=== vga_fb_write_scheduler ===
### Clock distribution, vga_fb_write_scheduler

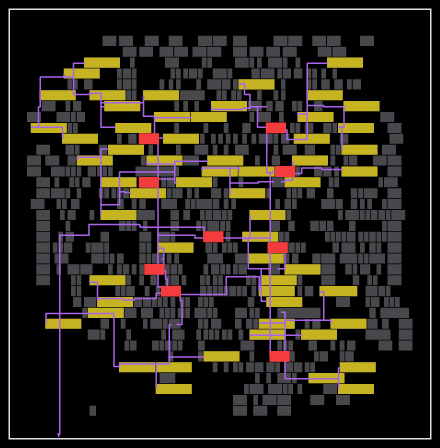

## src/rtl/vga_fb_write_scheduler_pkg.sv

```systemverilog
// Shared types and framebuffer geometry for the VGA framebuffer write scheduler.
package vga_fb_write_scheduler_pkg;

    localparam int FB_WIDTH  = 640;
    localparam int FB_HEIGHT = 480;
    localparam int FB_WORDS  = FB_WIDTH * FB_HEIGHT;

    typedef enum logic {
        ST_ARB   = 1'b0,
        ST_CLEAR = 1'b1
    } state_t;

endpackage

```

## src/rtl/vga_fb_write_scheduler_arb.sv

```systemverilog
// Two-way round-robin arbiter producing a one-hot grant from two request valids.
module rr_arbiter2
    import vga_fb_write_scheduler_pkg::*;
(
    input  logic       i_valid0,
    input  logic       i_valid1,
    input  logic       i_last,    // 1: requester 1 was granted most recently
    output logic [1:0] o_grant
);

    // Lone requester wins outright; on contention the one not served last wins.
    always_comb begin
        o_grant = 2'b00;
        if (i_valid0 && i_valid1) begin
            o_grant = i_last ? 2'b01 : 2'b10;
        end else if (i_valid0) begin
            o_grant = 2'b01;
        end else if (i_valid1) begin
            o_grant = 2'b10;
        end else begin
            o_grant = 2'b00;
        end
    end

endmodule

```

## src/rtl/vga_fb_write_scheduler.sv

```systemverilog
// Schedules framebuffer writes from two requesters and a full-screen clear engine
// onto a single registered write port.
module vga_fb_write_scheduler
    import vga_fb_write_scheduler_pkg::*;
#(
    parameter int FB_WORDS = vga_fb_write_scheduler_pkg::FB_WORDS,
    parameter int ADDR_W   = 19,
    parameter int DATA_W   = 8
) (
    input  logic              iVGA_CLK,
    input  logic              iRST_n,
    input  logic              req0_valid,
    input  logic [ADDR_W-1:0] req0_addr,
    input  logic [DATA_W-1:0] req0_data,
    output logic              req0_ready,
    input  logic              req1_valid,
    input  logic [ADDR_W-1:0] req1_addr,
    input  logic [DATA_W-1:0] req1_data,
    output logic              req1_ready,
    input  logic              clr_start,
    input  logic [DATA_W-1:0] clr_color,
    output logic              clr_busy,
    output logic              clr_done,
    output logic              oWREN,
    output logic [ADDR_W-1:0] oADDR,
    output logic [DATA_W-1:0] oDATA,
    output logic              oerr_addr
);

    localparam logic [ADDR_W:0]   C_LIMIT = (ADDR_W+1)'(FB_WORDS);
    localparam logic [ADDR_W-1:0] C_LAST  = ADDR_W'(FB_WORDS - 1);

    state_t            r_state,     w_state_nxt;
    logic [ADDR_W-1:0] r_clr_cnt,   w_clr_cnt_nxt;
    logic [DATA_W-1:0] r_clr_color, w_clr_color_nxt;
    logic              r_last,      w_last_nxt;
    logic              r_wren,      w_wren_nxt;
    logic [ADDR_W-1:0] r_addr,      w_addr_nxt;
    logic [DATA_W-1:0] r_data,      w_data_nxt;
    logic              r_done,      w_done_nxt;
    logic              r_err,       w_err_nxt;
    logic              w_ready0;
    logic              w_ready1;
    logic [1:0]        w_grant;
    logic              w_in0;
    logic              w_in1;

    rr_arbiter2 u_arb (
        .i_valid0 (req0_valid),
        .i_valid1 (req1_valid),
        .i_last   (r_last),
        .o_grant  (w_grant)
    );

    assign w_in0 = ({1'b0, req0_addr} < C_LIMIT);
    assign w_in1 = ({1'b0, req1_addr} < C_LIMIT);

    // Next-state, grant and write-port decode for arbitration and clearing.
    always_comb begin
        w_state_nxt     = r_state;
        w_clr_cnt_nxt   = r_clr_cnt;
        w_clr_color_nxt = r_clr_color;
        w_last_nxt      = r_last;
        w_wren_nxt      = 1'b0;
        w_addr_nxt      = r_addr;
        w_data_nxt      = r_data;
        w_done_nxt      = 1'b0;
        w_err_nxt       = 1'b0;
        w_ready0        = 1'b0;
        w_ready1        = 1'b0;
        case (r_state)
            ST_ARB: begin
                if (clr_start) begin
                    w_clr_color_nxt = clr_color;
                    w_clr_cnt_nxt   = '0;
                    w_state_nxt     = ST_CLEAR;
                end else if (w_grant[0]) begin
                    w_ready0   = 1'b1;
                    w_last_nxt = 1'b0;
                    if (w_in0) begin
                        w_wren_nxt = 1'b1;
                        w_addr_nxt = req0_addr;
                        w_data_nxt = req0_data;
                    end else begin
                        w_err_nxt = 1'b1;
                    end
                end else if (w_grant[1]) begin
                    w_ready1   = 1'b1;
                    w_last_nxt = 1'b1;
                    if (w_in1) begin
                        w_wren_nxt = 1'b1;
                        w_addr_nxt = req1_addr;
                        w_data_nxt = req1_data;
                    end else begin
                        w_err_nxt = 1'b1;
                    end
                end else begin
                    w_state_nxt = ST_ARB;
                end
            end
            ST_CLEAR: begin
                // The cycle showing the final address on oADDR is still CLEAR.
                if (r_done) begin
                    w_state_nxt = ST_ARB;
                end else begin
                    w_wren_nxt = 1'b1;
                    w_addr_nxt = r_clr_cnt;
                    w_data_nxt = r_clr_color;
                    if (r_clr_cnt == C_LAST) begin
                        w_done_nxt = 1'b1;
                    end else begin
                        w_clr_cnt_nxt = r_clr_cnt + ADDR_W'(1);
                    end
                end
            end
            default: begin
                w_state_nxt = ST_ARB;
            end
        endcase
    end

    // State, clear engine, arbitration pointer and registered write port.
    always_ff @(posedge iVGA_CLK or negedge iRST_n) begin
        if (!iRST_n) begin
            r_state     <= ST_ARB;
            r_clr_cnt   <= '0;
            r_clr_color <= '0;
            r_last      <= 1'b1;
            r_wren      <= 1'b0;
            r_addr      <= '0;
            r_data      <= '0;
            r_done      <= 1'b0;
            r_err       <= 1'b0;
        end else begin
            r_state     <= w_state_nxt;
            r_clr_cnt   <= w_clr_cnt_nxt;
            r_clr_color <= w_clr_color_nxt;
            r_last      <= w_last_nxt;
            r_wren      <= w_wren_nxt;
            r_addr      <= w_addr_nxt;
            r_data      <= w_data_nxt;
            r_done      <= w_done_nxt;
            r_err       <= w_err_nxt;
        end
    end

    assign req0_ready = iRST_n && w_ready0;
    assign req1_ready = iRST_n && w_ready1;
    assign clr_busy   = (r_state == ST_CLEAR);
    assign clr_done   = r_done;
    assign oWREN      = r_wren;
    assign oADDR      = r_addr;
    assign oDATA      = r_data;
    assign oerr_addr  = r_err;

endmodule

```

## config.mk

```make
export PLATFORM = sky130hd
export DESIGN_NAME = vga_fb_write_scheduler
export DESIGN_NICKNAME = d
export VERILOG_FILES = /design/src/rtl/vga_fb_write_scheduler_pkg.sv /design/src/rtl/vga_fb_write_scheduler_arb.sv /design/src/rtl/vga_fb_write_scheduler.sv
export SDC_FILE = /design/constraint.sdc
export NUM_CORES = 1
export LEC_CHECK = 0
export ABC_AREA = 1
export CORE_AREA = 4 4 101 103
export DETAILED_ROUTE_END_ITERATION = 8
export DIE_AREA = 0 0 105 107
export MAX_ROUTING_LAYER = met4
export PLACE_DENSITY = 0.66
export SLEW_MARGIN = 40
export SYNTH_ARGS = -nofsm -noshare
export SYNTH_HDL_FRONTEND = slang
export SYNTH_SLANG_ARGS = --single-unit
```

## constraint.sdc

```tcl
create_clock -name iVGA_CLK -period 5.2 [get_ports iVGA_CLK]
set_clock_uncertainty 0.2 [all_clocks]
set_input_delay 1.3 -clock iVGA_CLK [delete_from_list [all_inputs] [get_ports iVGA_CLK]]
set_output_delay 1.3 -clock iVGA_CLK [all_outputs]
set_load 0.05 [all_outputs]
```

=== bus_cycle_sequencer ===
## config.mk

```make
export PLATFORM = sky130hd
export DESIGN_NAME = bus_cycle_sequencer
export DESIGN_NICKNAME = d
export VERILOG_FILES = /design/src/rtl/bus_seq_pkg.sv /design/src/rtl/bus_cycle_sequencer_wait_counter.sv /design/src/rtl/bus_cycle_sequencer.sv
export SDC_FILE = /design/constraint.sdc
export NUM_CORES = 1
export LEC_CHECK = 0
export CAP_MARGIN = 20
export CORE_MARGIN = 3
export CORE_UTILIZATION = 47
export CTS_CLUSTER_SIZE = 25
export DETAILED_ROUTE_END_ITERATION = 10
export PLACE_DENSITY = 0.87
export SLEW_MARGIN = 15
export SYNTH_ARGS = -nofsm -noshare
export SYNTH_HDL_FRONTEND = slang
export SYNTH_HIERARCHICAL = 1
export SYNTH_SLANG_ARGS = --single-unit
export TNS_END_PERCENT = 5
```

## constraint.sdc

```tcl
create_clock -name clk -period 4.7 [get_ports clk]
set_clock_uncertainty 0.15 [all_clocks]
set_input_delay 0.47 -clock clk [delete_from_list [all_inputs] [get_ports clk]]
set_output_delay 0.47 -clock clk [all_outputs]
set_load 0.01 [all_outputs]
```

## src/rtl/bus_seq_pkg.sv

```systemverilog
// Shared state encoding and pin constants for the external bus cycle sequencer.
package bus_seq_pkg;

  typedef enum logic [1:0] {
    ST_IDLE    = 2'd0,
    ST_ADDR_LO = 2'd1,
    ST_ADDR_HI = 2'd2,
    ST_DATA    = 2'd3
  } bus_state_e;

  localparam logic [7:0] OE_DRIVE = 8'hFF;
  localparam logic [7:0] OE_FLOAT = 8'h00;
  localparam logic       RW_READ  = 1'b0;
  localparam logic       RW_WRITE = 1'b1;

  function automatic logic [7:0] drive_mask(input logic rw);
    return (rw == RW_WRITE) ? OE_DRIVE : OE_FLOAT;
  endfunction

endpackage

```

## src/rtl/bus_cycle_sequencer_wait_counter.sv

```systemverilog
// Loadable 2-bit down-counter that stretches the data phase by DATA_WAIT cycles.
module bus_wait_counter (
  input  logic       clk,
  input  logic       res,
  input  logic       load,
  input  logic [1:0] load_val,
  input  logic       dec,
  output logic       zero
);

  logic [1:0] count_r;

  // Load wins over decrement; decrement stops at zero.
  always_ff @(posedge clk or posedge res) begin
    if (res) begin
      count_r <= 2'd0;
    end else if (load) begin
      count_r <= load_val;
    end else if (dec && (count_r != 2'd0)) begin
      count_r <= count_r - 2'd1;
    end
  end

  assign zero = (count_r == 2'd0);

endmodule

```

## src/rtl/bus_cycle_sequencer.sv

```systemverilog
// Sequences one core access as ADDR_LO, ADDR_HI and DATA pin phases, then acks.
// Optional BUS_RDY_WAIT_EN adds a bus_rdy input that extends the final data cycle.
module bus_cycle_sequencer
  import bus_seq_pkg::*;
#(
  parameter int DATA_WAIT = 0,
  parameter int ADDR_W    = 16
) (
  input  logic              clk,
  input  logic              res,
  input  logic              req,
  input  logic              req_rw,
  input  logic [ADDR_W-1:0] req_addr,
  input  logic [7:0]        req_wdata,
  output logic              ack,
  output logic [7:0]        rdata,
  output logic              busy,
  output logic [1:0]        bus_phase,
  output logic [7:0]        bus_addr_out,
  output logic [7:0]        bus_data_out,
  input  logic [7:0]        bus_data_in,
  output logic [7:0]        bus_data_oe
`ifdef BUS_RDY_WAIT_EN
  ,
  input  logic              bus_rdy
`endif
);

  if ((DATA_WAIT < 0) || (DATA_WAIT > 3)) begin : g_bad_wait
    $error("bus_cycle_sequencer: DATA_WAIT must be in 0..3");
  end
  if (ADDR_W != 16) begin : g_bad_addr_w
    $error("bus_cycle_sequencer: ADDR_W must be 16");
  end

  localparam logic [1:0] WAIT_INIT = 2'(DATA_WAIT);

  bus_state_e  state_r;
  bus_state_e  state_next_s;
  logic [15:0] addr_r;
  logic        rw_r;
  logic [7:0]  wdata_r;
  logic        accept_s;
  logic        rdy_s;
  logic        cnt_zero_s;
  logic        data_done_s;
  logic [7:0]  addr_next_s;
  logic [7:0]  dout_next_s;
  logic [7:0]  oe_next_s;
  logic        ack_next_s;
  logic [7:0]  rdata_next_s;

`ifdef BUS_RDY_WAIT_EN
  assign rdy_s = bus_rdy;
`else
  assign rdy_s = 1'b1;
`endif

  // Held req must not restart an access during the ack cycle.
  assign accept_s    = (state_r == ST_IDLE) && req && !ack;
  assign data_done_s = (state_r == ST_DATA) && cnt_zero_s && rdy_s;

  bus_wait_counter u_wait (
    .clk      (clk),
    .res      (res),
    .load     (state_r == ST_ADDR_HI),
    .load_val (WAIT_INIT),
    .dec      (state_r == ST_DATA),
    .zero     (cnt_zero_s)
  );

  // Next state and the pin values that the output registers take at the same edge.
  always_comb begin
    state_next_s = state_r;
    addr_next_s  = 8'h00;
    dout_next_s  = 8'h00;
    oe_next_s    = OE_FLOAT;
    ack_next_s   = 1'b0;
    rdata_next_s = rdata;
    case (state_r)
      ST_IDLE: begin
        if (accept_s) begin
          state_next_s = ST_ADDR_LO;
          addr_next_s  = req_addr[7:0];
        end else begin
          state_next_s = ST_IDLE;
        end
      end
      ST_ADDR_LO: begin
        state_next_s = ST_ADDR_HI;
        addr_next_s  = addr_r[15:8];
      end
      ST_ADDR_HI: begin
        state_next_s = ST_DATA;
        addr_next_s  = addr_r[15:8];
        dout_next_s  = wdata_r & drive_mask(rw_r);
        oe_next_s    = drive_mask(rw_r);
      end
      ST_DATA: begin
        if (data_done_s) begin
          state_next_s = ST_IDLE;
          ack_next_s   = 1'b1;
          if (rw_r == RW_READ) begin
            rdata_next_s = bus_data_in;
          end else begin
            rdata_next_s = rdata;
          end
        end else begin
          state_next_s = ST_DATA;
          addr_next_s  = addr_r[15:8];
          dout_next_s  = wdata_r & drive_mask(rw_r);
          oe_next_s    = drive_mask(rw_r);
        end
      end
      default: begin
        state_next_s = ST_IDLE;
      end
    endcase
  end

  // Request capture; address, direction and write data are only sampled on accept.
  always_ff @(posedge clk or posedge res) begin
    if (res) begin
      addr_r  <= 16'h0000;
      rw_r    <= RW_READ;
      wdata_r <= 8'h00;
    end else if (accept_s) begin
      addr_r  <= req_addr[15:0];
      rw_r    <= req_rw;
      wdata_r <= req_wdata;
    end
  end

  // State and pin registers.
  always_ff @(posedge clk or posedge res) begin
    if (res) begin
      state_r      <= ST_IDLE;
      bus_phase    <= 2'd0;
      busy         <= 1'b0;
      bus_addr_out <= 8'h00;
      bus_data_out <= 8'h00;
      bus_data_oe  <= OE_FLOAT;
      ack          <= 1'b0;
      rdata        <= 8'h00;
    end else begin
      state_r      <= state_next_s;
      bus_phase    <= state_next_s;
      busy         <= (state_next_s != ST_IDLE);
      bus_addr_out <= addr_next_s;
      bus_data_out <= dout_next_s;
      bus_data_oe  <= oe_next_s;
      ack          <= ack_next_s;
      rdata        <= rdata_next_s;
    end
  end

endmodule

```

=== video_scan_gen ===
### src/rtl/video_scan_gen.sv
// video_scan_gen: parametrised raster scan generator with pixel clock-enable, cell coordinates and frame strobes
module video_scan_gen #(
  parameter int unsigned H_ACTIVE = 640,
  parameter int unsigned H_FP = 16,
  parameter int unsigned H_SYNC = 96,
  parameter int unsigned H_BP = 48,
  parameter int unsigned V_ACTIVE = 480,
  parameter int unsigned V_FP = 10,
  parameter int unsigned V_SYNC = 2,
  parameter int unsigned V_BP = 33,
  parameter int unsigned HSZ = 10,
  parameter int unsigned VSZ = 10,
  parameter bit H_SYNC_POL = 1'b0,
  parameter bit V_SYNC_POL = 1'b0,
  parameter int unsigned CELL_W = 8,
  parameter int unsigned CELL_H = 8,
  parameter int unsigned CXW = 3,
  parameter int unsigned CYW = 4,
  parameter int unsigned CW = 7,
  parameter int unsigned RW = 6,
  parameter int unsigned PIX_DIV = 4
) (
  input  logic           i_clk,
  input  logic           i_rst,
  input  logic           i_en,
  output logic           o_pix_stb,
  output logic [HSZ-1:0] o_hcount,
  output logic [VSZ-1:0] o_vcount,
  output logic           o_de,
  output logic           o_hsync,
  output logic           o_vsync,
  output logic [CXW-1:0] o_cell_x,
  output logic [CYW-1:0] o_cell_y,
  output logic [CW-1:0]  o_text_col,
  output logic [RW-1:0]  o_text_row,
  output logic           o_line_start,
  output logic           o_frame_start,
  output logic           o_vblank_irq,
  output logic [15:0]    o_frame_count
);
  localparam int unsigned H_TOTAL = H_ACTIVE + H_FP + H_SYNC + H_BP;
  localparam int unsigned V_TOTAL = V_ACTIVE + V_FP + V_SYNC + V_BP;
  localparam int unsigned DW = PIX_DIV > 1 ? $clog2(PIX_DIV) : 1;
  localparam logic [DW-1:0] DIV_LAST = DW'(PIX_DIV - 1);
  localparam logic [HSZ-1:0] H_LAST = HSZ'(H_TOTAL - 1);
  localparam logic [VSZ-1:0] V_LAST = VSZ'(V_TOTAL - 1);
  localparam logic [HSZ:0] H_ACT = (HSZ+1)'(H_ACTIVE);
  localparam logic [HSZ:0] H_SS = (HSZ+1)'(H_ACTIVE + H_FP);
  localparam logic [HSZ:0] H_SE = (HSZ+1)'(H_ACTIVE + H_FP + H_SYNC);
  localparam logic [VSZ:0] V_ACT = (VSZ+1)'(V_ACTIVE);
  localparam logic [VSZ:0] V_SS = (VSZ+1)'(V_ACTIVE + V_FP);
  localparam logic [VSZ:0] V_SE = (VSZ+1)'(V_ACTIVE + V_FP + V_SYNC);
  localparam logic [CXW-1:0] CX_LAST = CXW'(CELL_W - 1);
  localparam logic [CYW-1:0] CY_LAST = CYW'(CELL_H - 1);

  logic [DW-1:0] div_q, div_d;
  logic [HSZ-1:0] hcount_q, hcount_d, h_nxt;
  logic [VSZ-1:0] vcount_q, vcount_d, v_nxt;
  logic [CXW-1:0] cell_x_q, cell_x_d;
  logic [CYW-1:0] cell_y_q, cell_y_d;
  logic [CW-1:0] text_col_q, text_col_d;
  logic [RW-1:0] text_row_q, text_row_d;
  logic line_start_q, line_start_d, frame_start_q, frame_start_d, vblank_q, vblank_d;
  logic [15:0] frame_count_q, frame_count_d;
  logic pix_stb, h_wrap, v_wrap, line_wrap, h_vis, v_vis, cx_last, cy_last;

  // next-state for divider, scan counters, cell counters and event strobes
  always_comb begin
    pix_stb = i_en && div_q == DIV_LAST;
    h_wrap = hcount_q == H_LAST;
    v_wrap = vcount_q == V_LAST;
    line_wrap = pix_stb && h_wrap;
    h_nxt = h_wrap ? '0 : hcount_q + HSZ'(1);
    v_nxt = v_wrap ? '0 : vcount_q + VSZ'(1);
    h_vis = h_nxt != '0 && {1'b0, h_nxt} < H_ACT;
    v_vis = v_nxt != '0 && {1'b0, v_nxt} < V_ACT;
    cx_last = cell_x_q == CX_LAST;
    cy_last = cell_y_q == CY_LAST;
    div_d = !i_en ? div_q : pix_stb ? '0 : div_q + DW'(1);
    hcount_d = pix_stb ? h_nxt : hcount_q;
    vcount_d = line_wrap ? v_nxt : vcount_q;
    cell_x_d = !pix_stb ? cell_x_q : (!h_vis || cx_last) ? '0 : cell_x_q + CXW'(1);
    text_col_d = !pix_stb ? text_col_q : !h_vis ? '0 : cx_last ? text_col_q + CW'(1) : text_col_q;
    cell_y_d = !line_wrap ? cell_y_q : (!v_vis || cy_last) ? '0 : cell_y_q + CYW'(1);
    text_row_d = !line_wrap ? text_row_q : !v_vis ? '0 : cy_last ? text_row_q + RW'(1) : text_row_q;
    line_start_d = line_wrap;
    frame_start_d = line_wrap && v_wrap;
    vblank_d = line_wrap && {1'b0, v_nxt} == V_ACT;
    frame_count_d = frame_start_d ? frame_count_q + 16'd1 : frame_count_q;
  end

  // state registers with synchronous reset
  always_ff @(posedge i_clk) begin
    if (i_rst) begin
      div_q <= '0;
      hcount_q <= '0;
      vcount_q <= '0;
      cell_x_q <= '0;
      cell_y_q <= '0;
      text_col_q <= '0;
      text_row_q <= '0;
      line_start_q <= 1'b0;
      frame_start_q <= 1'b0;
      vblank_q <= 1'b0;
      frame_count_q <= '0;
    end else begin
      div_q <= div_d;
      hcount_q <= hcount_d;
      vcount_q <= vcount_d;
      cell_x_q <= cell_x_d;
      cell_y_q <= cell_y_d;
      text_col_q <= text_col_d;
      text_row_q <= text_row_d;
      line_start_q <= line_start_d;
      frame_start_q <= frame_start_d;
      vblank_q <= vblank_d;
      frame_count_q <= frame_count_d;
    end
  end

  // output decodes from the registered counters
  always_comb begin
    o_pix_stb = pix_stb;
    o_hcount = hcount_q;
    o_vcount = vcount_q;
    o_de = {1'b0, hcount_q} < H_ACT && {1'b0, vcount_q} < V_ACT;
    o_hsync = ({1'b0, hcount_q} >= H_SS && {1'b0, hcount_q} < H_SE) ? H_SYNC_POL : !H_SYNC_POL;
    o_vsync = ({1'b0, vcount_q} >= V_SS && {1'b0, vcount_q} < V_SE) ? V_SYNC_POL : !V_SYNC_POL;
    o_cell_x = cell_x_q;
    o_cell_y = cell_y_q;
    o_text_col = text_col_q;
    o_text_row = text_row_q;
    o_line_start = line_start_q;
    o_frame_start = frame_start_q;
    o_vblank_irq = vblank_q;
    o_frame_count = frame_count_q;
  end
endmodule

### config.mk
export PLATFORM = sky130hd
export DESIGN_NAME = video_scan_gen
export DESIGN_NICKNAME = d
export VERILOG_FILES = /design/src/rtl/video_scan_gen.sv
export SDC_FILE = /design/constraint.sdc
export NUM_CORES = 1
export LEC_CHECK = 0
export CAP_MARGIN = 20
export CORE_AREA = 10 10 103 105
export CTS_CLUSTER_DIAMETER = 120
export DETAILED_ROUTE_END_ITERATION = 10
export DIE_AREA = 0 0 113 115
export PLACE_DENSITY = 0.72
export SYNTH_ARGS = -nofsm -noshare
export SYNTH_HDL_FRONTEND = slang
export SYNTH_SLANG_ARGS = --single-unit
### constraint.sdc
create_clock -name i_clk -period 4 [get_ports i_clk]
set_clock_uncertainty 0.15 [all_clocks]
set_input_delay 0.8 -clock i_clk [delete_from_list [all_inputs] [get_ports i_clk]]
set_output_delay 0.8 -clock i_clk [all_outputs]
set_load 0.02 [all_outputs]

==> layout pictures side by side <==
Routing congestion map.
(a)
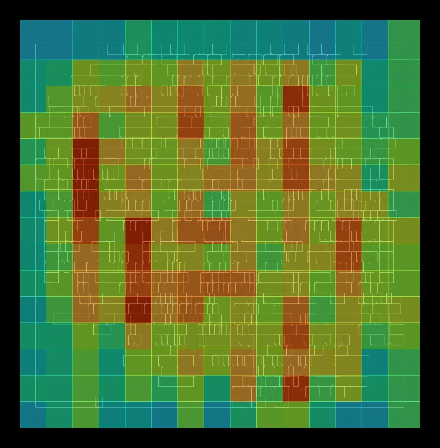
(b)
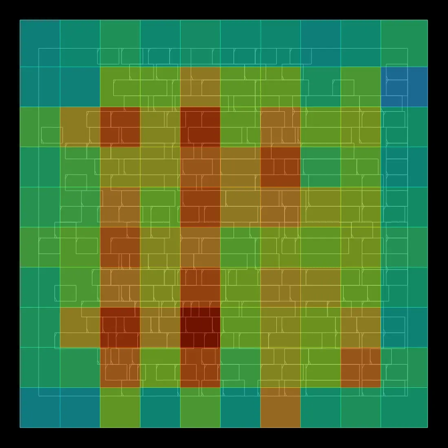
(c)
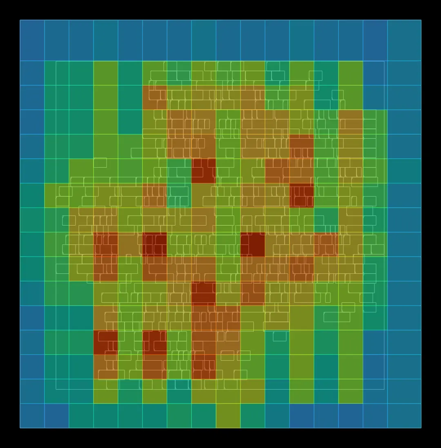
Of these, lowest track usage: (c)
Of these, highest utilization: (b)
(c) is video_scan_gen.
(b) is bus_cycle_sequencer.
(a) is vga_fb_write_scheduler.

### Gate families picked out, bus_cycle_sequencer

Bar = 20 µm.
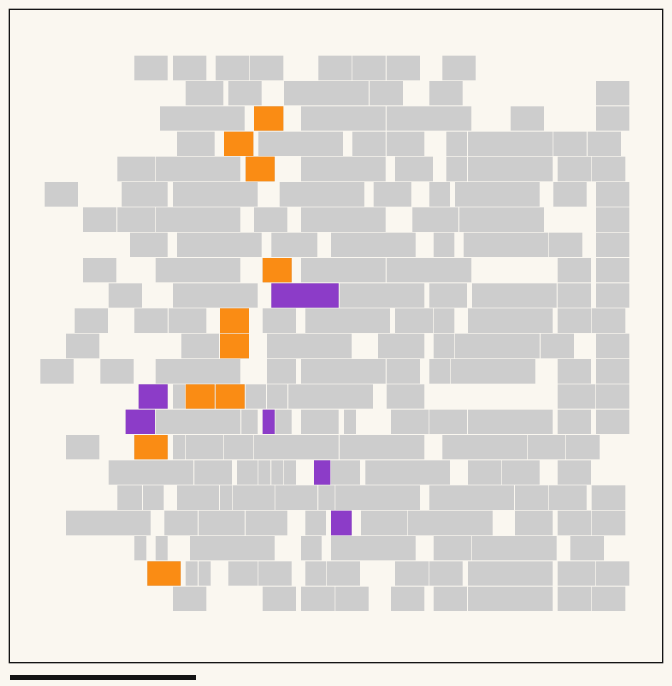
purple -> nor cells  # cells 6, most used nor4b_1
orange -> non-inverting ao/oa cells  # cells 10, most used a22o_1

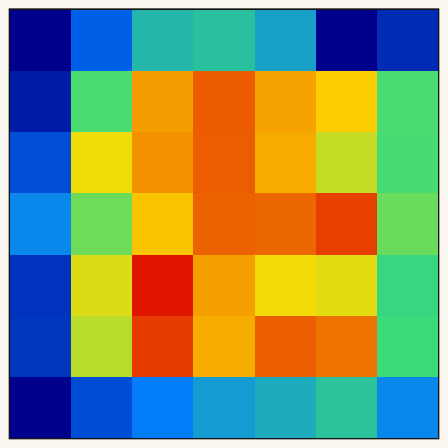
*Cell density map, bus_cycle_sequencer*
The die is cut into 7 by 7 equal tiles; dark blue is low, red is high, 0 to 100% covered.
nearly empty tiles = 6.1%
tiles over 75% full = 35%
densest ninth of the die = centre
mean over tiles = 54%
Final Util: 71.7%
placeable core area: 3800 µm²

==> results.py, bus_cycle_sequencer <==
# Metrics from the implementation run
metrics = {
    "final_timing": {
        "finalSetupViolCount": 0,
        "whs_ns": 0.221,
        "slew_headroom_pct": 41.7,
        "fmax_ghz": 0.503,
        "grt_setup_unrepaired": "false",
        "hold_viol": 0,
        "finalSetupTns_ns": 0,
    },
    "clocking": {
        "h-tree-depth": 2,
        "postCtsHoldBufs": 0,
        "clk_pin_slew_ns": 0.08,
        "cts-buffers-inserted": 5,
        "cts_setup_buffers": 0,
    },
    "layout": {
        "clkCellAreaFrac_pct": 3.35,
        "comb_share_pct": 23.0,
        "nNonClkInverters": 9,
        "final_cell_area_um2": 2730,
        "buffers_excl_clock": 71,
        "area_growth_pct": 40.9,
        "sh_seq_area_pct": 44.1,
        "seq_cells": 48,
    },
    "logic_synthesis": {
        "synth_cells": 134,
        "ff_type": "dfrtp_1",
        "synth_stat.cells": 134,
        "synth_seq_share_pct": 62.1,
        "top_cells_by_count": "dfrtp_1, mux2_1, and2_1, a22o_1",
        "ys_types": 27,
    },
    "power_and_ir_drop": {
        "pwr-share-comb_pct": 44.2,
        "power_leader": "combinational logic",
        "p_seq_uw": 702,
    },
    "detailed_routing": {
        "post_drt_wl_per_cell_um": 15.2,
        "first_pass_iters": 4,
    },
    "worst_setup_path": {
        "timing.rr.start": "state_r[0]$_DFF_PP0_",
        "reg2reg_to": "wdata_r[5]$_DFFE_PP0P_",
        "crit_chain": "clkdlybuf4s50_1",
        "r2r_slack_ns": 2.79,
    },
    "grt": {
        "antenna_found_initial": 0,
    },
    "place": {
        "place_inst": 245,
        "finalWeightedCongestion": 0.840,
    },
    "status": {
        "status": "finished, final reports clean",
    },
    "run": {
        "warnings": 28,
        "drv_cap": 0,
    },
    "floorplanning": {
        "chipArea_um2": 4920,
    },
}
bus_cycle_sequencer: metal layers:
| layer | global-route usage [%] | vias to the layer above |
|---|---|---|
| met5 | 0 | - |
| met4 | 5.96 | 0 |
| met3 | 7.48 | 9 |
| met2 | 26.3 | 60 |
| met1 | 21.8 | 594 |
| li1 | - | 590 |
bus_cycle_sequencer: cell families (layout without fill, tap and decap cells):
group                      after synthesis  in the layout  share of synthesized area (%)
other                                    1              2                          0.194
DFF                                     48             48                           62.1
adders and majority gates                4              4                           2.59
AOI/OAI and AO/OA                       16             16                           6.79
buffers and inverters                   18             87                           5.63
muxes                                   25             25                           14.6
and+or+nand+nor                         22             22                           8.15
bus_cycle_sequencer: layout by cell type (no fill, tap or decap), drive strengths merged, types with 2 or more instances in the layout:
cell type,n
clkbuf,6
nor4b,2
nor2,2
a22o,8
conb,2
inv,8
a221o,2
nand2,2
clkdlybuf4s50,71
mux2,25
and2b,2
o21ai,2
and2,9
ha,4
clkinv,2
nand2b,2
dfrtp,48
a21oi,3
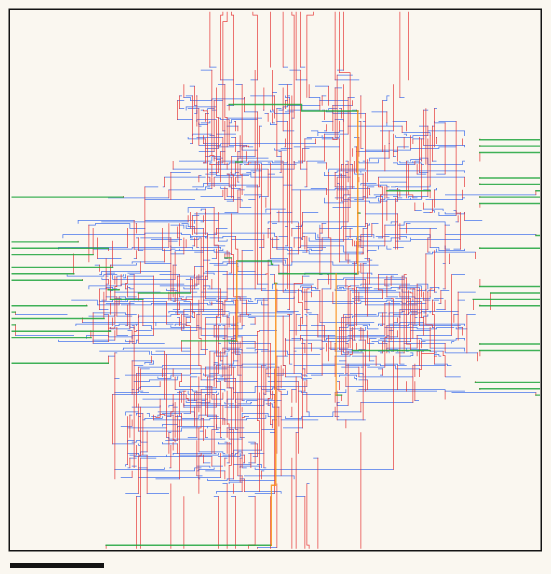
*Routed metal, one colour a layer, video_scan_gen*
Bar = 20 µm.
orange -> metal 4  # wire length 134 µm
blue -> metal 1  # wire length 3920 µm
green -> metal 3  # wire length 575 µm
red -> metal 2  # wire length 4050 µm

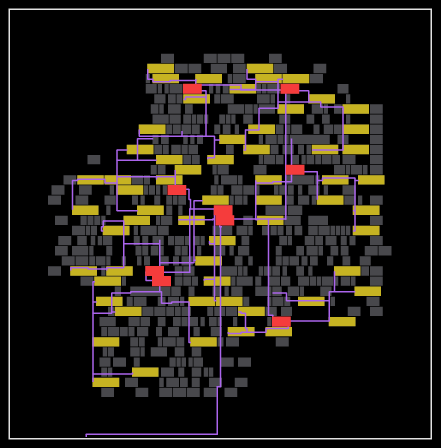
*Clock distribution, video_scan_gen*
red -> clock drivers  # count 9
yellow -> flip-flops  # count 61
purple -> clock wires  # length 900 µm
routed clock nets = 10

==> results.py, video_scan_gen <==
# Metrics from the implementation run
metrics = {
    "logic_synthesis": {
        "edf_count": 0,
        "synth_warnings": 0,
        "synth_area_um2": 3340,
    },
    "power_and_ir_drop": {
        "switching_share_pct": 23.3,
        "pwr-share-comb_pct": 2.8,
        "clk-power_uw": 621,
    },
    "worst_setup_path": {
        "worstPathMaxFanout": 11,
        "cpPeakStageDelay_ns": 0.67,
        "cp-endpoint": "o_vsync",
        "start_kind": "flip-flop",
    },
    "clocking": {
        "clk-insertion-delay-late_ns": 0.34,
    },
    "place": {
        "dp_hpwl_mm": 6.37,
    },
    "final_timing": {
        "fin_ws_ns": 0.508,
        "maxSlewViolCount": 0,
    },
    "hold_path": {
        "whs_path_depth": 2,
    },
    "status": {
        "status": "finished, final reports clean",
    },
    "run": {
        "warnings": 30,
    },
}
-- video_scan_gen: routing by layer --
metal | track usage (%) | vias up | share of wire [%] | wire length, µm
met1 | 16.0 | 1505 | 45 | 3920
li1 | - | 1599 | - | -
met2 | 21.9 | 58 | 47 | 4050
met3 | 4.79 | 9 | 6.6 | 575
met5 | 0 | - | 0 | 0
met4 | 5.41 | 0 | 1.5 | 134
-- video_scan_gen: cell families (layout without fill, tap and decap cells) --
group	after synthesis	after routing	share of synthesized area (%)
xor gates and xnor gates	32	32	8.38
muxes	2	2	0.599
DFF	61	61	36.5
adders and majority gates	12	12	4.49
buffers and inverters	39	99	4.94
and+or+nand+nor	202	202	31.7
AOI/OAI and AO/OA	67	67	13.3
-- video_scan_gen: registers in the layout, summed over array words and instances, names as in the netlist --
| register | count |
|---|---|
| o_cell_y | 4 |
| div_q | 2 |
| o_hcount | 10 |
| o_vblank_irq | 1 |
| o_frame_start | 1 |
| o_vcount | 10 |
| o_frame_count | 16 |
| o_line_start | 1 |
| o_cell_x | 3 |
| o_text_col | 7 |
| o_text_row | 6 |
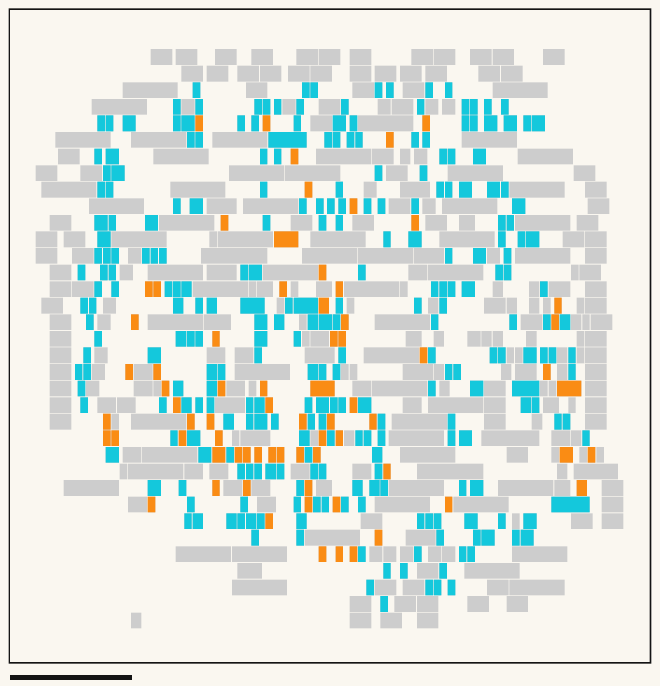
*Gate families picked out, vga_fb_write_scheduler*
Bar = 20 µm.
cyan -> nand cells  # cells 264, most used nand2_1, where spread over the die
orange -> nor cells  # cells 71, most used nor2_1

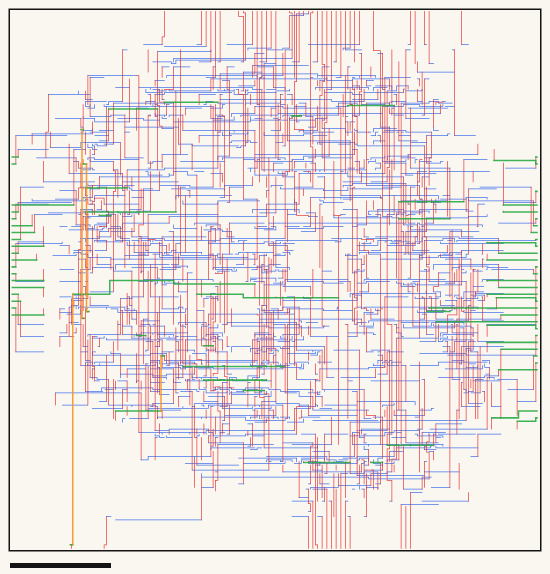
*Routed metal, one colour a layer, vga_fb_write_scheduler*
Bar = 20 µm.
orange -> metal 4  # wire length 127 µm
green -> metal 3  # wire length 480 µm
blue -> metal 1  # wire length 4900 µm
red -> metal 2  # wire length 4980 µm
Routed WL: 10.5 mm
GRT Total Usage: 19.6%
WL per Instance: 14.6 µm
Vias: 3653

About 'Clock distribution' of vga_fb_write_scheduler:
purple -> clock wires  # length 824 µm
yellow -> flip-flops  # count 59
red -> clock drivers  # count 9
routed clock nets = 10

==> results.py, vga_fb_write_scheduler <==
# Metrics from the implementation run
metrics = {
    "logic_synthesis": {
        "synth_warnings": 0,
        "synth_cells": 517,
        "ys.flops": 59,
        "ys_types": 28,
        "most_common_cell": "nand2_1",
        "async_flop_share_pct": 100,
        "synth_seq_share_pct": 40.6,
        "top_cells_by_count": "nand2_1, nor2_1, dfrtp_1, nand4_1, inv_1",
        "synth_stat.cells": 517,
        "synth_area_um2": 3640,
    },
    "worst_setup_path": {
        "arrival_ns": 3.11,
        "reg2reg_to": "oADDR[7]$_DFFE_PN0P_",
        "criticalPathCategory": "in2out",
        "worstPathMaxFanout": 3,
        "critPathLaunch": "clr_start",
    },
    "power_and_ir_drop": {
        "clk-power_uw": 470,
        "pwr-share-comb_pct": 11.4,
        "clkPwrFrac_pct": 44.3,
        "p_seq_uw": 471,
        "peakVddDrop_v": 0.000115,
        "internal_power_uw": 802,
    },
    "grt": {
        "grt_pass1_vias": 3527,
        "met2_usage_pct": 30.4,
        "grt_max_degree": 60,
        "grt-busiest-layer": "met2",
        "grt_pass1_wl_mm": 17.5,
    },
    "detailed_routing": {
        "detail-route-antenna-nets": 0,
        "wl_met1_mm": 4.90,
        "viasPerCell": 5.09,
        "wl_met3_um": 479,
    },
    "final_timing": {
        "maxSlewViolCount": 0,
        "finalClockPeriodUsage_pct": 88.7,
        "finalCriticalPeriod_ns": 4.61,
        "grt_setup_unrepaired": "false",
    },
    "floorplanning": {
        "initial_core_util_pct": 39.6,
        "coreArea_um2": 9200,
        "die_x_um": 105,
    },
    "status": {
        "status": "finished, final reports clean",
    },
    "hold_path": {
        "whs_path_depth": 2,
    },
    "place": {
        "finalWeightedCongestion": 0.860,
    },
    "run": {
        "drv_cap": 0,
    },
    "layout": {
        "diodes": 0,
    },
}
vga_fb_write_scheduler: kinds of logic after synthesis:
group           after synthesis  synth area share [%]
compound gates               48                  7.97
simple gates                335                  40.3
xor+xnor                     11                  2.64
flops                        59                  40.6
fa+ha+maj                     1                 0.343
buf+inv                      63                  8.17
vga_fb_write_scheduler: area by class of cell:
cell class	count	area (µm²)
fillers	898	4320
multi-input cells	395	1870
flip-flops and latches	59	1480
repair buffers	105	1040
well taps	111	139
clock buffers	9	124
inverters	32	123
clock inverters	7	100
vga_fb_write_scheduler: stage by stage:
stage          total power [mW]  utilization (%)  instance area, µm²  hold slack [ns]
2_1_floorplan             0.524                -                3640            0.243
3_3_place_gp              0.601             50.6                4650            0.259
3_5_place_dp              0.602             50.6                4650            0.260
4_1_cts                    1.07             53.0                4880            0.279
5_1_grt                    1.11             53.1                4880            0.293
6_report                   1.06             53.1                4880            0.277
vga_fb_write_scheduler: critical path, cell delays in order:
cell and delay (ns):
clkdlybuf4s50_1 0.47, nor2_4 0.14, inv_2 0.06, nor2_2 0.17, inv_1 0.07, nor2_1 0.09
clkdlybuf4s50_1 0.81

=== down_timer ===
### Routed metal, one colour a layer, down_timer

Bar = 10 µm.
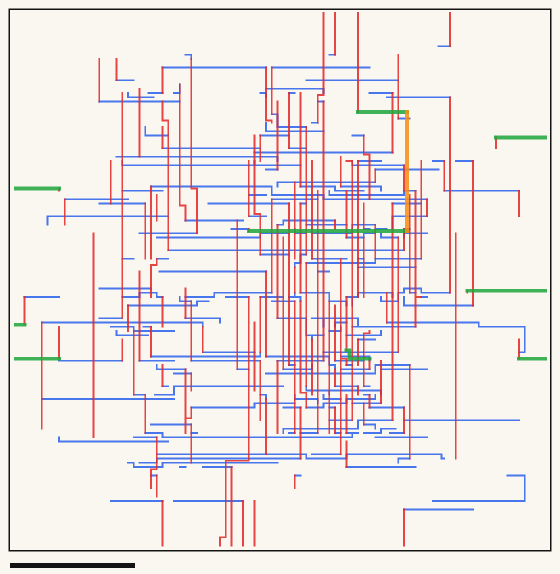

`src/rtl/down_timer_pkg.sv`:
```
// Shared definitions for the loadable down-counting timer: state encoding,
// default count width and a small helper used by the next-state logic.
package down_timer_pkg;

  localparam int DEFAULT_WIDTH = 4;

  typedef enum logic [1:0] {
    IDLE = 2'b00,
    RUN  = 2'b01,
    DONE = 2'b10
  } state_e;

  // A loaded value of zero has nothing to count, so it parks the timer in IDLE.
  function automatic state_e load_target(input logic nonzero);
    return nonzero ? RUN : IDLE;
  endfunction

endpackage

```
`src/rtl/down_timer.sv`:
```
// Loadable down-counting timer with terminal-count pulse, one-shot or
// auto-reload operation. One combinational next-state block, one register block.
module down_timer
  import down_timer_pkg::*;
#(
  parameter int WIDTH = DEFAULT_WIDTH
) (
  input  logic             clock,
  input  logic             reset,
  input  logic             enable,
  input  logic             load,
  input  logic [WIDTH-1:0] load_value,
  input  logic             auto_reload,
  output logic [WIDTH-1:0] counter_out,
  output logic             busy,
  output logic             done,
  output logic             tc
);

  // state | meaning
  // IDLE  | no count loaded; counter holds, enable ignored
  // RUN   | counting down on enabled cycles
  // DONE  | one-shot expired; counter at zero until next load

  localparam logic [WIDTH-1:0] ONE = WIDTH'(1);

  state_e           state_q, state_d;
  logic [WIDTH-1:0] count_q, count_d;
  logic [WIDTH-1:0] reload_q, reload_d;
  logic             tc_q, tc_d;

  always_comb begin
    state_d  = state_q;
    count_d  = count_q;
    reload_d = reload_q;
    tc_d     = 1'b0;
    if (load) begin
      count_d  = load_value;
      reload_d = load_value;
      state_d  = load_target(load_value != '0);
    end else begin
      case (state_q)
        RUN: begin
          if (enable) begin
            // Decrement only from 2 upward, so the count can never wrap.
            if (count_q > ONE) begin
              count_d = count_q - ONE;
            end else if (count_q == ONE) begin
              tc_d = 1'b1;
              if (auto_reload) begin
                count_d = reload_q;
              end else begin
                count_d = '0;
                state_d = DONE;
              end
            end
          end
        end
        default: ;
      endcase
    end
  end

  always_ff @(posedge clock or negedge reset) begin
    if (!reset) begin
      state_q  <= IDLE;
      count_q  <= '0;
      reload_q <= '0;
      tc_q     <= 1'b0;
    end else begin
      state_q  <= state_d;
      count_q  <= count_d;
      reload_q <= reload_d;
      tc_q     <= tc_d;
    end
  end

  assign counter_out = count_q;
  assign busy        = (state_q == RUN);
  assign done        = (state_q == DONE);
  assign tc          = tc_q;

endmodule

```
`config.mk`:
```
export PLATFORM = sky130hd
export DESIGN_NAME = down_timer
export DESIGN_NICKNAME = d
export VERILOG_FILES = /design/src/rtl/down_timer_pkg.sv /design/src/rtl/down_timer.sv
export SDC_FILE = /design/constraint.sdc
export NUM_CORES = 1
export LEC_CHECK = 0
export ABC_AREA = 0
export CAP_MARGIN = 20
export CORE_MARGIN = 2
export CORE_UTILIZATION = 41
export DETAILED_ROUTE_END_ITERATION = 6
export PLACE_DENSITY = 0.71
export SLEW_MARGIN = 20
export SYNTH_ARGS = -nofsm -noshare
export SYNTH_HDL_FRONTEND = slang
export SYNTH_SLANG_ARGS = --single-unit
```
`constraint.sdc`:
```
create_clock -name clock -period 1.55 [get_ports clock]
set_input_delay 0.155 -clock clock [delete_from_list [all_inputs] [get_ports clock]]
set_output_delay 0.155 -clock clock [all_outputs]
set_load 0.01 [all_outputs]
```
=== halfaddr_readback ===
<file path="src/rtl/halfaddr_rb_pkg.sv">
// Shared parameters and FSM state type for the half-adder result
// readback block.
package halfaddr_rb_pkg;

    localparam int ADDR_W = 4;
    localparam int DEPTH  = 16;

    typedef enum logic [1:0] {
        IDLE,
        READ,
        SCAN,
        DONE
    } state_t;

endpackage

</file>
<file path="src/rtl/halfaddr_rb_mem.sv">
// Result storage: per-slot {valid, carry, sum}, one write port,
// one asynchronous read port, synchronous clear of all valid bits.
module halfaddr_rb_mem #(
    parameter int ADDR_W = halfaddr_rb_pkg::ADDR_W,
    parameter int DEPTH  = halfaddr_rb_pkg::DEPTH
) (
    input  logic              clk,
    input  logic              rst_n,
    input  logic              clear,
    input  logic              wr_en,
    input  logic [ADDR_W-1:0] wr_addr,
    input  logic              wr_sum,
    input  logic              wr_carry,
    input  logic [ADDR_W-1:0] rd_addr,
    output logic              rd_valid,
    output logic              rd_sum,
    output logic              rd_carry
);

    logic [DEPTH-1:0] valid_q;
    logic [DEPTH-1:0] sum_q;
    logic [DEPTH-1:0] carry_q;

    always_ff @(posedge clk or negedge rst_n) begin
        if (!rst_n) begin
            valid_q <= '0;
            sum_q   <= '0;
            carry_q <= '0;
        end else begin
            if (wr_en) begin
                sum_q[wr_addr]   <= wr_sum;
                carry_q[wr_addr] <= wr_carry;
            end
            // clear beats a same-cycle write: the slot stays invalid
            if (clear)
                valid_q <= '0;
            else if (wr_en)
                valid_q[wr_addr] <= 1'b1;
        end
    end

    assign rd_valid = valid_q[rd_addr];
    assign rd_sum   = sum_q[rd_addr];
    assign rd_carry = carry_q[rd_addr];

endmodule

</file>
<file path="src/rtl/halfaddr_readback.sv">
// Half-adder result table with single-entry readback and a
// full-table scan that counts valid and carry-set slots.
module halfaddr_readback
    import halfaddr_rb_pkg::*;
#(
    parameter int ADDR_W = halfaddr_rb_pkg::ADDR_W,
    parameter int DEPTH  = halfaddr_rb_pkg::DEPTH
) (
    input  logic              clk,
    input  logic              rst_n,
    input  logic              wr_en,
    input  logic [ADDR_W-1:0] wr_addr,
    input  logic              wr_sum,
    input  logic              wr_carry,
    input  logic              clear,
    input  logic              rd_req,
    input  logic [ADDR_W-1:0] rd_addr,
    output logic              rd_ack,
    output logic              rd_sum,
    output logic              rd_carry,
    output logic              rd_hit,
    input  logic              scan_start,
    output logic              scan_done,
    output logic [ADDR_W:0]   valid_cnt,
    output logic [ADDR_W:0]   carry_cnt,
    output logic              busy
);

    localparam logic [ADDR_W-1:0] LAST = ADDR_W'(DEPTH - 1);

    state_t            state_q;
    state_t            state_d;
    logic              rd_take;
    logic              scan_take;
    logic [ADDR_W-1:0] ptr_q;
    logic [ADDR_W-1:0] mem_addr;
    logic              m_valid;
    logic              m_sum;
    logic              m_carry;

    // single read port shared between readback and scan
    assign mem_addr = (state_q == SCAN) ? ptr_q : rd_addr;

    halfaddr_rb_mem #(
        .ADDR_W (ADDR_W),
        .DEPTH  (DEPTH)
    ) u_mem (
        .clk      (clk),
        .rst_n    (rst_n),
        .clear    (clear),
        .wr_en    (wr_en),
        .wr_addr  (wr_addr),
        .wr_sum   (wr_sum),
        .wr_carry (wr_carry),
        .rd_addr  (mem_addr),
        .rd_valid (m_valid),
        .rd_sum   (m_sum),
        .rd_carry (m_carry)
    );

    always_comb begin
        state_d   = state_q;
        rd_take   = 1'b0;
        scan_take = 1'b0;
        unique case (state_q)
            IDLE: begin
                if (rd_req) begin
                    state_d = READ;
                    rd_take = 1'b1;
                end else if (scan_start) begin
                    state_d   = SCAN;
                    scan_take = 1'b1;
                end
            end
            READ: state_d = IDLE;
            SCAN: if (ptr_q == LAST) state_d = DONE;
            DONE: state_d = IDLE;
            default: state_d = IDLE;
        endcase
    end

    always_ff @(posedge clk or negedge rst_n) begin
        if (!rst_n) begin
            state_q   <= IDLE;
            ptr_q     <= '0;
            valid_cnt <= '0;
            carry_cnt <= '0;
            rd_hit    <= 1'b0;
            rd_sum    <= 1'b0;
            rd_carry  <= 1'b0;
        end else begin
            state_q <= state_d;
            // captured from pre-write contents at acceptance
            if (rd_take) begin
                rd_hit   <= m_valid;
                rd_sum   <= m_valid & m_sum;
                rd_carry <= m_valid & m_carry;
            end
            if (scan_take) begin
                ptr_q     <= '0;
                valid_cnt <= '0;
                carry_cnt <= '0;
            end else if (state_q == SCAN) begin
                ptr_q <= ptr_q + ADDR_W'(1);
                if (m_valid)
                    valid_cnt <= valid_cnt + (ADDR_W+1)'(1);
                if (m_valid && m_carry)
                    carry_cnt <= carry_cnt + (ADDR_W+1)'(1);
            end
        end
    end

    assign rd_ack    = (state_q == READ);
    assign scan_done = (state_q == DONE);
    assign busy      = (state_q == READ) || (state_q == SCAN);

endmodule

</file>
<file path="config.mk">
export PLATFORM = sky130hd
export DESIGN_NAME = halfaddr_readback
export DESIGN_NICKNAME = d
export VERILOG_FILES = /design/src/rtl/halfaddr_rb_pkg.sv /design/src/rtl/halfaddr_rb_mem.sv /design/src/rtl/halfaddr_readback.sv
export SDC_FILE = /design/constraint.sdc
export NUM_CORES = 1
export LEC_CHECK = 0
export CAP_MARGIN = 10
export CORE_MARGIN = 8
export CORE_UTILIZATION = 52
export CTS_CLUSTER_DIAMETER = 150
export CTS_CLUSTER_SIZE = 40
export DETAILED_ROUTE_END_ITERATION = 8
export PLACE_DENSITY_LB_ADDON = 0.05
export SETUP_SLACK_MARGIN = 0.2
export SLEW_MARGIN = 15
export SYNTH_ARGS = -nofsm -noshare
export SYNTH_HDL_FRONTEND = slang
export SYNTH_HIERARCHICAL = 1
export SYNTH_SLANG_ARGS = --single-unit
</file>
<file path="constraint.sdc">
create_clock -name clk -period 2.8 [get_ports clk]
set_input_delay 0.28 -clock clk [delete_from_list [all_inputs] [get_ports clk]]
set_output_delay 0.28 -clock clk [all_outputs]
set_load 0.05 [all_outputs]
</file>
=== mult_control ===
[config.mk]
export PLATFORM = sky130hd
export DESIGN_NAME = mult_control
export DESIGN_NICKNAME = d
export VERILOG_FILES = /design/src/rtl/mult_control.sv
export SDC_FILE = /design/constraint.sdc
export NUM_CORES = 1
export LEC_CHECK = 0
export ABC_AREA = 1
export CAP_MARGIN = 20
export CORE_MARGIN = 5
export CORE_UTILIZATION = 40
export DETAILED_ROUTE_END_ITERATION = 12
export GPL_ROUTABILITY_DRIVEN = 0
export PLACE_DENSITY = 0.66
export SYNTH_ARGS = -nofsm -noshare
export SYNTH_HDL_FRONTEND = slang
export SYNTH_SLANG_ARGS = --single-unit
[constraint.sdc]
create_clock -name clk -period 3.95 [get_ports clk]
set_input_delay 0.79 -clock clk [delete_from_list [all_inputs] [get_ports clk]]
set_output_delay 0.79 -clock clk [all_outputs]
set_load 0.02 [all_outputs]
[src/rtl/mult_control.sv]
// Sequencing controller for the shift-add multiplier: drives load, add-select
// and add+shift enables of the product register and reports completion.
module mult_control #(
    parameter int WIDTH = 32,
    parameter int CNT_W = 6
) (
    input  logic             clk,
    input  logic             Reset,
    input  logic             start,
    input  logic             product_lsb,
    input  logic             ALU_carry,
    output logic             W_ctrl,
    output logic             ADD_ctrl,
    output logic             SRL_ctrl,
    output logic             Ready,
    output logic             busy,
    output logic             overflow,
    output logic [CNT_W-1:0] iter_count
);

    localparam logic [1:0] S_IDLE = 2'd0;
    localparam logic [1:0] S_LOAD = 2'd1;
    localparam logic [1:0] S_ITER = 2'd2;
    localparam logic [1:0] S_DONE = 2'd3;

    localparam logic [CNT_W-1:0] LAST_ITER = CNT_W'(WIDTH - 1);

    logic [1:0]       state;
    logic [1:0]       state_n;
    logic             overflow_n;
    logic [CNT_W-1:0] count_n;
    logic             add_n;

    always_comb begin
        state_n    = state;
        overflow_n = overflow;
        count_n    = iter_count;
        add_n      = 1'b0;
        case (state)
            S_IDLE, S_DONE: begin
                if (start) begin
                    state_n    = S_LOAD;
                    overflow_n = 1'b0;
                    count_n    = '0;
                end
            end
            S_LOAD: begin
                state_n = S_ITER;
                add_n   = product_lsb;
            end
            S_ITER: begin
                // A carry aborts the iteration without counting it.
                if (ALU_carry) begin
                    overflow_n = 1'b1;
                    state_n    = S_DONE;
                end else begin
                    count_n = iter_count + CNT_W'(1);
                    if (iter_count == LAST_ITER) begin
                        state_n = S_DONE;
                    end else begin
                        add_n = product_lsb;
                    end
                end
            end
            default: begin
                state_n    = S_IDLE;
                overflow_n = 1'b0;
                count_n    = '0;
            end
        endcase
    end

    // Outputs are decoded from the next state so every control is a flop.
    always_ff @(posedge clk or posedge Reset) begin
        if (Reset) begin
            state      <= S_IDLE;
            W_ctrl     <= 1'b1;
            ADD_ctrl   <= 1'b0;
            SRL_ctrl   <= 1'b0;
            Ready      <= 1'b0;
            busy       <= 1'b0;
            overflow   <= 1'b0;
            iter_count <= '0;
        end else begin
            state      <= state_n;
            W_ctrl     <= (state_n == S_LOAD);
            ADD_ctrl   <= add_n;
            SRL_ctrl   <= (state_n == S_ITER);
            Ready      <= (state_n == S_DONE);
            busy       <= (state_n == S_LOAD) || (state_n == S_ITER);
            overflow   <= overflow_n;
            iter_count <= count_n;
        end
    end

endmodule

=== mux_stage ===
**src/rtl/mux_stage.sv**
```systemverilog
// mux_stage: N-way signed channel select feeding a 2-entry FIFO output buffer.
// Optional macro MUX_SEL_CHECK_EN drops out-of-range selects and raises sticky out_err.
module mux_stage #(
  parameter int WIDTH  = 9,
  parameter int NUM_IN = 10,
  parameter int SEL_W  = 4
) (
  input  logic                           clk,
  input  logic                           rst,
  input  logic        [NUM_IN*WIDTH-1:0] in_data,
  input  logic        [SEL_W-1:0]        in_sel,
  input  logic                           in_valid,
  output logic                           in_ready,
  output logic signed [WIDTH-1:0]        out_data,
  output logic                           out_valid,
  input  logic                           out_ready,
  output logic                           out_err
);

  logic        [1:0]       count_r;
  logic                    wr_ptr_r;
  logic                    rd_ptr_r;
  logic signed [WIDTH-1:0] mem0_r;
  logic signed [WIDTH-1:0] mem1_r;

  logic signed [WIDTH-1:0] chan_val_s;
  logic                    push_s;
  logic                    pop_s;
  logic        [1:0]       count_n_s;
  logic                    wr_ptr_n_s;
  logic                    rd_ptr_n_s;
  logic signed [WIDTH-1:0] mem0_n_s;
  logic signed [WIDTH-1:0] mem1_n_s;
  logic signed [WIDTH-1:0] head_n_s;

  // Channel selection; an out-of-range select yields zero.
  always_comb begin
    chan_val_s = '0;
    for (int k = 0; k < NUM_IN; k++) begin
      if (in_sel == SEL_W'(k)) begin
        chan_val_s = in_data[k*WIDTH +: WIDTH];
      end else begin
        chan_val_s = chan_val_s;
      end
    end
  end

`ifdef MUX_SEL_CHECK_EN
  logic sel_ok_s;
  logic accept_s;
  logic err_r;

  assign sel_ok_s = ({1'b0, in_sel} < (SEL_W+1)'(NUM_IN));
  assign accept_s = in_valid & in_ready;
  // Bad selects complete the handshake but never enter the buffer.
  assign push_s   = accept_s & sel_ok_s;
  assign out_err  = err_r;

  // Sticky error flag, cleared only by reset.
  always_ff @(posedge clk) begin
    if (rst) begin
      err_r <= 1'b0;
    end else begin
      err_r <= err_r | (accept_s & ~sel_ok_s);
    end
  end
`else
  assign push_s  = in_valid & in_ready;
  assign out_err = 1'b0;
`endif

  assign pop_s = out_valid & out_ready;

  // Next buffer state; outputs are then registered from it.
  always_comb begin
    mem0_n_s = mem0_r;
    mem1_n_s = mem1_r;
    if (push_s) begin
      if (wr_ptr_r) begin
        mem1_n_s = chan_val_s;
      end else begin
        mem0_n_s = chan_val_s;
      end
    end else begin
      mem0_n_s = mem0_r;
    end
    wr_ptr_n_s = wr_ptr_r ^ push_s;
    rd_ptr_n_s = rd_ptr_r ^ pop_s;
    count_n_s  = count_r + {1'b0, push_s} - {1'b0, pop_s};
    head_n_s   = rd_ptr_n_s ? mem1_n_s : mem0_n_s;
  end

  // Buffer storage, pointers and registered handshake outputs.
  always_ff @(posedge clk) begin
    if (rst) begin
      count_r   <= 2'd0;
      wr_ptr_r  <= 1'b0;
      rd_ptr_r  <= 1'b0;
      mem0_r    <= '0;
      mem1_r    <= '0;
      in_ready  <= 1'b1;
      out_valid <= 1'b0;
      out_data  <= '0;
    end else begin
      count_r   <= count_n_s;
      wr_ptr_r  <= wr_ptr_n_s;
      rd_ptr_r  <= rd_ptr_n_s;
      mem0_r    <= mem0_n_s;
      mem1_r    <= mem1_n_s;
      in_ready  <= (count_n_s < 2'd2);
      out_valid <= (count_n_s != 2'd0);
      out_data  <= (count_n_s != 2'd0) ? head_n_s : '0;
    end
  end

endmodule

```
**config.mk**
```make
export PLATFORM = sky130hd
export DESIGN_NAME = mux_stage
export DESIGN_NICKNAME = d
export VERILOG_FILES = /design/src/rtl/mux_stage.sv
export SDC_FILE = /design/constraint.sdc
export NUM_CORES = 1
export LEC_CHECK = 0
export CORE_MARGIN = 3
export CORE_UTILIZATION = 42
export DETAILED_ROUTE_END_ITERATION = 8
export GPL_ROUTABILITY_DRIVEN = 1
export PLACE_DENSITY = 0.82
export SLEW_MARGIN = 40
export SYNTH_ARGS = -nofsm -noshare
export SYNTH_HDL_FRONTEND = slang
export SYNTH_SLANG_ARGS = --single-unit
```
**constraint.sdc**
```tcl
create_clock -name clk -period 3 [get_ports clk]
set_clock_uncertainty 0.2 [all_clocks]
set_input_delay 0.6 -clock clk [delete_from_list [all_inputs] [get_ports clk]]
set_output_delay 0.6 -clock clk [all_outputs]
set_load 0.03 [all_outputs]
```
### Clock distribution, mult_control

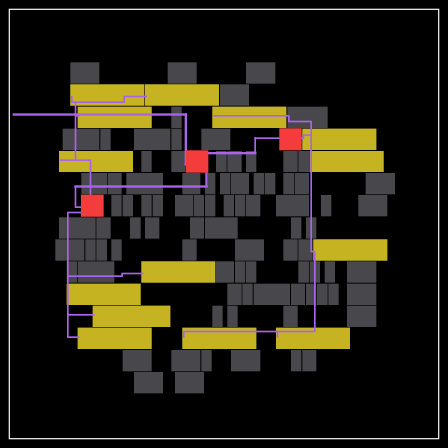
purple -> clock wires  # length 181 µm
red -> clock drivers  # count 3
yellow -> flip-flops  # count 14
routed clock nets = 4

==> results.py, mult_control <==
# Metrics from the implementation run
metrics = {
    "clocking": {
        "cts-buffers-inserted": 3,
    },
    "worst_setup_path": {
        "end_kind": "output port",
    },
    "power_and_ir_drop": {
        "p_seq_uw": 229,
        "power_leader": "combinational logic",
    },
    "final_timing": {
        "finalSetupViolCount": 0,
        "finalClockPeriodUsage_pct": 55.6,
        "finalCriticalPeriod_ns": 2.19,
        "fin_skew_ns": 0.00297,
        "slew_headroom_pct": 64.7,
    },
    "logic_synthesis": {
        "most_common_cell": "nand2_1",
        "synthAoiAreaFrac_pct": 8.78,
        "async_flop_share_pct": 100,
        "largest_area_cell": "dfrtp_1",
        "synth_cells": 85,
        "ff_type": "dfrtp_1",
    },
    "status": {
        "status": "finished, final reports clean",
    },
    "detailed_routing": {
        "dr_total_vias": 593,
        "wl_mm": 1.37,
    },
    "layout": {
        "sh_seq_area_pct": 36.8,
        "nets": 117,
        "mi_logic_area_um2": 319,
    },
}
[mult_control: layer usage]
layer  GRT usage, %  part of all wire [%]
met5              0                     0
met4           2.55                  0.44
met3           5.41                   6.4
met2           20.0                    51
met1           12.6                    42
[mult_control: per-stage QoR]
step | utilization, % | hold WS, ns | worst slack, ns
finish | 55.3 | 0.516 | 1.76
CTS | 55.3 | 0.521 | 1.74
detailed placement | 53.2 | 0.501 | 1.73
floorplan | - | 0.544 | 2.26
global route | 55.3 | 0.580 | 1.69
global placement | 53.2 | 0.493 | 1.79
[mult_control: path summary, 6_finish.rpt]
| kind | start | to | cells after the start |
|---|---|---|---|
| min in group asynchronous | Reset | iter_count[5]$_DFFE_PP0P_ | 2 |
| hold reg to reg | overflow$_DFFE_PP0P_ | overflow$_DFFE_PP0P_ | 2 |
| max in group asynchronous | Reset | W_ctrl$_DFF_PP1_ | 2 |
| setup reg to reg | state[0]$_DFF_PP0_ | busy$_DFF_PP0_ | 7 |
| setup / recovery | iter_count[0]$_DFFE_PP0P_ | iter_count[0] | 1 |
| hold / removal | overflow$_DFFE_PP0P_ | overflow$_DFFE_PP0P_ | 2 |
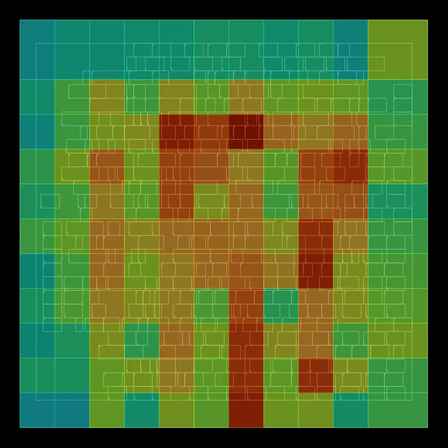
*Routing congestion map, mux_stage*
Final Util: 68.3%
WL per Instance: 16.2 µm
busiest grt layer: met2

==> results.py, mux_stage <==
# Metrics from the implementation run
metrics = {
    "layout": {
        "mostFrequentLayoutCells": "clkdlybuf4s50_1, mux2i_1, dfxtp_1, nor2b_1, o31ai_1",
        "nNonClkInverters": 14,
        "sh_seq_area_pct": 18.3,
        "largest_class": "combinational gates",
    },
    "grt": {
        "grt_util_met1_pct": 26.6,
        "antenna_found_initial": 0,
        "overflow": 0,
    },
    "worst_setup_path": {
        "crit_chain": "clkdlybuf4s50_1 -> nand2_1 -> ha_1 -> inv_1 -> ha_1 -> xor2_1 -> xnor2_1 -> a21o_1 -> inv_2 -> and2_1 -> a22o_1",
    },
    "clocking": {
        "cts_buffer_depth": 2,
        "cts_root_buf": "clkbuf_8",
        "cts_resized": 0,
    },
    "logic_synthesis": {
        "adder_share_pct": 1.06,
        "topCombFamilyByArea": "AND-OR/OR-AND gates",
        "synthAoiAreaFrac_pct": 23.2,
        "synth_cells": 262,
        "mux_share_pct": 21.2,
        "edf_count": 0,
        "synth_stat.cells": 262,
    },
    "final_timing": {
        "whs_ns": 0.337,
        "fin_ws_ns": 0.223,
        "finalClockPeriodUsage_pct": 92.6,
    },
    "floorplanning": {
        "n_tap_cell": 70,
        "io_pins": 110,
    },
    "place": {
        "dp_hpwl_mm": 5.56,
        "dpl_cell_area_um2": 3480,
    },
    "status": {
        "status": "finished, final reports clean",
    },
    "detailed_routing": {
        "route.met2.wl_mm": 3.48,
        "first_pass_iters": 4,
    },
}
==> mux_stage: Yosys cell counts (all sizes together) (6+ instances only) <==
library cell	n	area share [%]
buf	13	4.3
nand2	9	1.4
o221ai	7	2.6
dfxtp	33	28
o31ai	14	4.5
clkbuf	6	1.1
o21ai	11	2.3
inv	14	2.2
mux2i	42	18
or2	8	2.1
nor2	13	2.3
a21oi	8	1.7
o21a	7	2.2
mux2	7	3.4
a22o	7	2.6
o22ai	9	2.7
nor2b	17	4.5
==> mux_stage: critical path: cells and delay by family <==
kind                     cells  cell delay, ns
adder cells (fa/ha/maj)      2            0.44
AND-OR/OR-AND                2            0.43
buffers and inverters        3            0.60
AND/OR/NAND/NOR              2            0.32
XOR/XNOR                     2            0.37
==> mux_stage: power by group <==
part | switching, mW | internal (mW) | total (mW)
registers | 0.0331 | 0.510 | 0.543
clock network | 0.161 | 0.271 | 0.431
logic | 0.364 | 0.359 | 0.724
total | 0.558 | 1.14 | 1.70
==> mux_stage: state kept, by name (all words and copies together), names as in the netlist <==
name	flops
in_ready	1
count_r	2
mem0_r	9
out_data	9
out_valid	1
mem1_r	9
rd_ptr_r	1
wr_ptr_r	1
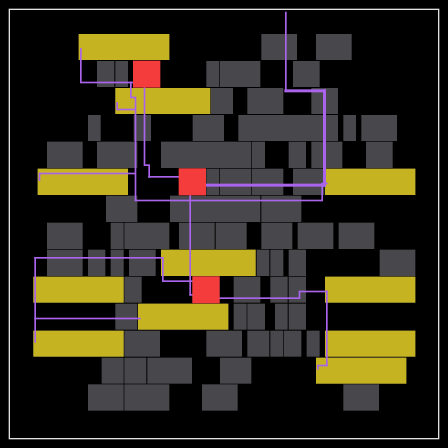
*Clock distribution, down_timer*
purple -> clock wires  # length 181 µm
red -> clock drivers  # count 3
yellow -> flip-flops  # count 11
routed clock nets = 4

About 'Routed metal, one colour a layer' of down_timer:
green -> metal 3  # wire length 38.9 µm
red -> metal 2  # wire length 722 µm
blue -> metal 1  # wire length 733 µm
orange -> metal 4  # wire length 9.50 µm
WL per Instance: 15.2 µm
GRT Total Usage: 17.8%
Routed WL: 1.50 mm
Vias: 564

==> results.py, down_timer <==
# Metrics from the implementation run
metrics = {
    "status": {
        "status": "finished with violations",
        "violations": "negative setup slack",
    },
    "power_and_ir_drop": {
        "pg_comb_uw": 254,
    },
    "final_timing": {
        "fin_ws_ns": -0.0129,
        "grt_setup_unrepaired": "true",
        "finalSetupViolCount": 1,
        "tightest_slew_ns": 0.520,
    },
    "grt": {
        "grt_util_met1_pct": 23.0,
    },
    "detailed_routing": {
        "route.detailed.drc": 0,
        "drt_iter0_drc": 2,
    },
    "worst_setup_path": {
        "reg2reg_to": "counter_out[3]$_DFFE_PN0P_",
        "critical_path.top_delay_family": "AND-OR/OR-AND gates",
        "cp_num_buf_inv": 0,
        "arrival_ns": 1.75,
    },
    "logic_synthesis": {
        "synth_chip_area_um2": 629,
        "synth_area_um2": 629,
        "largest_area_cell": "dfrtp_1",
        "edf_count": 0,
        "ff_type": "dfrtp_1",
    },
    "hold_path": {
        "hp-class": "in2async",
    },
    "layout": {
        "instances_no_fill": 99,
    },
    "clocking": {
        "clk-insertion-delay-late_ns": 0.27,
        "h-tree-depth": 1,
        "clk_pin_slew_ns": 0.08,
    },
}
[down_timer: placed cells by master (no fill, tap or decap), types with 2 or more instances in the layout]
| cell type | netlist | layout |
|---|---|---|
| dlymetal6s2s_1 | 0 | 2 |
| clkbuf_4 | 0 | 3 |
| dfrtp_1 | 11 | 9 |
| nand3_1 | 2 | 2 |
| clkdlybuf4s50_1 | 0 | 13 |
| ha_4 | 0 | 2 |
| buf_4 | 0 | 4 |
| nor2_1 | 4 | 4 |
| inv_1 | 5 | 3 |
| o2111ai_1 | 2 | 2 |
| a21oi_1 | 2 | 2 |
| nand2_1 | 5 | 5 |
| o21ai_0 | 6 | 6 |
| nor2b_1 | 2 | 2 |
| inv_2 | 1 | 2 |
| dfrtp_2 | 0 | 2 |
[down_timer: what timing repair did]
| item | in CTS | in global routing |
|---|---|---|
| pin swaps | 1 | 0 |
| setup endpoints to repair | 1 | 7 |
| hold buffers | 0 | 0 |
| setup buffers | 1 | 0 |
| gates resized | 1 | 5 |
[down_timer: cell type report]
cell class | count | area share (%)
tap | 16 | 2.26
sequential | 11 | 31.4
clock buffer | 3 | 2.55
multi-input combinational | 43 | 39.5
inverter | 6 | 2.83
timing repair buffer | 19 | 20.9
clock inverter | 1 | 0.566
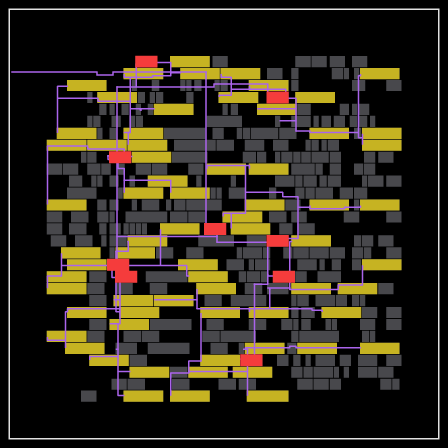
*Clock distribution, halfaddr_readback*
purple -> clock wires  # length 842 µm
red -> clock drivers  # count 9
yellow -> flip-flops  # count 67
routed clock nets = 10
flops lie = spread over the die

==> results.py, halfaddr_readback <==
# Metrics from the implementation run
metrics = {
    "status": {
        "status": "finished, final reports clean",
    },
    "layout": {
        "nets": 351,
        "area_growth_pct": 18.3,
        "diodes": 0,
    },
    "detailed_routing": {
        "route.detailed.drc": 0,
        "detail-route-antenna-nets": 0,
        "viasPerCell": 5.86,
        "post_drt_wl_per_cell_um": 18.6,
    },
    "logic_synthesis": {
        "synth_cells": 287,
        "top_cells_by_count": "dfrtp_1, nor2_1, mux2_1, nand2_1, nand3_1",
        "topCombFamilyByArea": "multiplexers",
        "fp_nets": 311,
        "edf_count": 0,
        "most_common_cell": "dfrtp_1",
        "synth_seq_share_pct": 48.6,
        "syn_avg_cell_area_um2": 12.0,
        "mux_share_pct": 20.5,
        "adder_share_pct": 2.90,
        "largest_area_cell": "dfrtp_1",
        "ys.flops": 67,
    },
    "worst_setup_path": {
        "required_ns": 3.03,
    },
    "final_timing": {
        "grt_setup_unrepaired": "true",
        "hold_viol": 0,
        "fin_skew_ns": 0.00823,
        "finalSetupTns_ns": 0,
        "slew_headroom_pct": 43.8,
    },
    "power_and_ir_drop": {
        "power_leader": "combinational logic",
        "p_leak_nw": 1.78,
        "power_mw": 3.41,
    },
    "floorplanning": {
        "io_pins": 32,
    },
    "clocking": {
        "postCtsHoldBufs": 0,
        "cts-buffers-inserted": 9,
        "h-tree-depth": 3,
    },
    "grt": {
        "grt_pass1_wl_mm": 12.4,
    },
    "place": {
        "dp_hpwl_mm": 5.47,
    },
}
[halfaddr_readback: cell type report]
| cell class | count | area, µm² | area share (%) |
|---|---|---|---|
| Clock buffer | 14 | 163 | 3.99 |
| Multi-Input combinational cell | 202 | 1730 | 42.4 |
| Inverter | 7 | 26.3 | 0.644 |
| Tap cell | 77 | 96.3 | 2.36 |
| Clock inverter | 2 | 10.0 | 0.245 |
| Timing Repair Buffer | 40 | 377 | 9.23 |
| Sequential cell | 67 | 1680 | 41.1 |
[halfaddr_readback: per-stage QoR]
step	cell area, µm²	worst slack [ns]	utilization, %	instances	hold WS [ns]
finish	4080	0.295	63.9	409	0.126
global route	4080	0.172	63.9	409	0.199
detailed placement	3840	0.0870	60.1	390	0.473
floorplan	3470	0.240	-	287	-0.0156
CTS	4030	0.211	63.0	406	0.154
global placement	3840	0.124	60.1	390	0.462
[halfaddr_readback: sequential cells by signal (all words and copies together), names as in the netlist]
| register | count |
|---|---|
| u_mem/carry_q | 16 |
| u_mem/sum_q | 16 |
| u_mem/valid_q | 16 |
| carry_cnt | 5 |
| valid_cnt | 5 |
| ptr_q | 4 |
| state_q | 2 |
| rd_carry | 1 |
| rd_hit | 1 |
| rd_sum | 1 |

=== nrisc_pc_stack ===
### Gate families picked out, nrisc_pc_stack

Bar = 20 µm.
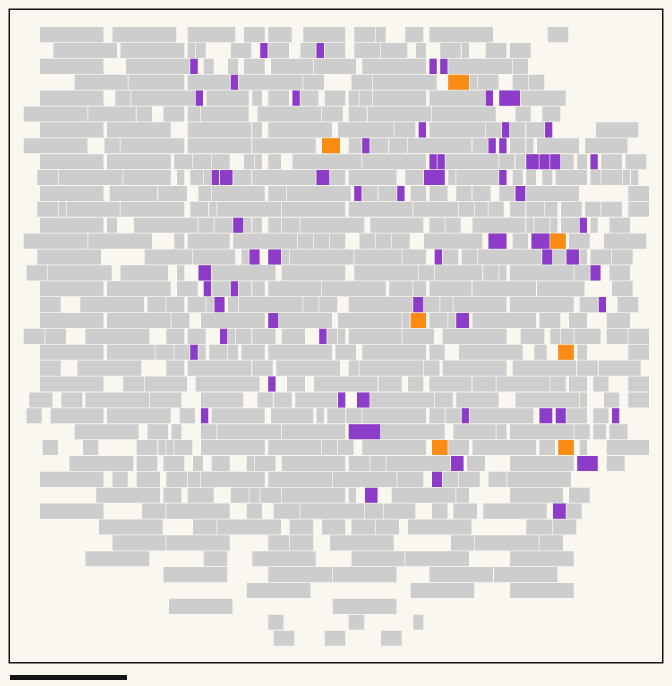

==> src/rtl/nrisc_pc_stack.sv <==
// rtl/nrisc_pc_stack.sv - NRISC program counter with hardware return-address stack
module nrisc_pc_stack #(
  parameter int PC_WIDTH = 16,
  parameter int STACK_DEPTH = 8,
  parameter logic [PC_WIDTH-1:0] RESET_VECTOR = '0
) (
  input  logic                           clk,
  input  logic                           rst,
  input  logic [1:0]                     PC_ctrl,
  input  logic                           PC_en,
  input  logic [PC_WIDTH-1:0]            PC_target,
  output logic [PC_WIDTH-1:0]            PC_out,
  output logic [PC_WIDTH-1:0]            STACK_top,
  output logic [$clog2(STACK_DEPTH):0]   STACK_count,
  output logic                           STACK_full,
  output logic                           STACK_empty,
  output logic                           STACK_ovf,
  output logic                           STACK_udf,
  input  logic                           STACK_err_clr
);

  localparam int AW = $clog2(STACK_DEPTH);
  localparam int CW = AW + 1;

  typedef enum logic [1:0] {
    CMD_INC  = 2'd0,
    CMD_JMP  = 2'd1,
    CMD_CALL = 2'd2,
    CMD_RET  = 2'd3
  } pc_cmd_t;

  logic [PC_WIDTH-1:0] mem [STACK_DEPTH];
  logic [PC_WIDTH-1:0] pc_inc;
  logic [CW-1:0]       cnt_m1;
  logic                do_push;
  pc_cmd_t             cmd;

  assign cmd         = pc_cmd_t'(PC_ctrl);
  assign pc_inc      = PC_out + 1'b1;
  assign cnt_m1      = STACK_count - 1'b1;
  assign STACK_full  = (STACK_count == CW'(STACK_DEPTH));
  assign STACK_empty = (STACK_count == '0);
  assign STACK_top   = STACK_empty ? '0 : mem[cnt_m1[AW-1:0]];
  assign do_push     = PC_en && !rst && (cmd == CMD_CALL) && !STACK_full;

  // Storage has no reset; only entries below count are ever observed.
  always_ff @(posedge clk) begin
    if (do_push)
      mem[STACK_count[AW-1:0]] <= pc_inc;
  end

  always_ff @(posedge clk) begin
    if (rst) begin
      PC_out      <= RESET_VECTOR;
      STACK_count <= '0;
      STACK_ovf   <= 1'b0;
      STACK_udf   <= 1'b0;
    end else begin
      if (STACK_err_clr) begin
        STACK_ovf <= 1'b0;
        STACK_udf <= 1'b0;
      end
      // Flag sets come after the clear so a same-cycle error wins.
      if (PC_en) begin
        case (cmd)
          CMD_INC: PC_out <= pc_inc;
          CMD_JMP: PC_out <= PC_target;
          CMD_CALL: begin
            if (STACK_full) begin
              PC_out    <= pc_inc;
              STACK_ovf <= 1'b1;
            end else begin
              PC_out      <= PC_target;
              STACK_count <= STACK_count + 1'b1;
            end
          end
          CMD_RET: begin
            if (STACK_empty) begin
              PC_out    <= pc_inc;
              STACK_udf <= 1'b1;
            end else begin
              PC_out      <= mem[cnt_m1[AW-1:0]];
              STACK_count <= cnt_m1;
            end
          end
          default: PC_out <= PC_out;
        endcase
      end
    end
  end

endmodule

==> config.mk <==
export PLATFORM = sky130hd
export DESIGN_NAME = nrisc_pc_stack
export DESIGN_NICKNAME = d
export VERILOG_FILES = /design/src/rtl/nrisc_pc_stack.sv
export SDC_FILE = /design/constraint.sdc
export NUM_CORES = 1
export LEC_CHECK = 0
export CAP_MARGIN = 10
export CORE_MARGIN = 2
export CORE_UTILIZATION = 57
export CTS_CLUSTER_DIAMETER = 120
export DETAILED_ROUTE_END_ITERATION = 10
export PLACE_DENSITY = 0.87
export SYNTH_ARGS = -nofsm -noshare
export SYNTH_HDL_FRONTEND = slang
export SYNTH_SLANG_ARGS = --single-unit
==> constraint.sdc <==
create_clock -name clk -period 3.69 [get_ports clk]
set_clock_uncertainty 0.2 [all_clocks]
set_input_delay 0.9225 -clock clk [delete_from_list [all_inputs] [get_ports clk]]
set_output_delay 0.9225 -clock clk [all_outputs]
set_load 0.03 [all_outputs]
=== trace_ring_buffer ===
===== config.mk =====
export PLATFORM = sky130hd
export DESIGN_NAME = trace_ring_buffer
export DESIGN_NICKNAME = d
export VERILOG_FILES = /design/src/rtl/trace_ring_buffer.sv
export SDC_FILE = /design/constraint.sdc
export NUM_CORES = 1
export LEC_CHECK = 0
export ABC_AREA = 1
export CAP_MARGIN = 15
export CORE_MARGIN = 8
export CORE_UTILIZATION = 30
export CTS_CLUSTER_DIAMETER = 60
export CTS_CLUSTER_SIZE = 40
export DETAILED_ROUTE_END_ITERATION = 8
export PLACE_DENSITY_LB_ADDON = 0.12
export SETUP_SLACK_MARGIN = 0.02
export SLEW_MARGIN = 20
export SYNTH_ARGS = -nofsm -noshare
export SYNTH_HDL_FRONTEND = slang
export SYNTH_SLANG_ARGS = --single-unit

===== constraint.sdc =====
create_clock -name clk -period 7.6 [get_ports clk]
set_clock_uncertainty 0.2 [all_clocks]
set_input_delay 1.52 -clock clk [delete_from_list [all_inputs] [get_ports clk]]
set_output_delay 1.52 -clock clk [all_outputs]
set_load 0.005 [all_outputs]

===== src/rtl/trace_ring_buffer.sv =====
// ============================================================================
// Module : trace_ring_buffer
// Brief  : Overwrite-oldest ring FIFO with show-ahead read port.
// Rev    : 1.0
// ============================================================================
`default_nettype none

module trace_ring_buffer #(
    parameter int WIDTH = 32,
    parameter int DEPTH = 16
) (
    input  logic                     clk,
    input  logic                     rst_n,
    input  logic                     clear_i,
    input  logic                     push_i,
    input  logic                     pop_i,
    input  logic [WIDTH-1:0]         data_i,
    output logic [WIDTH-1:0]         data_o,
    output logic                     empty_o,
    output logic                     full_o,
    output logic [$clog2(DEPTH):0]   count_o
);

    localparam int PTR_W = $clog2(DEPTH);
    localparam int CNT_W = PTR_W + 1;

    logic [WIDTH-1:0] mem_q [DEPTH];
    logic [PTR_W-1:0] rd_q;
    logic [PTR_W-1:0] wr_q;
    logic [CNT_W-1:0] count_q;
    logic             w_full;
    logic             w_empty;
    logic             w_pop;

    assign w_full  = (count_q == CNT_W'(DEPTH));
    assign w_empty = (count_q == '0);
    assign w_pop   = pop_i && !w_empty;

    always_ff @(posedge clk) begin
        if (push_i) begin
            mem_q[wr_q] <= data_i;
        end
    end

    // A push into a full ring drops the oldest entry, so the read side moves too.
    always_ff @(posedge clk) begin
        if (!rst_n || clear_i) begin
            rd_q    <= '0;
            wr_q    <= '0;
            count_q <= '0;
        end else begin
            if (push_i) begin
                wr_q <= wr_q + 1'b1;
            end
            if (w_pop || (push_i && w_full)) begin
                rd_q <= rd_q + 1'b1;
            end
            if (push_i && !w_full && !w_pop) begin
                count_q <= count_q + 1'b1;
            end else if (!push_i && w_pop) begin
                count_q <= count_q - 1'b1;
            end
        end
    end

    assign data_o  = w_empty ? '0 : mem_q[rd_q];
    assign empty_o = w_empty;
    assign full_o  = w_full;
    assign count_o = count_q;

endmodule

`default_nettype wire


### Routing congestion map, nrisc_pc_stack

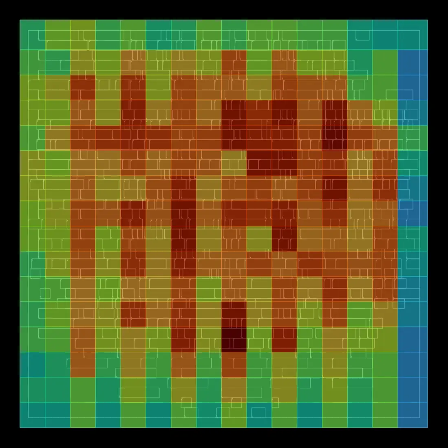
Final Util: 72.9%
GR Util met2: 44.8%

About 'Gate families picked out' of nrisc_pc_stack:
orange -> non-inverting ao/oa cells  # cells 7, most used a21o_1
purple -> nor cells  # cells 65, most used nor2_1
non-filler cells, final: 710
Top cell excl fill/tap: edfxtp_1

==> results.py, nrisc_pc_stack <==
# Metrics from the implementation run
metrics = {
    "clocking": {
        "cts_sinks": 150,
        "cts_tree": "done",
        "cts_buffer_depth": 2,
        "clk_pin_slew_ns": 0.06,
        "clk-insertion-delay-late_ns": 0.43,
    },
    "final_timing": {
        "maxSlewViolCount": 0,
        "finalSetupTns_ns": 0,
    },
    "detailed_routing": {
        "route.detailed.drc": 0,
        "post_drt_wl_per_cell_um": 25.0,
        "drt_iter0_drc": 720,
        "wl_mm": 17.7,
    },
    "logic_synthesis": {
        "async_flop_share_pct": 0,
        "ys_sh_xor_pct": 2.94,
        "synth_chip_area_um2": 6610,
        "top_area_share_pct": 58.2,
        "ff_type": "edfxtp_1",
        "adder_share_pct": 0.758,
    },
    "worst_setup_path": {
        "reg2reg_to": "PC_out[14]$_SDFFE_PP0P_",
        "timing.rr.start": "PC_out[1]$_SDFFE_PP0P_",
        "worstPathMaxFanout": 8,
        "ff2ff_path_depth": 6,
    },
    "layout": {
        "area_growth_pct": 25.5,
        "fill_cells": 682,
        "diodes": 0,
        "mi_logic_area_um2": 2260,
    },
    "floorplanning": {
        "coreArea_um2": 11400,
        "die_h_um": 112,
    },
    "grt": {
        "grt_usage_pct": 29.0,
        "antenna_found_initial": 0,
    },
    "run": {
        "warnings": 31,
    },
    "place": {
        "place_inst": 665,
    },
    "status": {
        "status": "finished, final reports clean",
    },
}
nrisc_pc_stack: logic make-up after synthesis:
family          count (synthesis)
flops                         150
simple gates                  125
compound gates                 66
mux                            54
buf+inv                        33
xor+xnor                       20
fa+ha+maj                       4
nrisc_pc_stack: timing repair:
item	CTS	global route
cloned	1	0
setup buffers	10	2
hold buffers	0	0
pin swaps	2	2
resized	39	24
setup endpoints to repair	16	16
nrisc_pc_stack: sequential cells by signal (all words and copies together) (netlist names):
signal,flops
STACK_udf,1
mem,128
STACK_count,4
PC_out,16
STACK_ovf,1
nrisc_pc_stack: where the power goes:
part / switching (mW) / internal [mW]
clock: 0.689 / 0.929
sequential: 0.0310 / 1.88
combinational: 0.476 / 0.361
total: 1.20 / 3.17
nrisc_pc_stack: layout make-up:
cell class,instances,area share [%]
Clock buffer,18,5.18
Clock inverter,14,1.54
Inverter,10,0.453
Multi-Input combinational cell,269,27.3
Sequential cell,150,51.7
Tap cell,143,2.16
Timing Repair Buffer,106,11.7
nrisc_pc_stack: metal layers:
metal,global-route usage (%),share of wire [%]
met1,38.8,37
met2,44.8,48
met5,0,0
met4,15.5,2.9
met3,6.59,12
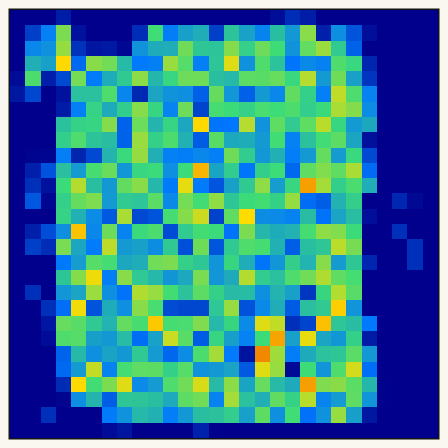
*Cell density map, trace_ring_buffer*
The die is cut into 28 by 28 equal tiles; dark blue is low, red is high, 0 to 100% covered.
fullest tile = 85%
tiles over 75% full = 1.7%
densest ninth of the die = centre
mean over tiles = 29%
Final Util: 34.5%
FP Core Util: 30.1%
placeable core area: 71100 µm²

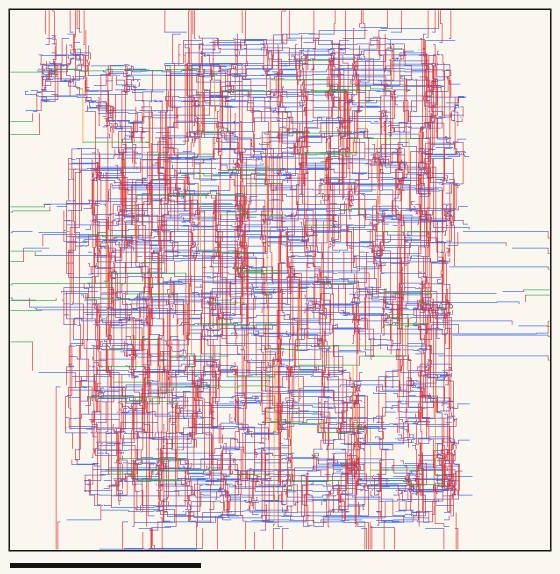
*Routed metal, one colour a layer, trace_ring_buffer*
Bar = 100 µm.
blue -> metal 1  # wire length 27.1 mm
red -> metal 2  # wire length 28.5 mm
green -> metal 3  # wire length 2140 µm
orange -> metal 4  # wire length 1050 µm

==> results.py, trace_ring_buffer <==
# Metrics from the implementation run
metrics = {
    "status": {
        "status": "finished, final reports clean",
    },
    "logic_synthesis": {
        "synth_chip_area_um2": 21400,
        "synth_warnings": 0,
    },
    "layout": {
        "nNonClkInverters": 16,
        "drive_above_1_share_pct": 7.24,
        "mi_logic_area_um2": 5050,
        "final_cell_area_um2": 24500,
        "logic_gates": 1085,
        "mostFrequentLayoutCells": "nand2_1, edfxtp_1, nand3_1, a21oi_1, clkdlybuf4s50_1",
    },
    "final_timing": {
        "fmax_ghz": 0.173,
        "slew_headroom_pct": 25.9,
    },
    "power_and_ir_drop": {
        "clkPwrFrac_pct": 39.3,
        "internal_power_mw": 4.72,
        "power_leader": "sequential cells",
    },
    "worst_setup_path": {
        "critical_path.top_delay_family": "buffers and inverters",
        "crit_path_frequent_cell": "nand3_1",
        "cpPeakStageDelay_ns": 0.81,
    },
    "detailed_routing": {
        "detail-route-antenna-nets": 0,
        "top_layer": "met4",
    },
    "floorplanning": {
        "die_h_um": 283,
    },
    "grt": {
        "antenna_found_initial": 2,
    },
}
trace_ring_buffer: kinds of logic after synthesis:
| kind of cell | Yosys count | synth area share [%] |
|---|---|---|
| simple gates | 954 | 19.1 |
| flops | 529 | 73.4 |
| buf+inv | 125 | 3.60 |
| compound gates | 118 | 3.17 |
| fa+ha+maj | 9 | 0.561 |
| xor+xnor | 4 | 0.164 |
trace_ring_buffer: synthesized netlist by cell type:
cell,number,share of area (%)
edfxtp_1,512,72
buf_12,1,0.093
buf_4,13,0.46
dfxtp_1,17,1.6
a21oi_1,77,1.8
o21ai_0,3,0.070
nand3_1,392,9.2
nand3b_1,1,0.035
nand2_2,4,0.12
buf_2,38,0.89
ha_1,8,0.47
nor2_1,24,0.42
fa_1,1,0.093
inv_2,1,0.018
o21a_1,35,1.2
inv_6,1,0.041
nand3_2,1,0.047
buf_8,1,0.070
xor2_1,1,0.041
inv_1,14,0.25
buf_1,12,0.21
xnor2_1,3,0.12
clkbuf_1,21,0.37
nand2_1,531,9.3
nor3_1,1,0.023
buf_6,23,1.2
o21ai_1,3,0.070
trace_ring_buffer: registers in the layout, summed over array words and instances, names as in the netlist, named ones only:
name	count
count_o	5
mem_q	512
rd_q	4
wr_q	4

=== fpga_rst_seq ===
### Routed metal, one colour a layer, fpga_rst_seq

Bar = 10 µm.
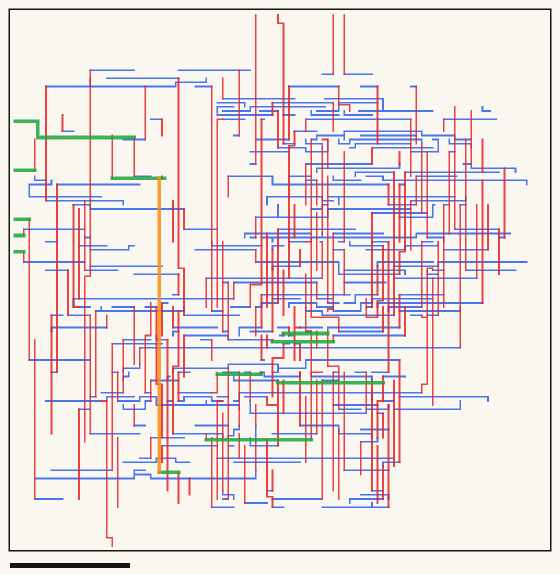

<file path="config.mk">
export PLATFORM = sky130hd
export DESIGN_NAME = fpga_rst_seq
export DESIGN_NICKNAME = d
export VERILOG_FILES = /design/src/rtl/fpga_rst_pkg.sv /design/src/rtl/fpga_sync2.sv /design/src/rtl/fpga_rst_seq.sv
export SDC_FILE = /design/constraint.sdc
export NUM_CORES = 1
export LEC_CHECK = 0
export ABC_AREA = 0
export CAP_MARGIN = 10
export CORE_MARGIN = 1.5
export CORE_UTILIZATION = 58
export CTS_BUF_LIST = sky130_fd_sc_hd__clkbuf_2
export CTS_CLUSTER_SIZE = 10
export DETAILED_ROUTE_END_ITERATION = 8
export HOLD_SLACK_MARGIN = 0.02
export PLACE_DENSITY = 0.81
export SLEW_MARGIN = 20
export SYNTH_ARGS = -nofsm -noshare
export SYNTH_HDL_FRONTEND = slang
export SYNTH_SLANG_ARGS = --single-unit
export TNS_END_PERCENT = 5
</file>
<file path="constraint.sdc">
create_clock -name fpga_clk_in -period 2.48 [get_ports fpga_clk_in]
set_clock_uncertainty 0.05 [all_clocks]
set_input_delay 0.496 -clock fpga_clk_in [delete_from_list [all_inputs] [get_ports fpga_clk_in]]
set_output_delay 0.496 -clock fpga_clk_in [all_outputs]
set_load 0.02 [all_outputs]
</file>
<file path="src/rtl/fpga_rst_pkg.sv">
// Shared encodings for the FPGA reset sequencer: FSM states and reset-cause codes.
package fpga_rst_pkg;

    typedef enum logic [1:0] {
        WAIT_LOCK = 2'd0,
        HOLD      = 2'd1,
        REL_DBG   = 2'd2,
        RUN       = 2'd3
    } state_t;

    typedef enum logic [1:0] {
        RC_POR  = 2'b00,
        RC_LOCK = 2'b01,
        RC_SYS  = 2'b10,
        RC_WDOG = 2'b11
    } rst_cause_t;

endpackage

</file>
<file path="src/rtl/fpga_sync2.sv">
// Two-flop synchroniser with asynchronous active-low clear.
module fpga_sync2 (
    input  logic i_clk,
    input  logic i_rst_n,
    input  logic i_d,
    output logic o_q
);

    logic [1:0] r_sync;

    always_ff @(posedge i_clk or negedge i_rst_n) begin
        if (!i_rst_n) r_sync <= '0;
        else          r_sync <= {r_sync[0], i_d};
    end

    assign o_q = r_sync[1];

endmodule

</file>
<file path="src/rtl/fpga_rst_seq.sv">
// Reset sequencer between the clock/reset block and the MCU: waits for a stable
// PLL lock, holds reset, releases nTRST, then NRST; re-sequences on loss/requests.
//
// state     | meaning
// WAIT_LOCK | both resets asserted, counting consecutive lk-high cycles
// HOLD      | system reset held for HOLD_CYC cycles; debug reset unchanged
// REL_DBG   | debug reset released, GAP_CYC cycles before system release
// RUN       | sequence complete, watching lock loss and reset requests
module fpga_rst_seq
    import fpga_rst_pkg::*;
#(
    parameter int LOCK_CYC = 16,
    parameter int HOLD_CYC = 64,
    parameter int GAP_CYC  = 8,
    parameter int CNT_W    = 8
) (
    input  logic       fpga_clk_in,
    input  logic       fpga_rst_in,
    input  logic       pll_locked,
    input  logic       sys_rst_req,
    input  logic       wdog_rst_req,
    output logic       dbg_rst_n,
    output logic       sys_rst_n,
    output logic       rst_done,
    output logic [1:0] rst_cause
);

    localparam logic [CNT_W-1:0] LOCK_TC = CNT_W'(LOCK_CYC - 1);
    localparam logic [CNT_W-1:0] HOLD_TC = CNT_W'(HOLD_CYC - 1);
    localparam logic [CNT_W-1:0] GAP_TC  = CNT_W'(GAP_CYC - 1);

    logic             w_lk;
    state_t           r_state, w_state_nxt;
    rst_cause_t       r_cause, w_cause_nxt;
    logic [CNT_W-1:0] r_cnt, w_cnt_nxt;
    logic             r_dbg_rst_n, w_dbg_nxt;
    logic             r_sys_rst_n, w_sys_nxt;
    logic             r_done, w_done_nxt;

    fpga_sync2 u_sync_lock (
        .i_clk   (fpga_clk_in),
        .i_rst_n (fpga_rst_in),
        .i_d     (pll_locked),
        .o_q     (w_lk)
    );

    always_comb begin
        w_state_nxt = r_state;
        w_cause_nxt = r_cause;
        w_dbg_nxt   = r_dbg_rst_n;
        w_sys_nxt   = r_sys_rst_n;
        w_done_nxt  = r_done;
        w_cnt_nxt   = r_cnt;

        case (r_state)
            WAIT_LOCK: begin
                if (w_lk && r_cnt == LOCK_TC) w_state_nxt = HOLD;
            end
            HOLD: begin
                if (!w_lk) begin
                    w_state_nxt = WAIT_LOCK;
                    w_cause_nxt = RC_LOCK;
                end else if (r_cnt == HOLD_TC) begin
                    w_state_nxt = REL_DBG;
                end
            end
            REL_DBG: begin
                if (!w_lk) begin
                    w_state_nxt = WAIT_LOCK;
                    w_cause_nxt = RC_LOCK;
                end else if (r_cnt == GAP_TC) begin
                    w_state_nxt = RUN;
                end
            end
            RUN: begin
                // Lock loss wins over watchdog, which wins over the MCU request.
                if (!w_lk) begin
                    w_state_nxt = WAIT_LOCK;
                    w_cause_nxt = RC_LOCK;
                end else if (wdog_rst_req) begin
                    w_state_nxt = HOLD;
                    w_cause_nxt = RC_WDOG;
                end else if (sys_rst_req) begin
                    w_state_nxt = HOLD;
                    w_cause_nxt = RC_SYS;
                end
            end
            default: w_state_nxt = WAIT_LOCK;
        endcase

        // Outputs are decoded from the next state so they switch on state entry.
        case (w_state_nxt)
            WAIT_LOCK: begin
                w_dbg_nxt  = 1'b0;
                w_sys_nxt  = 1'b0;
                w_done_nxt = 1'b0;
            end
            HOLD: begin
                w_sys_nxt  = 1'b0;
                w_done_nxt = 1'b0;
            end
            REL_DBG: begin
                w_dbg_nxt  = 1'b1;
                w_sys_nxt  = 1'b0;
                w_done_nxt = 1'b0;
            end
            RUN: begin
                w_dbg_nxt  = 1'b1;
                w_sys_nxt  = 1'b1;
                w_done_nxt = 1'b1;
            end
            default: ;
        endcase

        if (w_state_nxt != r_state)             w_cnt_nxt = '0;
        else if (r_state == WAIT_LOCK && !w_lk) w_cnt_nxt = '0;
        else if (r_cnt != '1)                   w_cnt_nxt = r_cnt + 1'b1;
    end

    always_ff @(posedge fpga_clk_in or negedge fpga_rst_in) begin
        if (!fpga_rst_in) begin
            r_state     <= WAIT_LOCK;
            r_cause     <= RC_POR;
            r_cnt       <= '0;
            r_dbg_rst_n <= 1'b0;
            r_sys_rst_n <= 1'b0;
            r_done      <= 1'b0;
        end else begin
            r_state     <= w_state_nxt;
            r_cause     <= w_cause_nxt;
            r_cnt       <= w_cnt_nxt;
            r_dbg_rst_n <= w_dbg_nxt;
            r_sys_rst_n <= w_sys_nxt;
            r_done      <= w_done_nxt;
        end
    end

    assign dbg_rst_n = r_dbg_rst_n;
    assign sys_rst_n = r_sys_rst_n;
    assign rst_done  = r_done;
    assign rst_cause = r_cause;

endmodule

</file>
=== engine_result_accumulator ===
[config.mk]
export PLATFORM = sky130hd
export DESIGN_NAME = engine_result_accumulator
export DESIGN_NICKNAME = d
export VERILOG_FILES = /design/src/rtl/engine_result_accumulator.sv
export SDC_FILE = /design/constraint.sdc
export NUM_CORES = 1
export LEC_CHECK = 0
export CORE_ASPECT_RATIO = 1.2
export CORE_MARGIN = 1
export CORE_UTILIZATION = 49
export DETAILED_ROUTE_END_ITERATION = 8
export PLACE_DENSITY = 0.78
export SLEW_MARGIN = 40
export SYNTH_ARGS = -nofsm -noshare
export SYNTH_HDL_FRONTEND = slang
export SYNTH_SLANG_ARGS = --single-unit
[constraint.sdc]
create_clock -name clk -period 3.77 [get_ports clk]
set_clock_uncertainty 0.1 [all_clocks]
set_input_delay 0.754 -clock clk [delete_from_list [all_inputs] [get_ports clk]]
set_output_delay 0.754 -clock clk [all_outputs]
set_load 0.01 [all_outputs]
[src/rtl/engine_result_accumulator.sv]
// Accumulates per-PE engine results over a programmable number of steps with
// signed saturation, then offers the finished vector over a valid/ready port.
module engine_result_accumulator #(
  parameter int unsigned RESULT_WIDTH = 16,
  parameter int unsigned PE_NUM       = 4,
  parameter int unsigned ACC_WIDTH    = 24,
  parameter int unsigned STEP_W       = 8
) (
  input  logic                                 clk,
  input  logic                                 rst_n,
  input  logic                                 start,
  input  logic [STEP_W-1:0]                    num_steps,
  input  logic                                 in_valid,
  output logic                                 in_ready,
  input  logic [PE_NUM-1:0][RESULT_WIDTH-1:0]  result_in,
  output logic                                 out_valid,
  input  logic                                 out_ready,
  output logic [PE_NUM-1:0][ACC_WIDTH-1:0]     out_data,
  output logic [PE_NUM-1:0]                    sat_flag,
  output logic                                 busy
);

  localparam int unsigned EXT_W = ACC_WIDTH + 1 - RESULT_WIDTH;
  localparam logic [ACC_WIDTH-1:0] ACC_MAX = {1'b0, {(ACC_WIDTH-1){1'b1}}};
  localparam logic [ACC_WIDTH-1:0] ACC_MIN = {1'b1, {(ACC_WIDTH-1){1'b0}}};

  typedef enum logic [1:0] {IDLE, ACCUM, HOLD} state_t;

  state_t                           state_q, state_d;
  logic [STEP_W-1:0]                cnt_q, steps_q;
  logic [PE_NUM-1:0][ACC_WIDTH-1:0] acc_q, acc_nxt_c;
  logic [PE_NUM-1:0]                sat_q, ovf_c;
  logic                             in_ready_q, out_valid_q, busy_q;
  logic                             arm_c, beat_c, last_c;

  // A job is armed from IDLE, or from HOLD only together with the output handshake.
  assign arm_c  = start && ((state_q == IDLE) || ((state_q == HOLD) && out_ready));
  assign beat_c = (state_q == ACCUM) && in_valid;
  assign last_c = beat_c && (cnt_q == steps_q - STEP_W'(1));

  // Per-lane add one bit wider than the accumulator; a differing top pair means overflow.
  for (genvar p = 0; p < int'(PE_NUM); p++) begin : g_lane
    logic [ACC_WIDTH:0] ext_in;
    logic [ACC_WIDTH:0] sum;
    assign ext_in = {{EXT_W{result_in[p][RESULT_WIDTH-1]}}, result_in[p]};
    assign sum    = {acc_q[p][ACC_WIDTH-1], acc_q[p]} + ext_in;
    assign ovf_c[p] = sum[ACC_WIDTH] ^ sum[ACC_WIDTH-1];
    assign acc_nxt_c[p] = ovf_c[p] ? (sum[ACC_WIDTH] ? ACC_MIN : ACC_MAX)
                                   : sum[ACC_WIDTH-1:0];
  end

  // Next-state decode
  always_comb begin
    state_d = state_q;
    case (state_q)
      IDLE:    if (start) state_d = ACCUM;
      ACCUM:   if (last_c) state_d = HOLD;
      HOLD:    if (out_ready) state_d = start ? ACCUM : IDLE;
      default: state_d = IDLE;
    endcase
  end

  // State register plus state-decoded handshake flags
  always_ff @(posedge clk or negedge rst_n) begin
    if (!rst_n) begin
      state_q     <= IDLE;
      in_ready_q  <= 1'b0;
      out_valid_q <= 1'b0;
      busy_q      <= 1'b0;
    end else begin
      state_q     <= state_d;
      in_ready_q  <= (state_d == ACCUM);
      out_valid_q <= (state_d == HOLD);
      busy_q      <= (state_d != IDLE);
    end
  end

  // Job datapath: arming clears everything, each beat adds one result vector
  always_ff @(posedge clk or negedge rst_n) begin
    if (!rst_n) begin
      acc_q   <= '0;
      sat_q   <= '0;
      cnt_q   <= '0;
      steps_q <= '0;
    end else if (arm_c) begin
      acc_q   <= '0;
      sat_q   <= '0;
      cnt_q   <= '0;
      steps_q <= (num_steps == '0) ? STEP_W'(1) : num_steps;
    end else if (beat_c) begin
      acc_q   <= acc_nxt_c;
      sat_q   <= sat_q | ovf_c;
      cnt_q   <= cnt_q + STEP_W'(1);
    end
  end

  assign in_ready  = in_ready_q;
  assign out_valid = out_valid_q;
  assign busy      = busy_q;
  assign out_data  = acc_q;
  assign sat_flag  = sat_q;

endmodule

=== layer_output_collector ===
===== config.mk =====
export PLATFORM = sky130hd
export DESIGN_NAME = layer_output_collector
export DESIGN_NICKNAME = d
export VERILOG_FILES = /design/src/rtl/layer_output_collector_pkg.sv /design/src/rtl/layer_output_collector_argmax_scanner.sv /design/src/rtl/layer_output_collector.sv
export SDC_FILE = /design/constraint.sdc
export NUM_CORES = 1
export LEC_CHECK = 0
export CORE_AREA = 3 3 206 208
export CTS_BUF_LIST = sky130_fd_sc_hd__clkbuf_4
export DETAILED_ROUTE_END_ITERATION = 10
export DIE_AREA = 0 0 209 211
export PLACE_DENSITY = 0.56
export SYNTH_ARGS = -nofsm -noshare
export SYNTH_HDL_FRONTEND = slang
export SYNTH_SLANG_ARGS = --single-unit

===== constraint.sdc =====
create_clock -name clock -period 1.84 [get_ports clock]
set_clock_uncertainty 0.2 [all_clocks]
set_input_delay 0.184 -clock clock [delete_from_list [all_inputs] [get_ports clock]]
set_output_delay 0.184 -clock clock [all_outputs]
set_load 0.1 [all_outputs]

===== src/rtl/layer_output_collector_pkg.sv =====
// Shared fixed-point format and collector state encoding for the layer output collector.
package layer_output_collector_pkg;

   localparam int INTEGER_WIDTH  = 8;
   localparam int FRACTION_WIDTH = 8;

   typedef logic signed [INTEGER_WIDTH-1:-FRACTION_WIDTH] fixed_t;

   typedef enum logic [1:0] {
      COLLECTING = 2'd0,
      PRESENTING = 2'd1,
      HOLDING    = 2'd2
   } collector_state_t;

endpackage


===== src/rtl/layer_output_collector_argmax_scanner.sv =====
// Sequential argmax over the held vector: one element per cycle, strict signed
// greater-than so ties keep the lowest index.
module argmax_scanner
   import layer_output_collector_pkg::*;
#(
   parameter int NUM_NEURONS = 16
) (
   input  logic   clock,
   input  logic   reset,
   input  logic   start,
   input  logic   abort,
   input  fixed_t values [NUM_NEURONS],
   output logic [(NUM_NEURONS > 1 ? $clog2(NUM_NEURONS) : 1)-1:0] argmax,
   output logic   argmax_valid
);

   localparam int INDEX_WIDTH = (NUM_NEURONS > 1) ? $clog2(NUM_NEURONS) : 1;

   logic [INDEX_WIDTH-1:0] index;
   fixed_t                 best;
   logic                   scanning;

   // Element 0 is consumed in the start cycle, so valid lands NUM_NEURONS cycles later.
   always_ff @(posedge clock or negedge reset) begin
      if (!reset) begin
         index        <= '0;
         best         <= '0;
         scanning     <= 1'b0;
         argmax       <= '0;
         argmax_valid <= 1'b0;
      end else if (abort) begin
         scanning     <= 1'b0;
         argmax_valid <= 1'b0;
      end else if (start) begin
         best         <= values[0];
         argmax       <= '0;
         index        <= INDEX_WIDTH'(1);
         scanning     <= (NUM_NEURONS > 1);
         argmax_valid <= (NUM_NEURONS == 1);
      end else if (scanning) begin
         if (values[index] > best) begin
            best   <= values[index];
            argmax <= index;
         end
         if (index == INDEX_WIDTH'(NUM_NEURONS - 1)) begin
            scanning     <= 1'b0;
            argmax_valid <= 1'b1;
         end
         index <= index + 1'b1;
      end
   end

endmodule


===== src/rtl/layer_output_collector.sv =====
// Collects one output per upstream neuron, presents the full vector with a one-cycle
// pulse and holds it until the next layer finishes. Optional argmax: LAYER_OUTPUT_COLLECTOR_ARGMAX_EN.
module layer_output_collector
   import layer_output_collector_pkg::*;
#(
   parameter int NUM_NEURONS = 16
) (
   input  logic                   clock,
   input  logic                   reset,
   input  fixed_t                 neuron_outputs [NUM_NEURONS],
   input  logic [NUM_NEURONS-1:0] neuron_outputs_ready,
   output fixed_t                 outputs [NUM_NEURONS],
   output logic                   outputs_ready,
   input  logic                   next_layer_done,
   output logic                   busy,
   output logic                   overrun_error
`ifdef LAYER_OUTPUT_COLLECTOR_ARGMAX_EN
   ,
   output logic [(NUM_NEURONS > 1 ? $clog2(NUM_NEURONS) : 1)-1:0] argmax,
   output logic                   argmax_valid
`endif
);

   collector_state_t       state, state_next;
   logic [NUM_NEURONS-1:0] captured, accepted, dropped;
   logic                   release_vector;

   assign release_vector = (state != COLLECTING) && next_layer_done;
   assign outputs_ready  = (state == PRESENTING);
   assign busy           = (state != COLLECTING);

   // Any pulse not accepted into an empty slot is dropped and flagged.
   always_comb begin
      accepted   = '0;
      dropped    = '0;
      state_next = state;
      case (state)
         COLLECTING: begin
            accepted = neuron_outputs_ready & ~captured;
            dropped  = neuron_outputs_ready & captured;
            if (&(captured | accepted)) state_next = PRESENTING;
         end
         PRESENTING, HOLDING: begin
            dropped    = neuron_outputs_ready;
            state_next = next_layer_done ? COLLECTING : HOLDING;
         end
         default: state_next = COLLECTING;
      endcase
   end

   always_ff @(posedge clock or negedge reset) begin
      if (!reset) begin
         state         <= COLLECTING;
         captured      <= '0;
         overrun_error <= 1'b0;
         for (int i = 0; i < NUM_NEURONS; i++) outputs[i] <= '0;
      end else begin
         state <= state_next;
         if (|dropped) overrun_error <= 1'b1;
         if (release_vector) captured <= '0;
         else                captured <= captured | accepted;
         for (int i = 0; i < NUM_NEURONS; i++) begin
            if (accepted[i]) outputs[i] <= neuron_outputs[i];
         end
      end
   end

`ifdef LAYER_OUTPUT_COLLECTOR_ARGMAX_EN
   argmax_scanner #(
      .NUM_NEURONS (NUM_NEURONS)
   ) u_argmax_scanner (
      .clock        (clock),
      .reset        (reset),
      .start        (state == PRESENTING),
      .abort        (release_vector),
      .values       (outputs),
      .argmax       (argmax),
      .argmax_valid (argmax_valid)
   );
`endif

endmodule


### Gate families picked out, engine_result_accumulator

Bar = 50 µm.
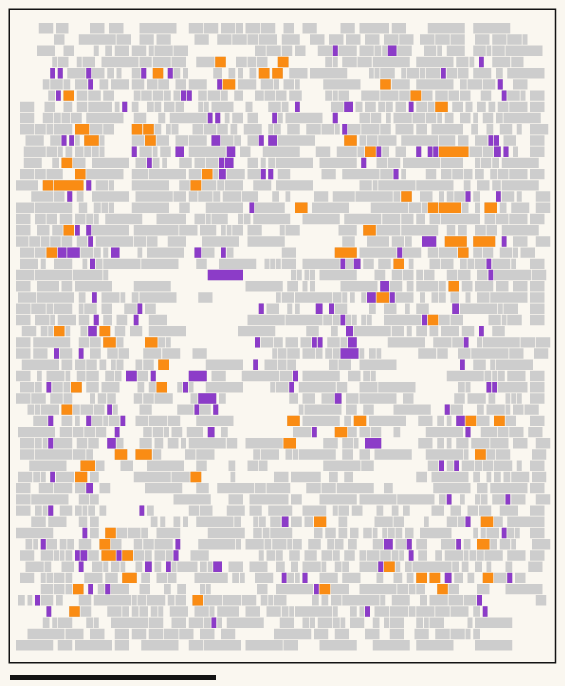
purple -> nor cells  # cells 163, most used nor2_1, where spread over the die
orange -> non-inverting ao/oa cells  # cells 77, most used a21o_1, where spread over the die
non-filler cells, final: 1791
Top cell excl fill/tap: clkdlybuf4s50_1

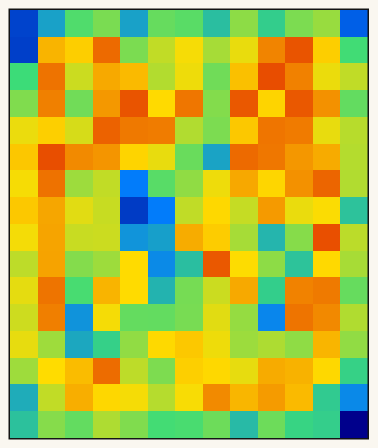
*Cell density map, engine_result_accumulator*
The die is cut into 13 by 16 equal tiles; dark blue is low, red is high, 0 to 100% covered.
fullest tile = 91%
nearly empty tiles = 0.50%
mean over tiles = 66%
placeable core area: 19800 µm²
Final Util: 71.6%
FP Core Util: 50.4%

==> results.py, engine_result_accumulator <==
# Metrics from the implementation run
metrics = {
    "worst_setup_path": {
        "start_kind": "input pin",
        "critPathLaunch": "result_in[25]",
        "critical_path.top_delay_family": "AND-OR/OR-AND gates",
        "end_kind": "flip-flop",
        "cp.depth": 14,
        "reg2reg_to": "out_data[46]$_DFFE_PN0P_",
    },
    "layout": {
        "seq_cells": 121,
        "mostFrequentLayoutCells": "clkdlybuf4s50_1, buf_4, nand2_1, nor2_1, dfrtp_1",
        "mi_logic_area_um2": 6890,
    },
    "grt": {
        "antenna_found_initial": 1,
        "grt_max_degree": 55,
        "met2_usage_pct": 49.1,
    },
    "detailed_routing": {
        "detail-route-antenna-nets": 0,
        "post_drt_wl_per_cell_um": 15.6,
        "route.met2.wl_mm": 14.5,
    },
    "clocking": {
        "clk-insertion-delay-late_ns": 0.42,
        "cts_tree": "done",
        "cts_sinks": 121,
    },
    "final_timing": {
        "whs_ns": 0.317,
        "finalSetupViolCount": 0,
        "finalCriticalPeriod_ns": 3.67,
    },
    "status": {
        "status": "finished, final reports clean",
    },
    "place": {
        "port_buffers": 179,
        "dpl_cell_area_um2": 13200,
        "place_inst": 1746,
    },
    "floorplanning": {
        "chipArea_um2": 20900,
    },
    "logic_synthesis": {
        "synth_warnings": 0,
        "top_cells_by_count": "nand2_1, nor2_1, dfrtp_1, ha_1, o21ai_0",
        "topCombFamilyByArea": "AND-OR/OR-AND gates",
        "syn_avg_cell_area_um2": 8.43,
    },
}
==> engine_result_accumulator: logic make-up (layout without fill, tap and decap cells) <==
logic type / count (synthesis) / count (layout)
mux: 3 / 3
fa+ha+maj: 108 / 108
flops: 121 / 121
simple gates: 418 / 418
other cells: 0 / 1
xor+xnor: 83 / 83
buf+inv: 73 / 418
compound gates: 375 / 378
==> engine_result_accumulator: per-stage QoR <==
step | worst slack, ns | util [%]
2_1_floorplan | 0.0172 | -
3_3_place_gp | -0.496 | 66.8
3_5_place_dp | -0.601 | 66.8
4_1_cts | -0.00228 | 70.0
5_1_grt | -0.0551 | 71.6
6_report | 0.103 | 71.6
==> engine_result_accumulator: what timing repair did <==
| action | CTS | global route |
|---|---|---|
| pin swaps | 5 | 35 |
| setup buffers | 1 | 7 |
| hold buffers | 0 | 0 |
| resized | 11 | 75 |
| endpoints found under the setup margin | 47 | 72 |
| gates cloned | 2 | 2 |
==> engine_result_accumulator: state kept, by name, indices dropped and copies added (netlist names) <==
name and count:
sat_flag 4, state_q 2, cnt_q 8, in_ready 1, steps_q 8, busy 1
out_valid 1, out_data 96
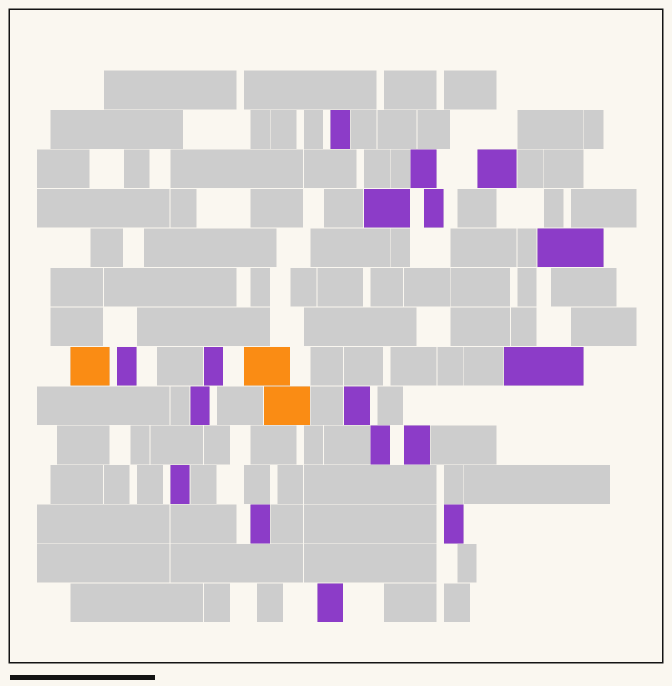
*Gate families picked out, fpga_rst_seq*
Bar = 10 µm.
purple -> nor cells  # cells 17, most used nor2_1
orange -> non-inverting ao/oa cells  # cells 3
Comb area share: 50.7%
non-filler cells, final: 127
Top cell excl fill/tap: dfrtp_1

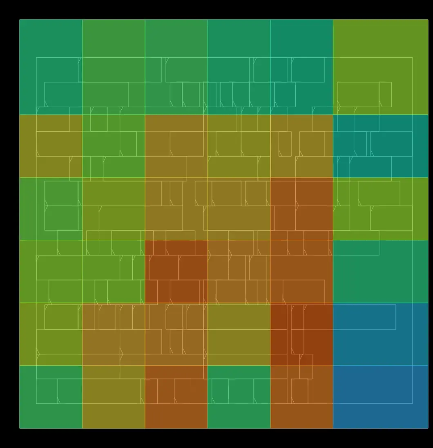
*Routing congestion map, fpga_rst_seq*
busiest grt layer: met2
met1 Track Usage GR: 33.6%
WL per Instance: 15.8 µm
GR Util met2: 38.9%

About 'Routed metal, one colour a layer' of fpga_rst_seq:
orange -> metal 4  # wire length 24.5 µm
red -> metal 2  # wire length 971 µm
green -> metal 3  # wire length 51.0 µm
blue -> metal 1  # wire length 957 µm

==> results.py, fpga_rst_seq <==
# Metrics from the implementation run
metrics = {
    "worst_setup_path": {
        "crit_slowest_cell": "dfrtp_1",
        "cp-endpoint": "r_cnt[5]$_DFFE_PN0P_",
        "cpPeakStageDelay_ns": 0.46,
        "criticalPathCategory": "reg2reg",
    },
    "clocking": {
        "clk-insertion-delay-late_ns": 0.27,
        "cts_root_buf": "clkbuf_2",
        "postCtsHoldBufs": 0,
    },
    "hold_path": {
        "whs_path_depth": 0,
        "hp-class": "reg2reg",
    },
    "logic_synthesis": {
        "async_flop_share_pct": 100,
        "largest_area_cell": "dfrtp_1",
        "ys_types": 42,
        "most_common_cell": "dfrtp_1",
    },
    "run": {
        "drv_cap": 0,
        "warnings": 30,
    },
    "floorplanning": {
        "chipArea_um2": 2020,
        "initial_core_util_pct": 64.8,
        "die_h_um": 45.0,
    },
    "detailed_routing": {
        "drt_iter0_drc": 17,
        "wl_mm": 2.00,
        "detail-route-antenna-nets": 0,
    },
    "layout": {
        "logic_gates": 77,
        "fill_cells": 122,
        "utilization_pct": 71.0,
        "regArea_um2": 400,
        "clock_buffers": 3,
        "sh_seq_area_pct": 35.8,
    },
    "status": {
        "status": "finished, final reports clean",
    },
    "grt": {
        "antenna_found_initial": 0,
        "grt_max_degree": 17,
        "overflow": 0,
    },
    "final_timing": {
        "finalSetupViolCount": 0,
    },
}
==> fpga_rst_seq: flip-flops by register name, summed over array words and instances (netlist names) <==
signal              count
r_state                 2
u_sync_lock.r_sync      2
dbg_rst_n               1
r_cnt                   8
rst_done                1
rst_cause               2
==> fpga_rst_seq: routing by layer <==
metal / global-route usage, % / vias to the layer above / part of all wire (%)
met1: 33.6 / 393 / 48
met5: 0 / - / 0
li1: - / 391 / -
met4: 8.82 / 0 / 1.2
met2: 38.9 / 19 / 48
met3: 2.40 / 2 / 2.5
==> fpga_rst_seq: critical path: cells and delay by family (launching register included) <==
family / cells / cell delay, ns
simple gates: 2 / 0.43
flops: 1 / 0.46
compound gates: 3 / 0.57
buf+inv: 1 / 0.20
fa+ha+maj: 1 / 0.34
==> fpga_rst_seq: metrics by stage <==
step	hold slack [ns]	instances
2_1_floorplan	0.150	102
3_3_place_gp	0.285	124
3_5_place_dp	0.287	124
4_1_cts	0.317	127
5_1_grt	0.336	127
6_report	0.314	127
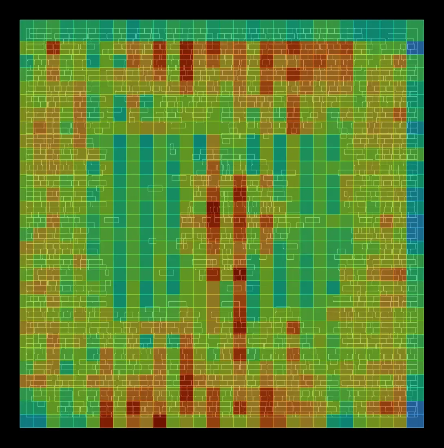
*Routing congestion map, layer_output_collector*
met1 Track Usage GR: 19.6%
GR Util met2: 32.4%

==> results.py, layer_output_collector <==
# Metrics from the implementation run
metrics = {
    "run": {
        "drv_cap": 0,
    },
    "logic_synthesis": {
        "top_cells_by_count": "dfrtp_1, mux2_2, o21ai_0, inv_1, buf_6",
        "synth_area_um2": 10800,
    },
    "status": {
        "violations": "negative setup slack",
        "status": "finished with violations",
    },
    "detailed_routing": {
        "wl_mm": 41.4,
        "viasPerCell": 4.30,
    },
    "hold_path": {
        "hp-class": "in2reg",
    },
    "clocking": {
        "clk-insertion-delay-late_ns": 0.74,
        "cts_resized": 9,
    },
    "worst_setup_path": {
        "r2r_slack_ns": -0.13,
        "worstPathMaxFanout": 3,
    },
    "grt": {
        "grt_max_degree": 59,
        "grt-busiest-layer": "met2",
    },
    "final_timing": {
        "finalSetupViolCount": 130,
        "fin_ws_ns": -0.312,
    },
    "floorplanning": {
        "die_h_um": 211,
    },
    "layout": {
        "instances_no_fill": 2177,
    },
    "place": {
        "finalWeightedCongestion": 0.790,
    },
}
-- layer_output_collector: logic make-up after synthesis --
logic type               Yosys count  synth area share [%]
adder cells (fa/ha/maj)            3                 0.348
AND/OR/NAND/NOR                   29                  3.31
flip-flops                       275                  63.7
AND-OR/OR-AND                     54                  2.98
buffers and inverters             39                  2.49
multiplexers                     257                  27.1
-- layer_output_collector: layout make-up --
cell class / instances / area, µm² / share of cell area, %
timing repair buffer: 865 / 11500 / 48.2
sequential: 275 / 6890 / 29.0
multi-input combinational: 345 / 3720 / 15.7
clock buffer: 120 / 901 / 3.79
tap: 532 / 666 / 2.80
clock inverter: 20 / 77.6 / 0.326
inverter: 18 / 71.3 / 0.300
antenna: 2 / 5.00 / 0.0210
-- layer_output_collector: worst max-delay path, stage by stage, from the launching register on --
cell and delay [ns]:
dfrtp_1 0.39, inv_2 0.09, ha_4 0.15, buf_12 0.10, clkinvlp_4 0.11, buf_12 0.18
-- layer_output_collector: sequential cells by signal (all words and copies together) (netlist names) --
signal	flops
captured	16
state	2
overrun_error	1
outputs	256

==> screenshots <==
Clock distribution.
panel A
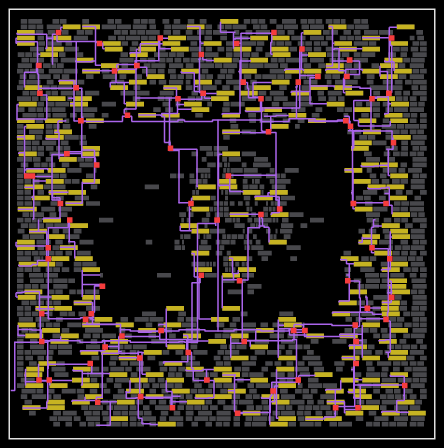
panel B
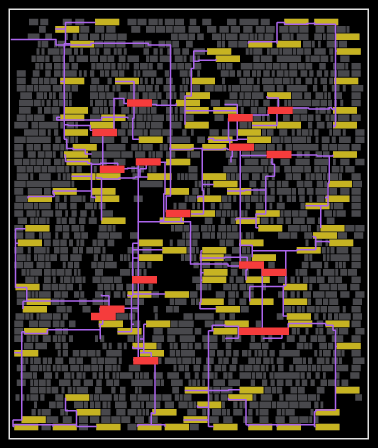
panel C
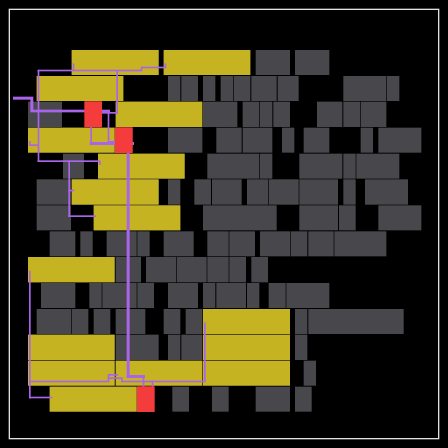
- fewest sequential cells: panel C
- most sequential cells: panel A
panel A: layer_output_collector
panel C: fpga_rst_seq
panel B: engine_result_accumulator



## Gallery

Cell density map.
picture 1
The die is cut into 10 by 11 equal tiles; dark blue is low, red is high, 0 to 100% covered.
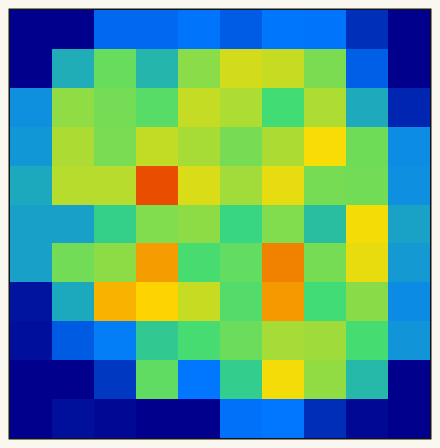
picture 2
The die is cut into 11 by 12 equal tiles; dark blue is low, red is high, 0 to 100% covered.
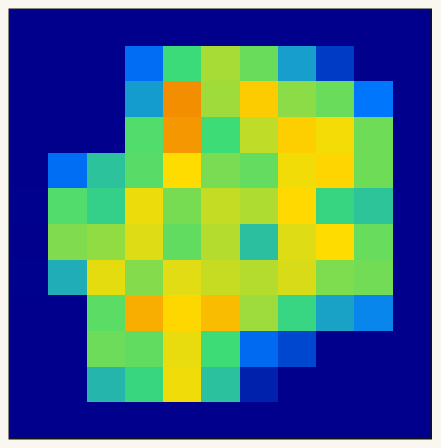
picture 3
The die is cut into 11 by 11 equal tiles; dark blue is low, red is high, 0 to 100% covered.
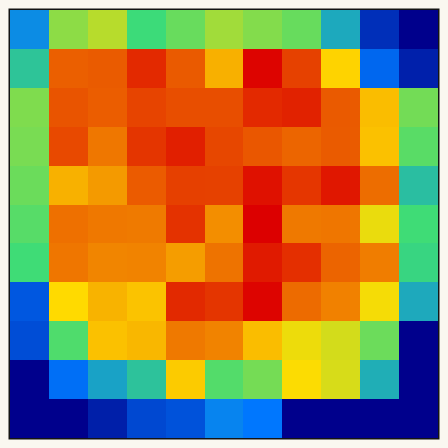
picture 4
The die is cut into 10 by 10 equal tiles; dark blue is low, red is high, 0 to 100% covered.
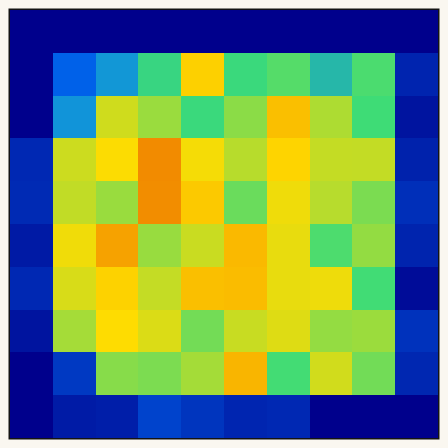
picture 5
The die is cut into 9 by 9 equal tiles; dark blue is low, red is high, 0 to 100% covered.
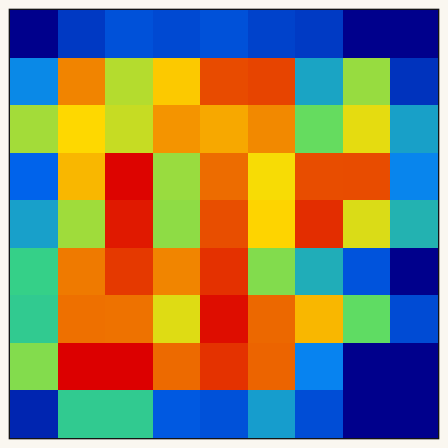
picture 6
The die is cut into 21 by 21 equal tiles; dark blue is low, red is high, 0 to 100% covered.
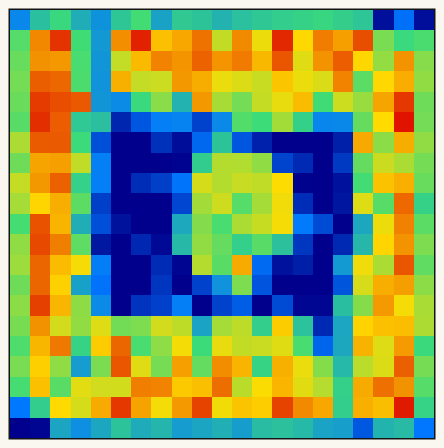
Picture 1 comes from vga_fb_write_scheduler.
Picture 3 comes from nrisc_pc_stack.
Picture 6 comes from layer_output_collector.
Picture 4 comes from halfaddr_readback.
Picture 5 comes from fpga_rst_seq.
Picture 2 comes from video_scan_gen.


## Gallery

Clock distribution.
image #1
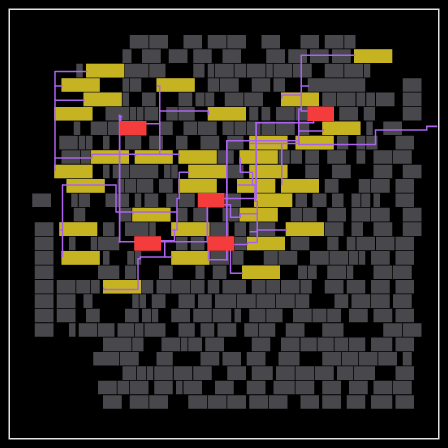
image #2
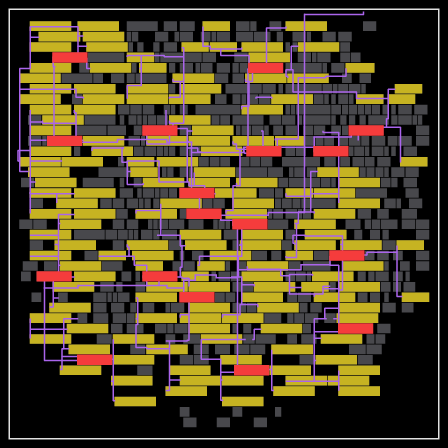
image #3
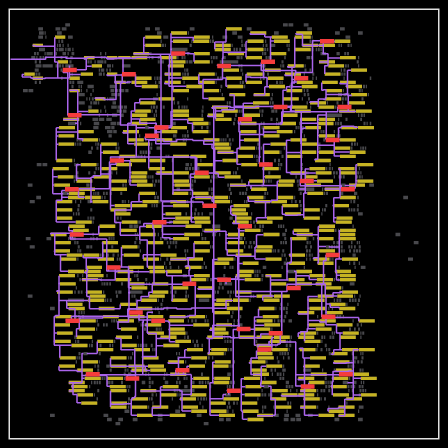
image #4
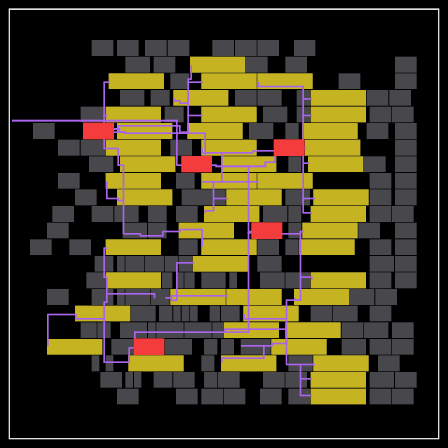
The one with the most sequential cells is image #3.
For nrisc_pc_stack, see image #2.
For mux_stage, see image #1.
For bus_cycle_sequencer, see image #4.
For trace_ring_buffer, see image #3.

No activity file was given, so power comes from the tool's default toggle rates.
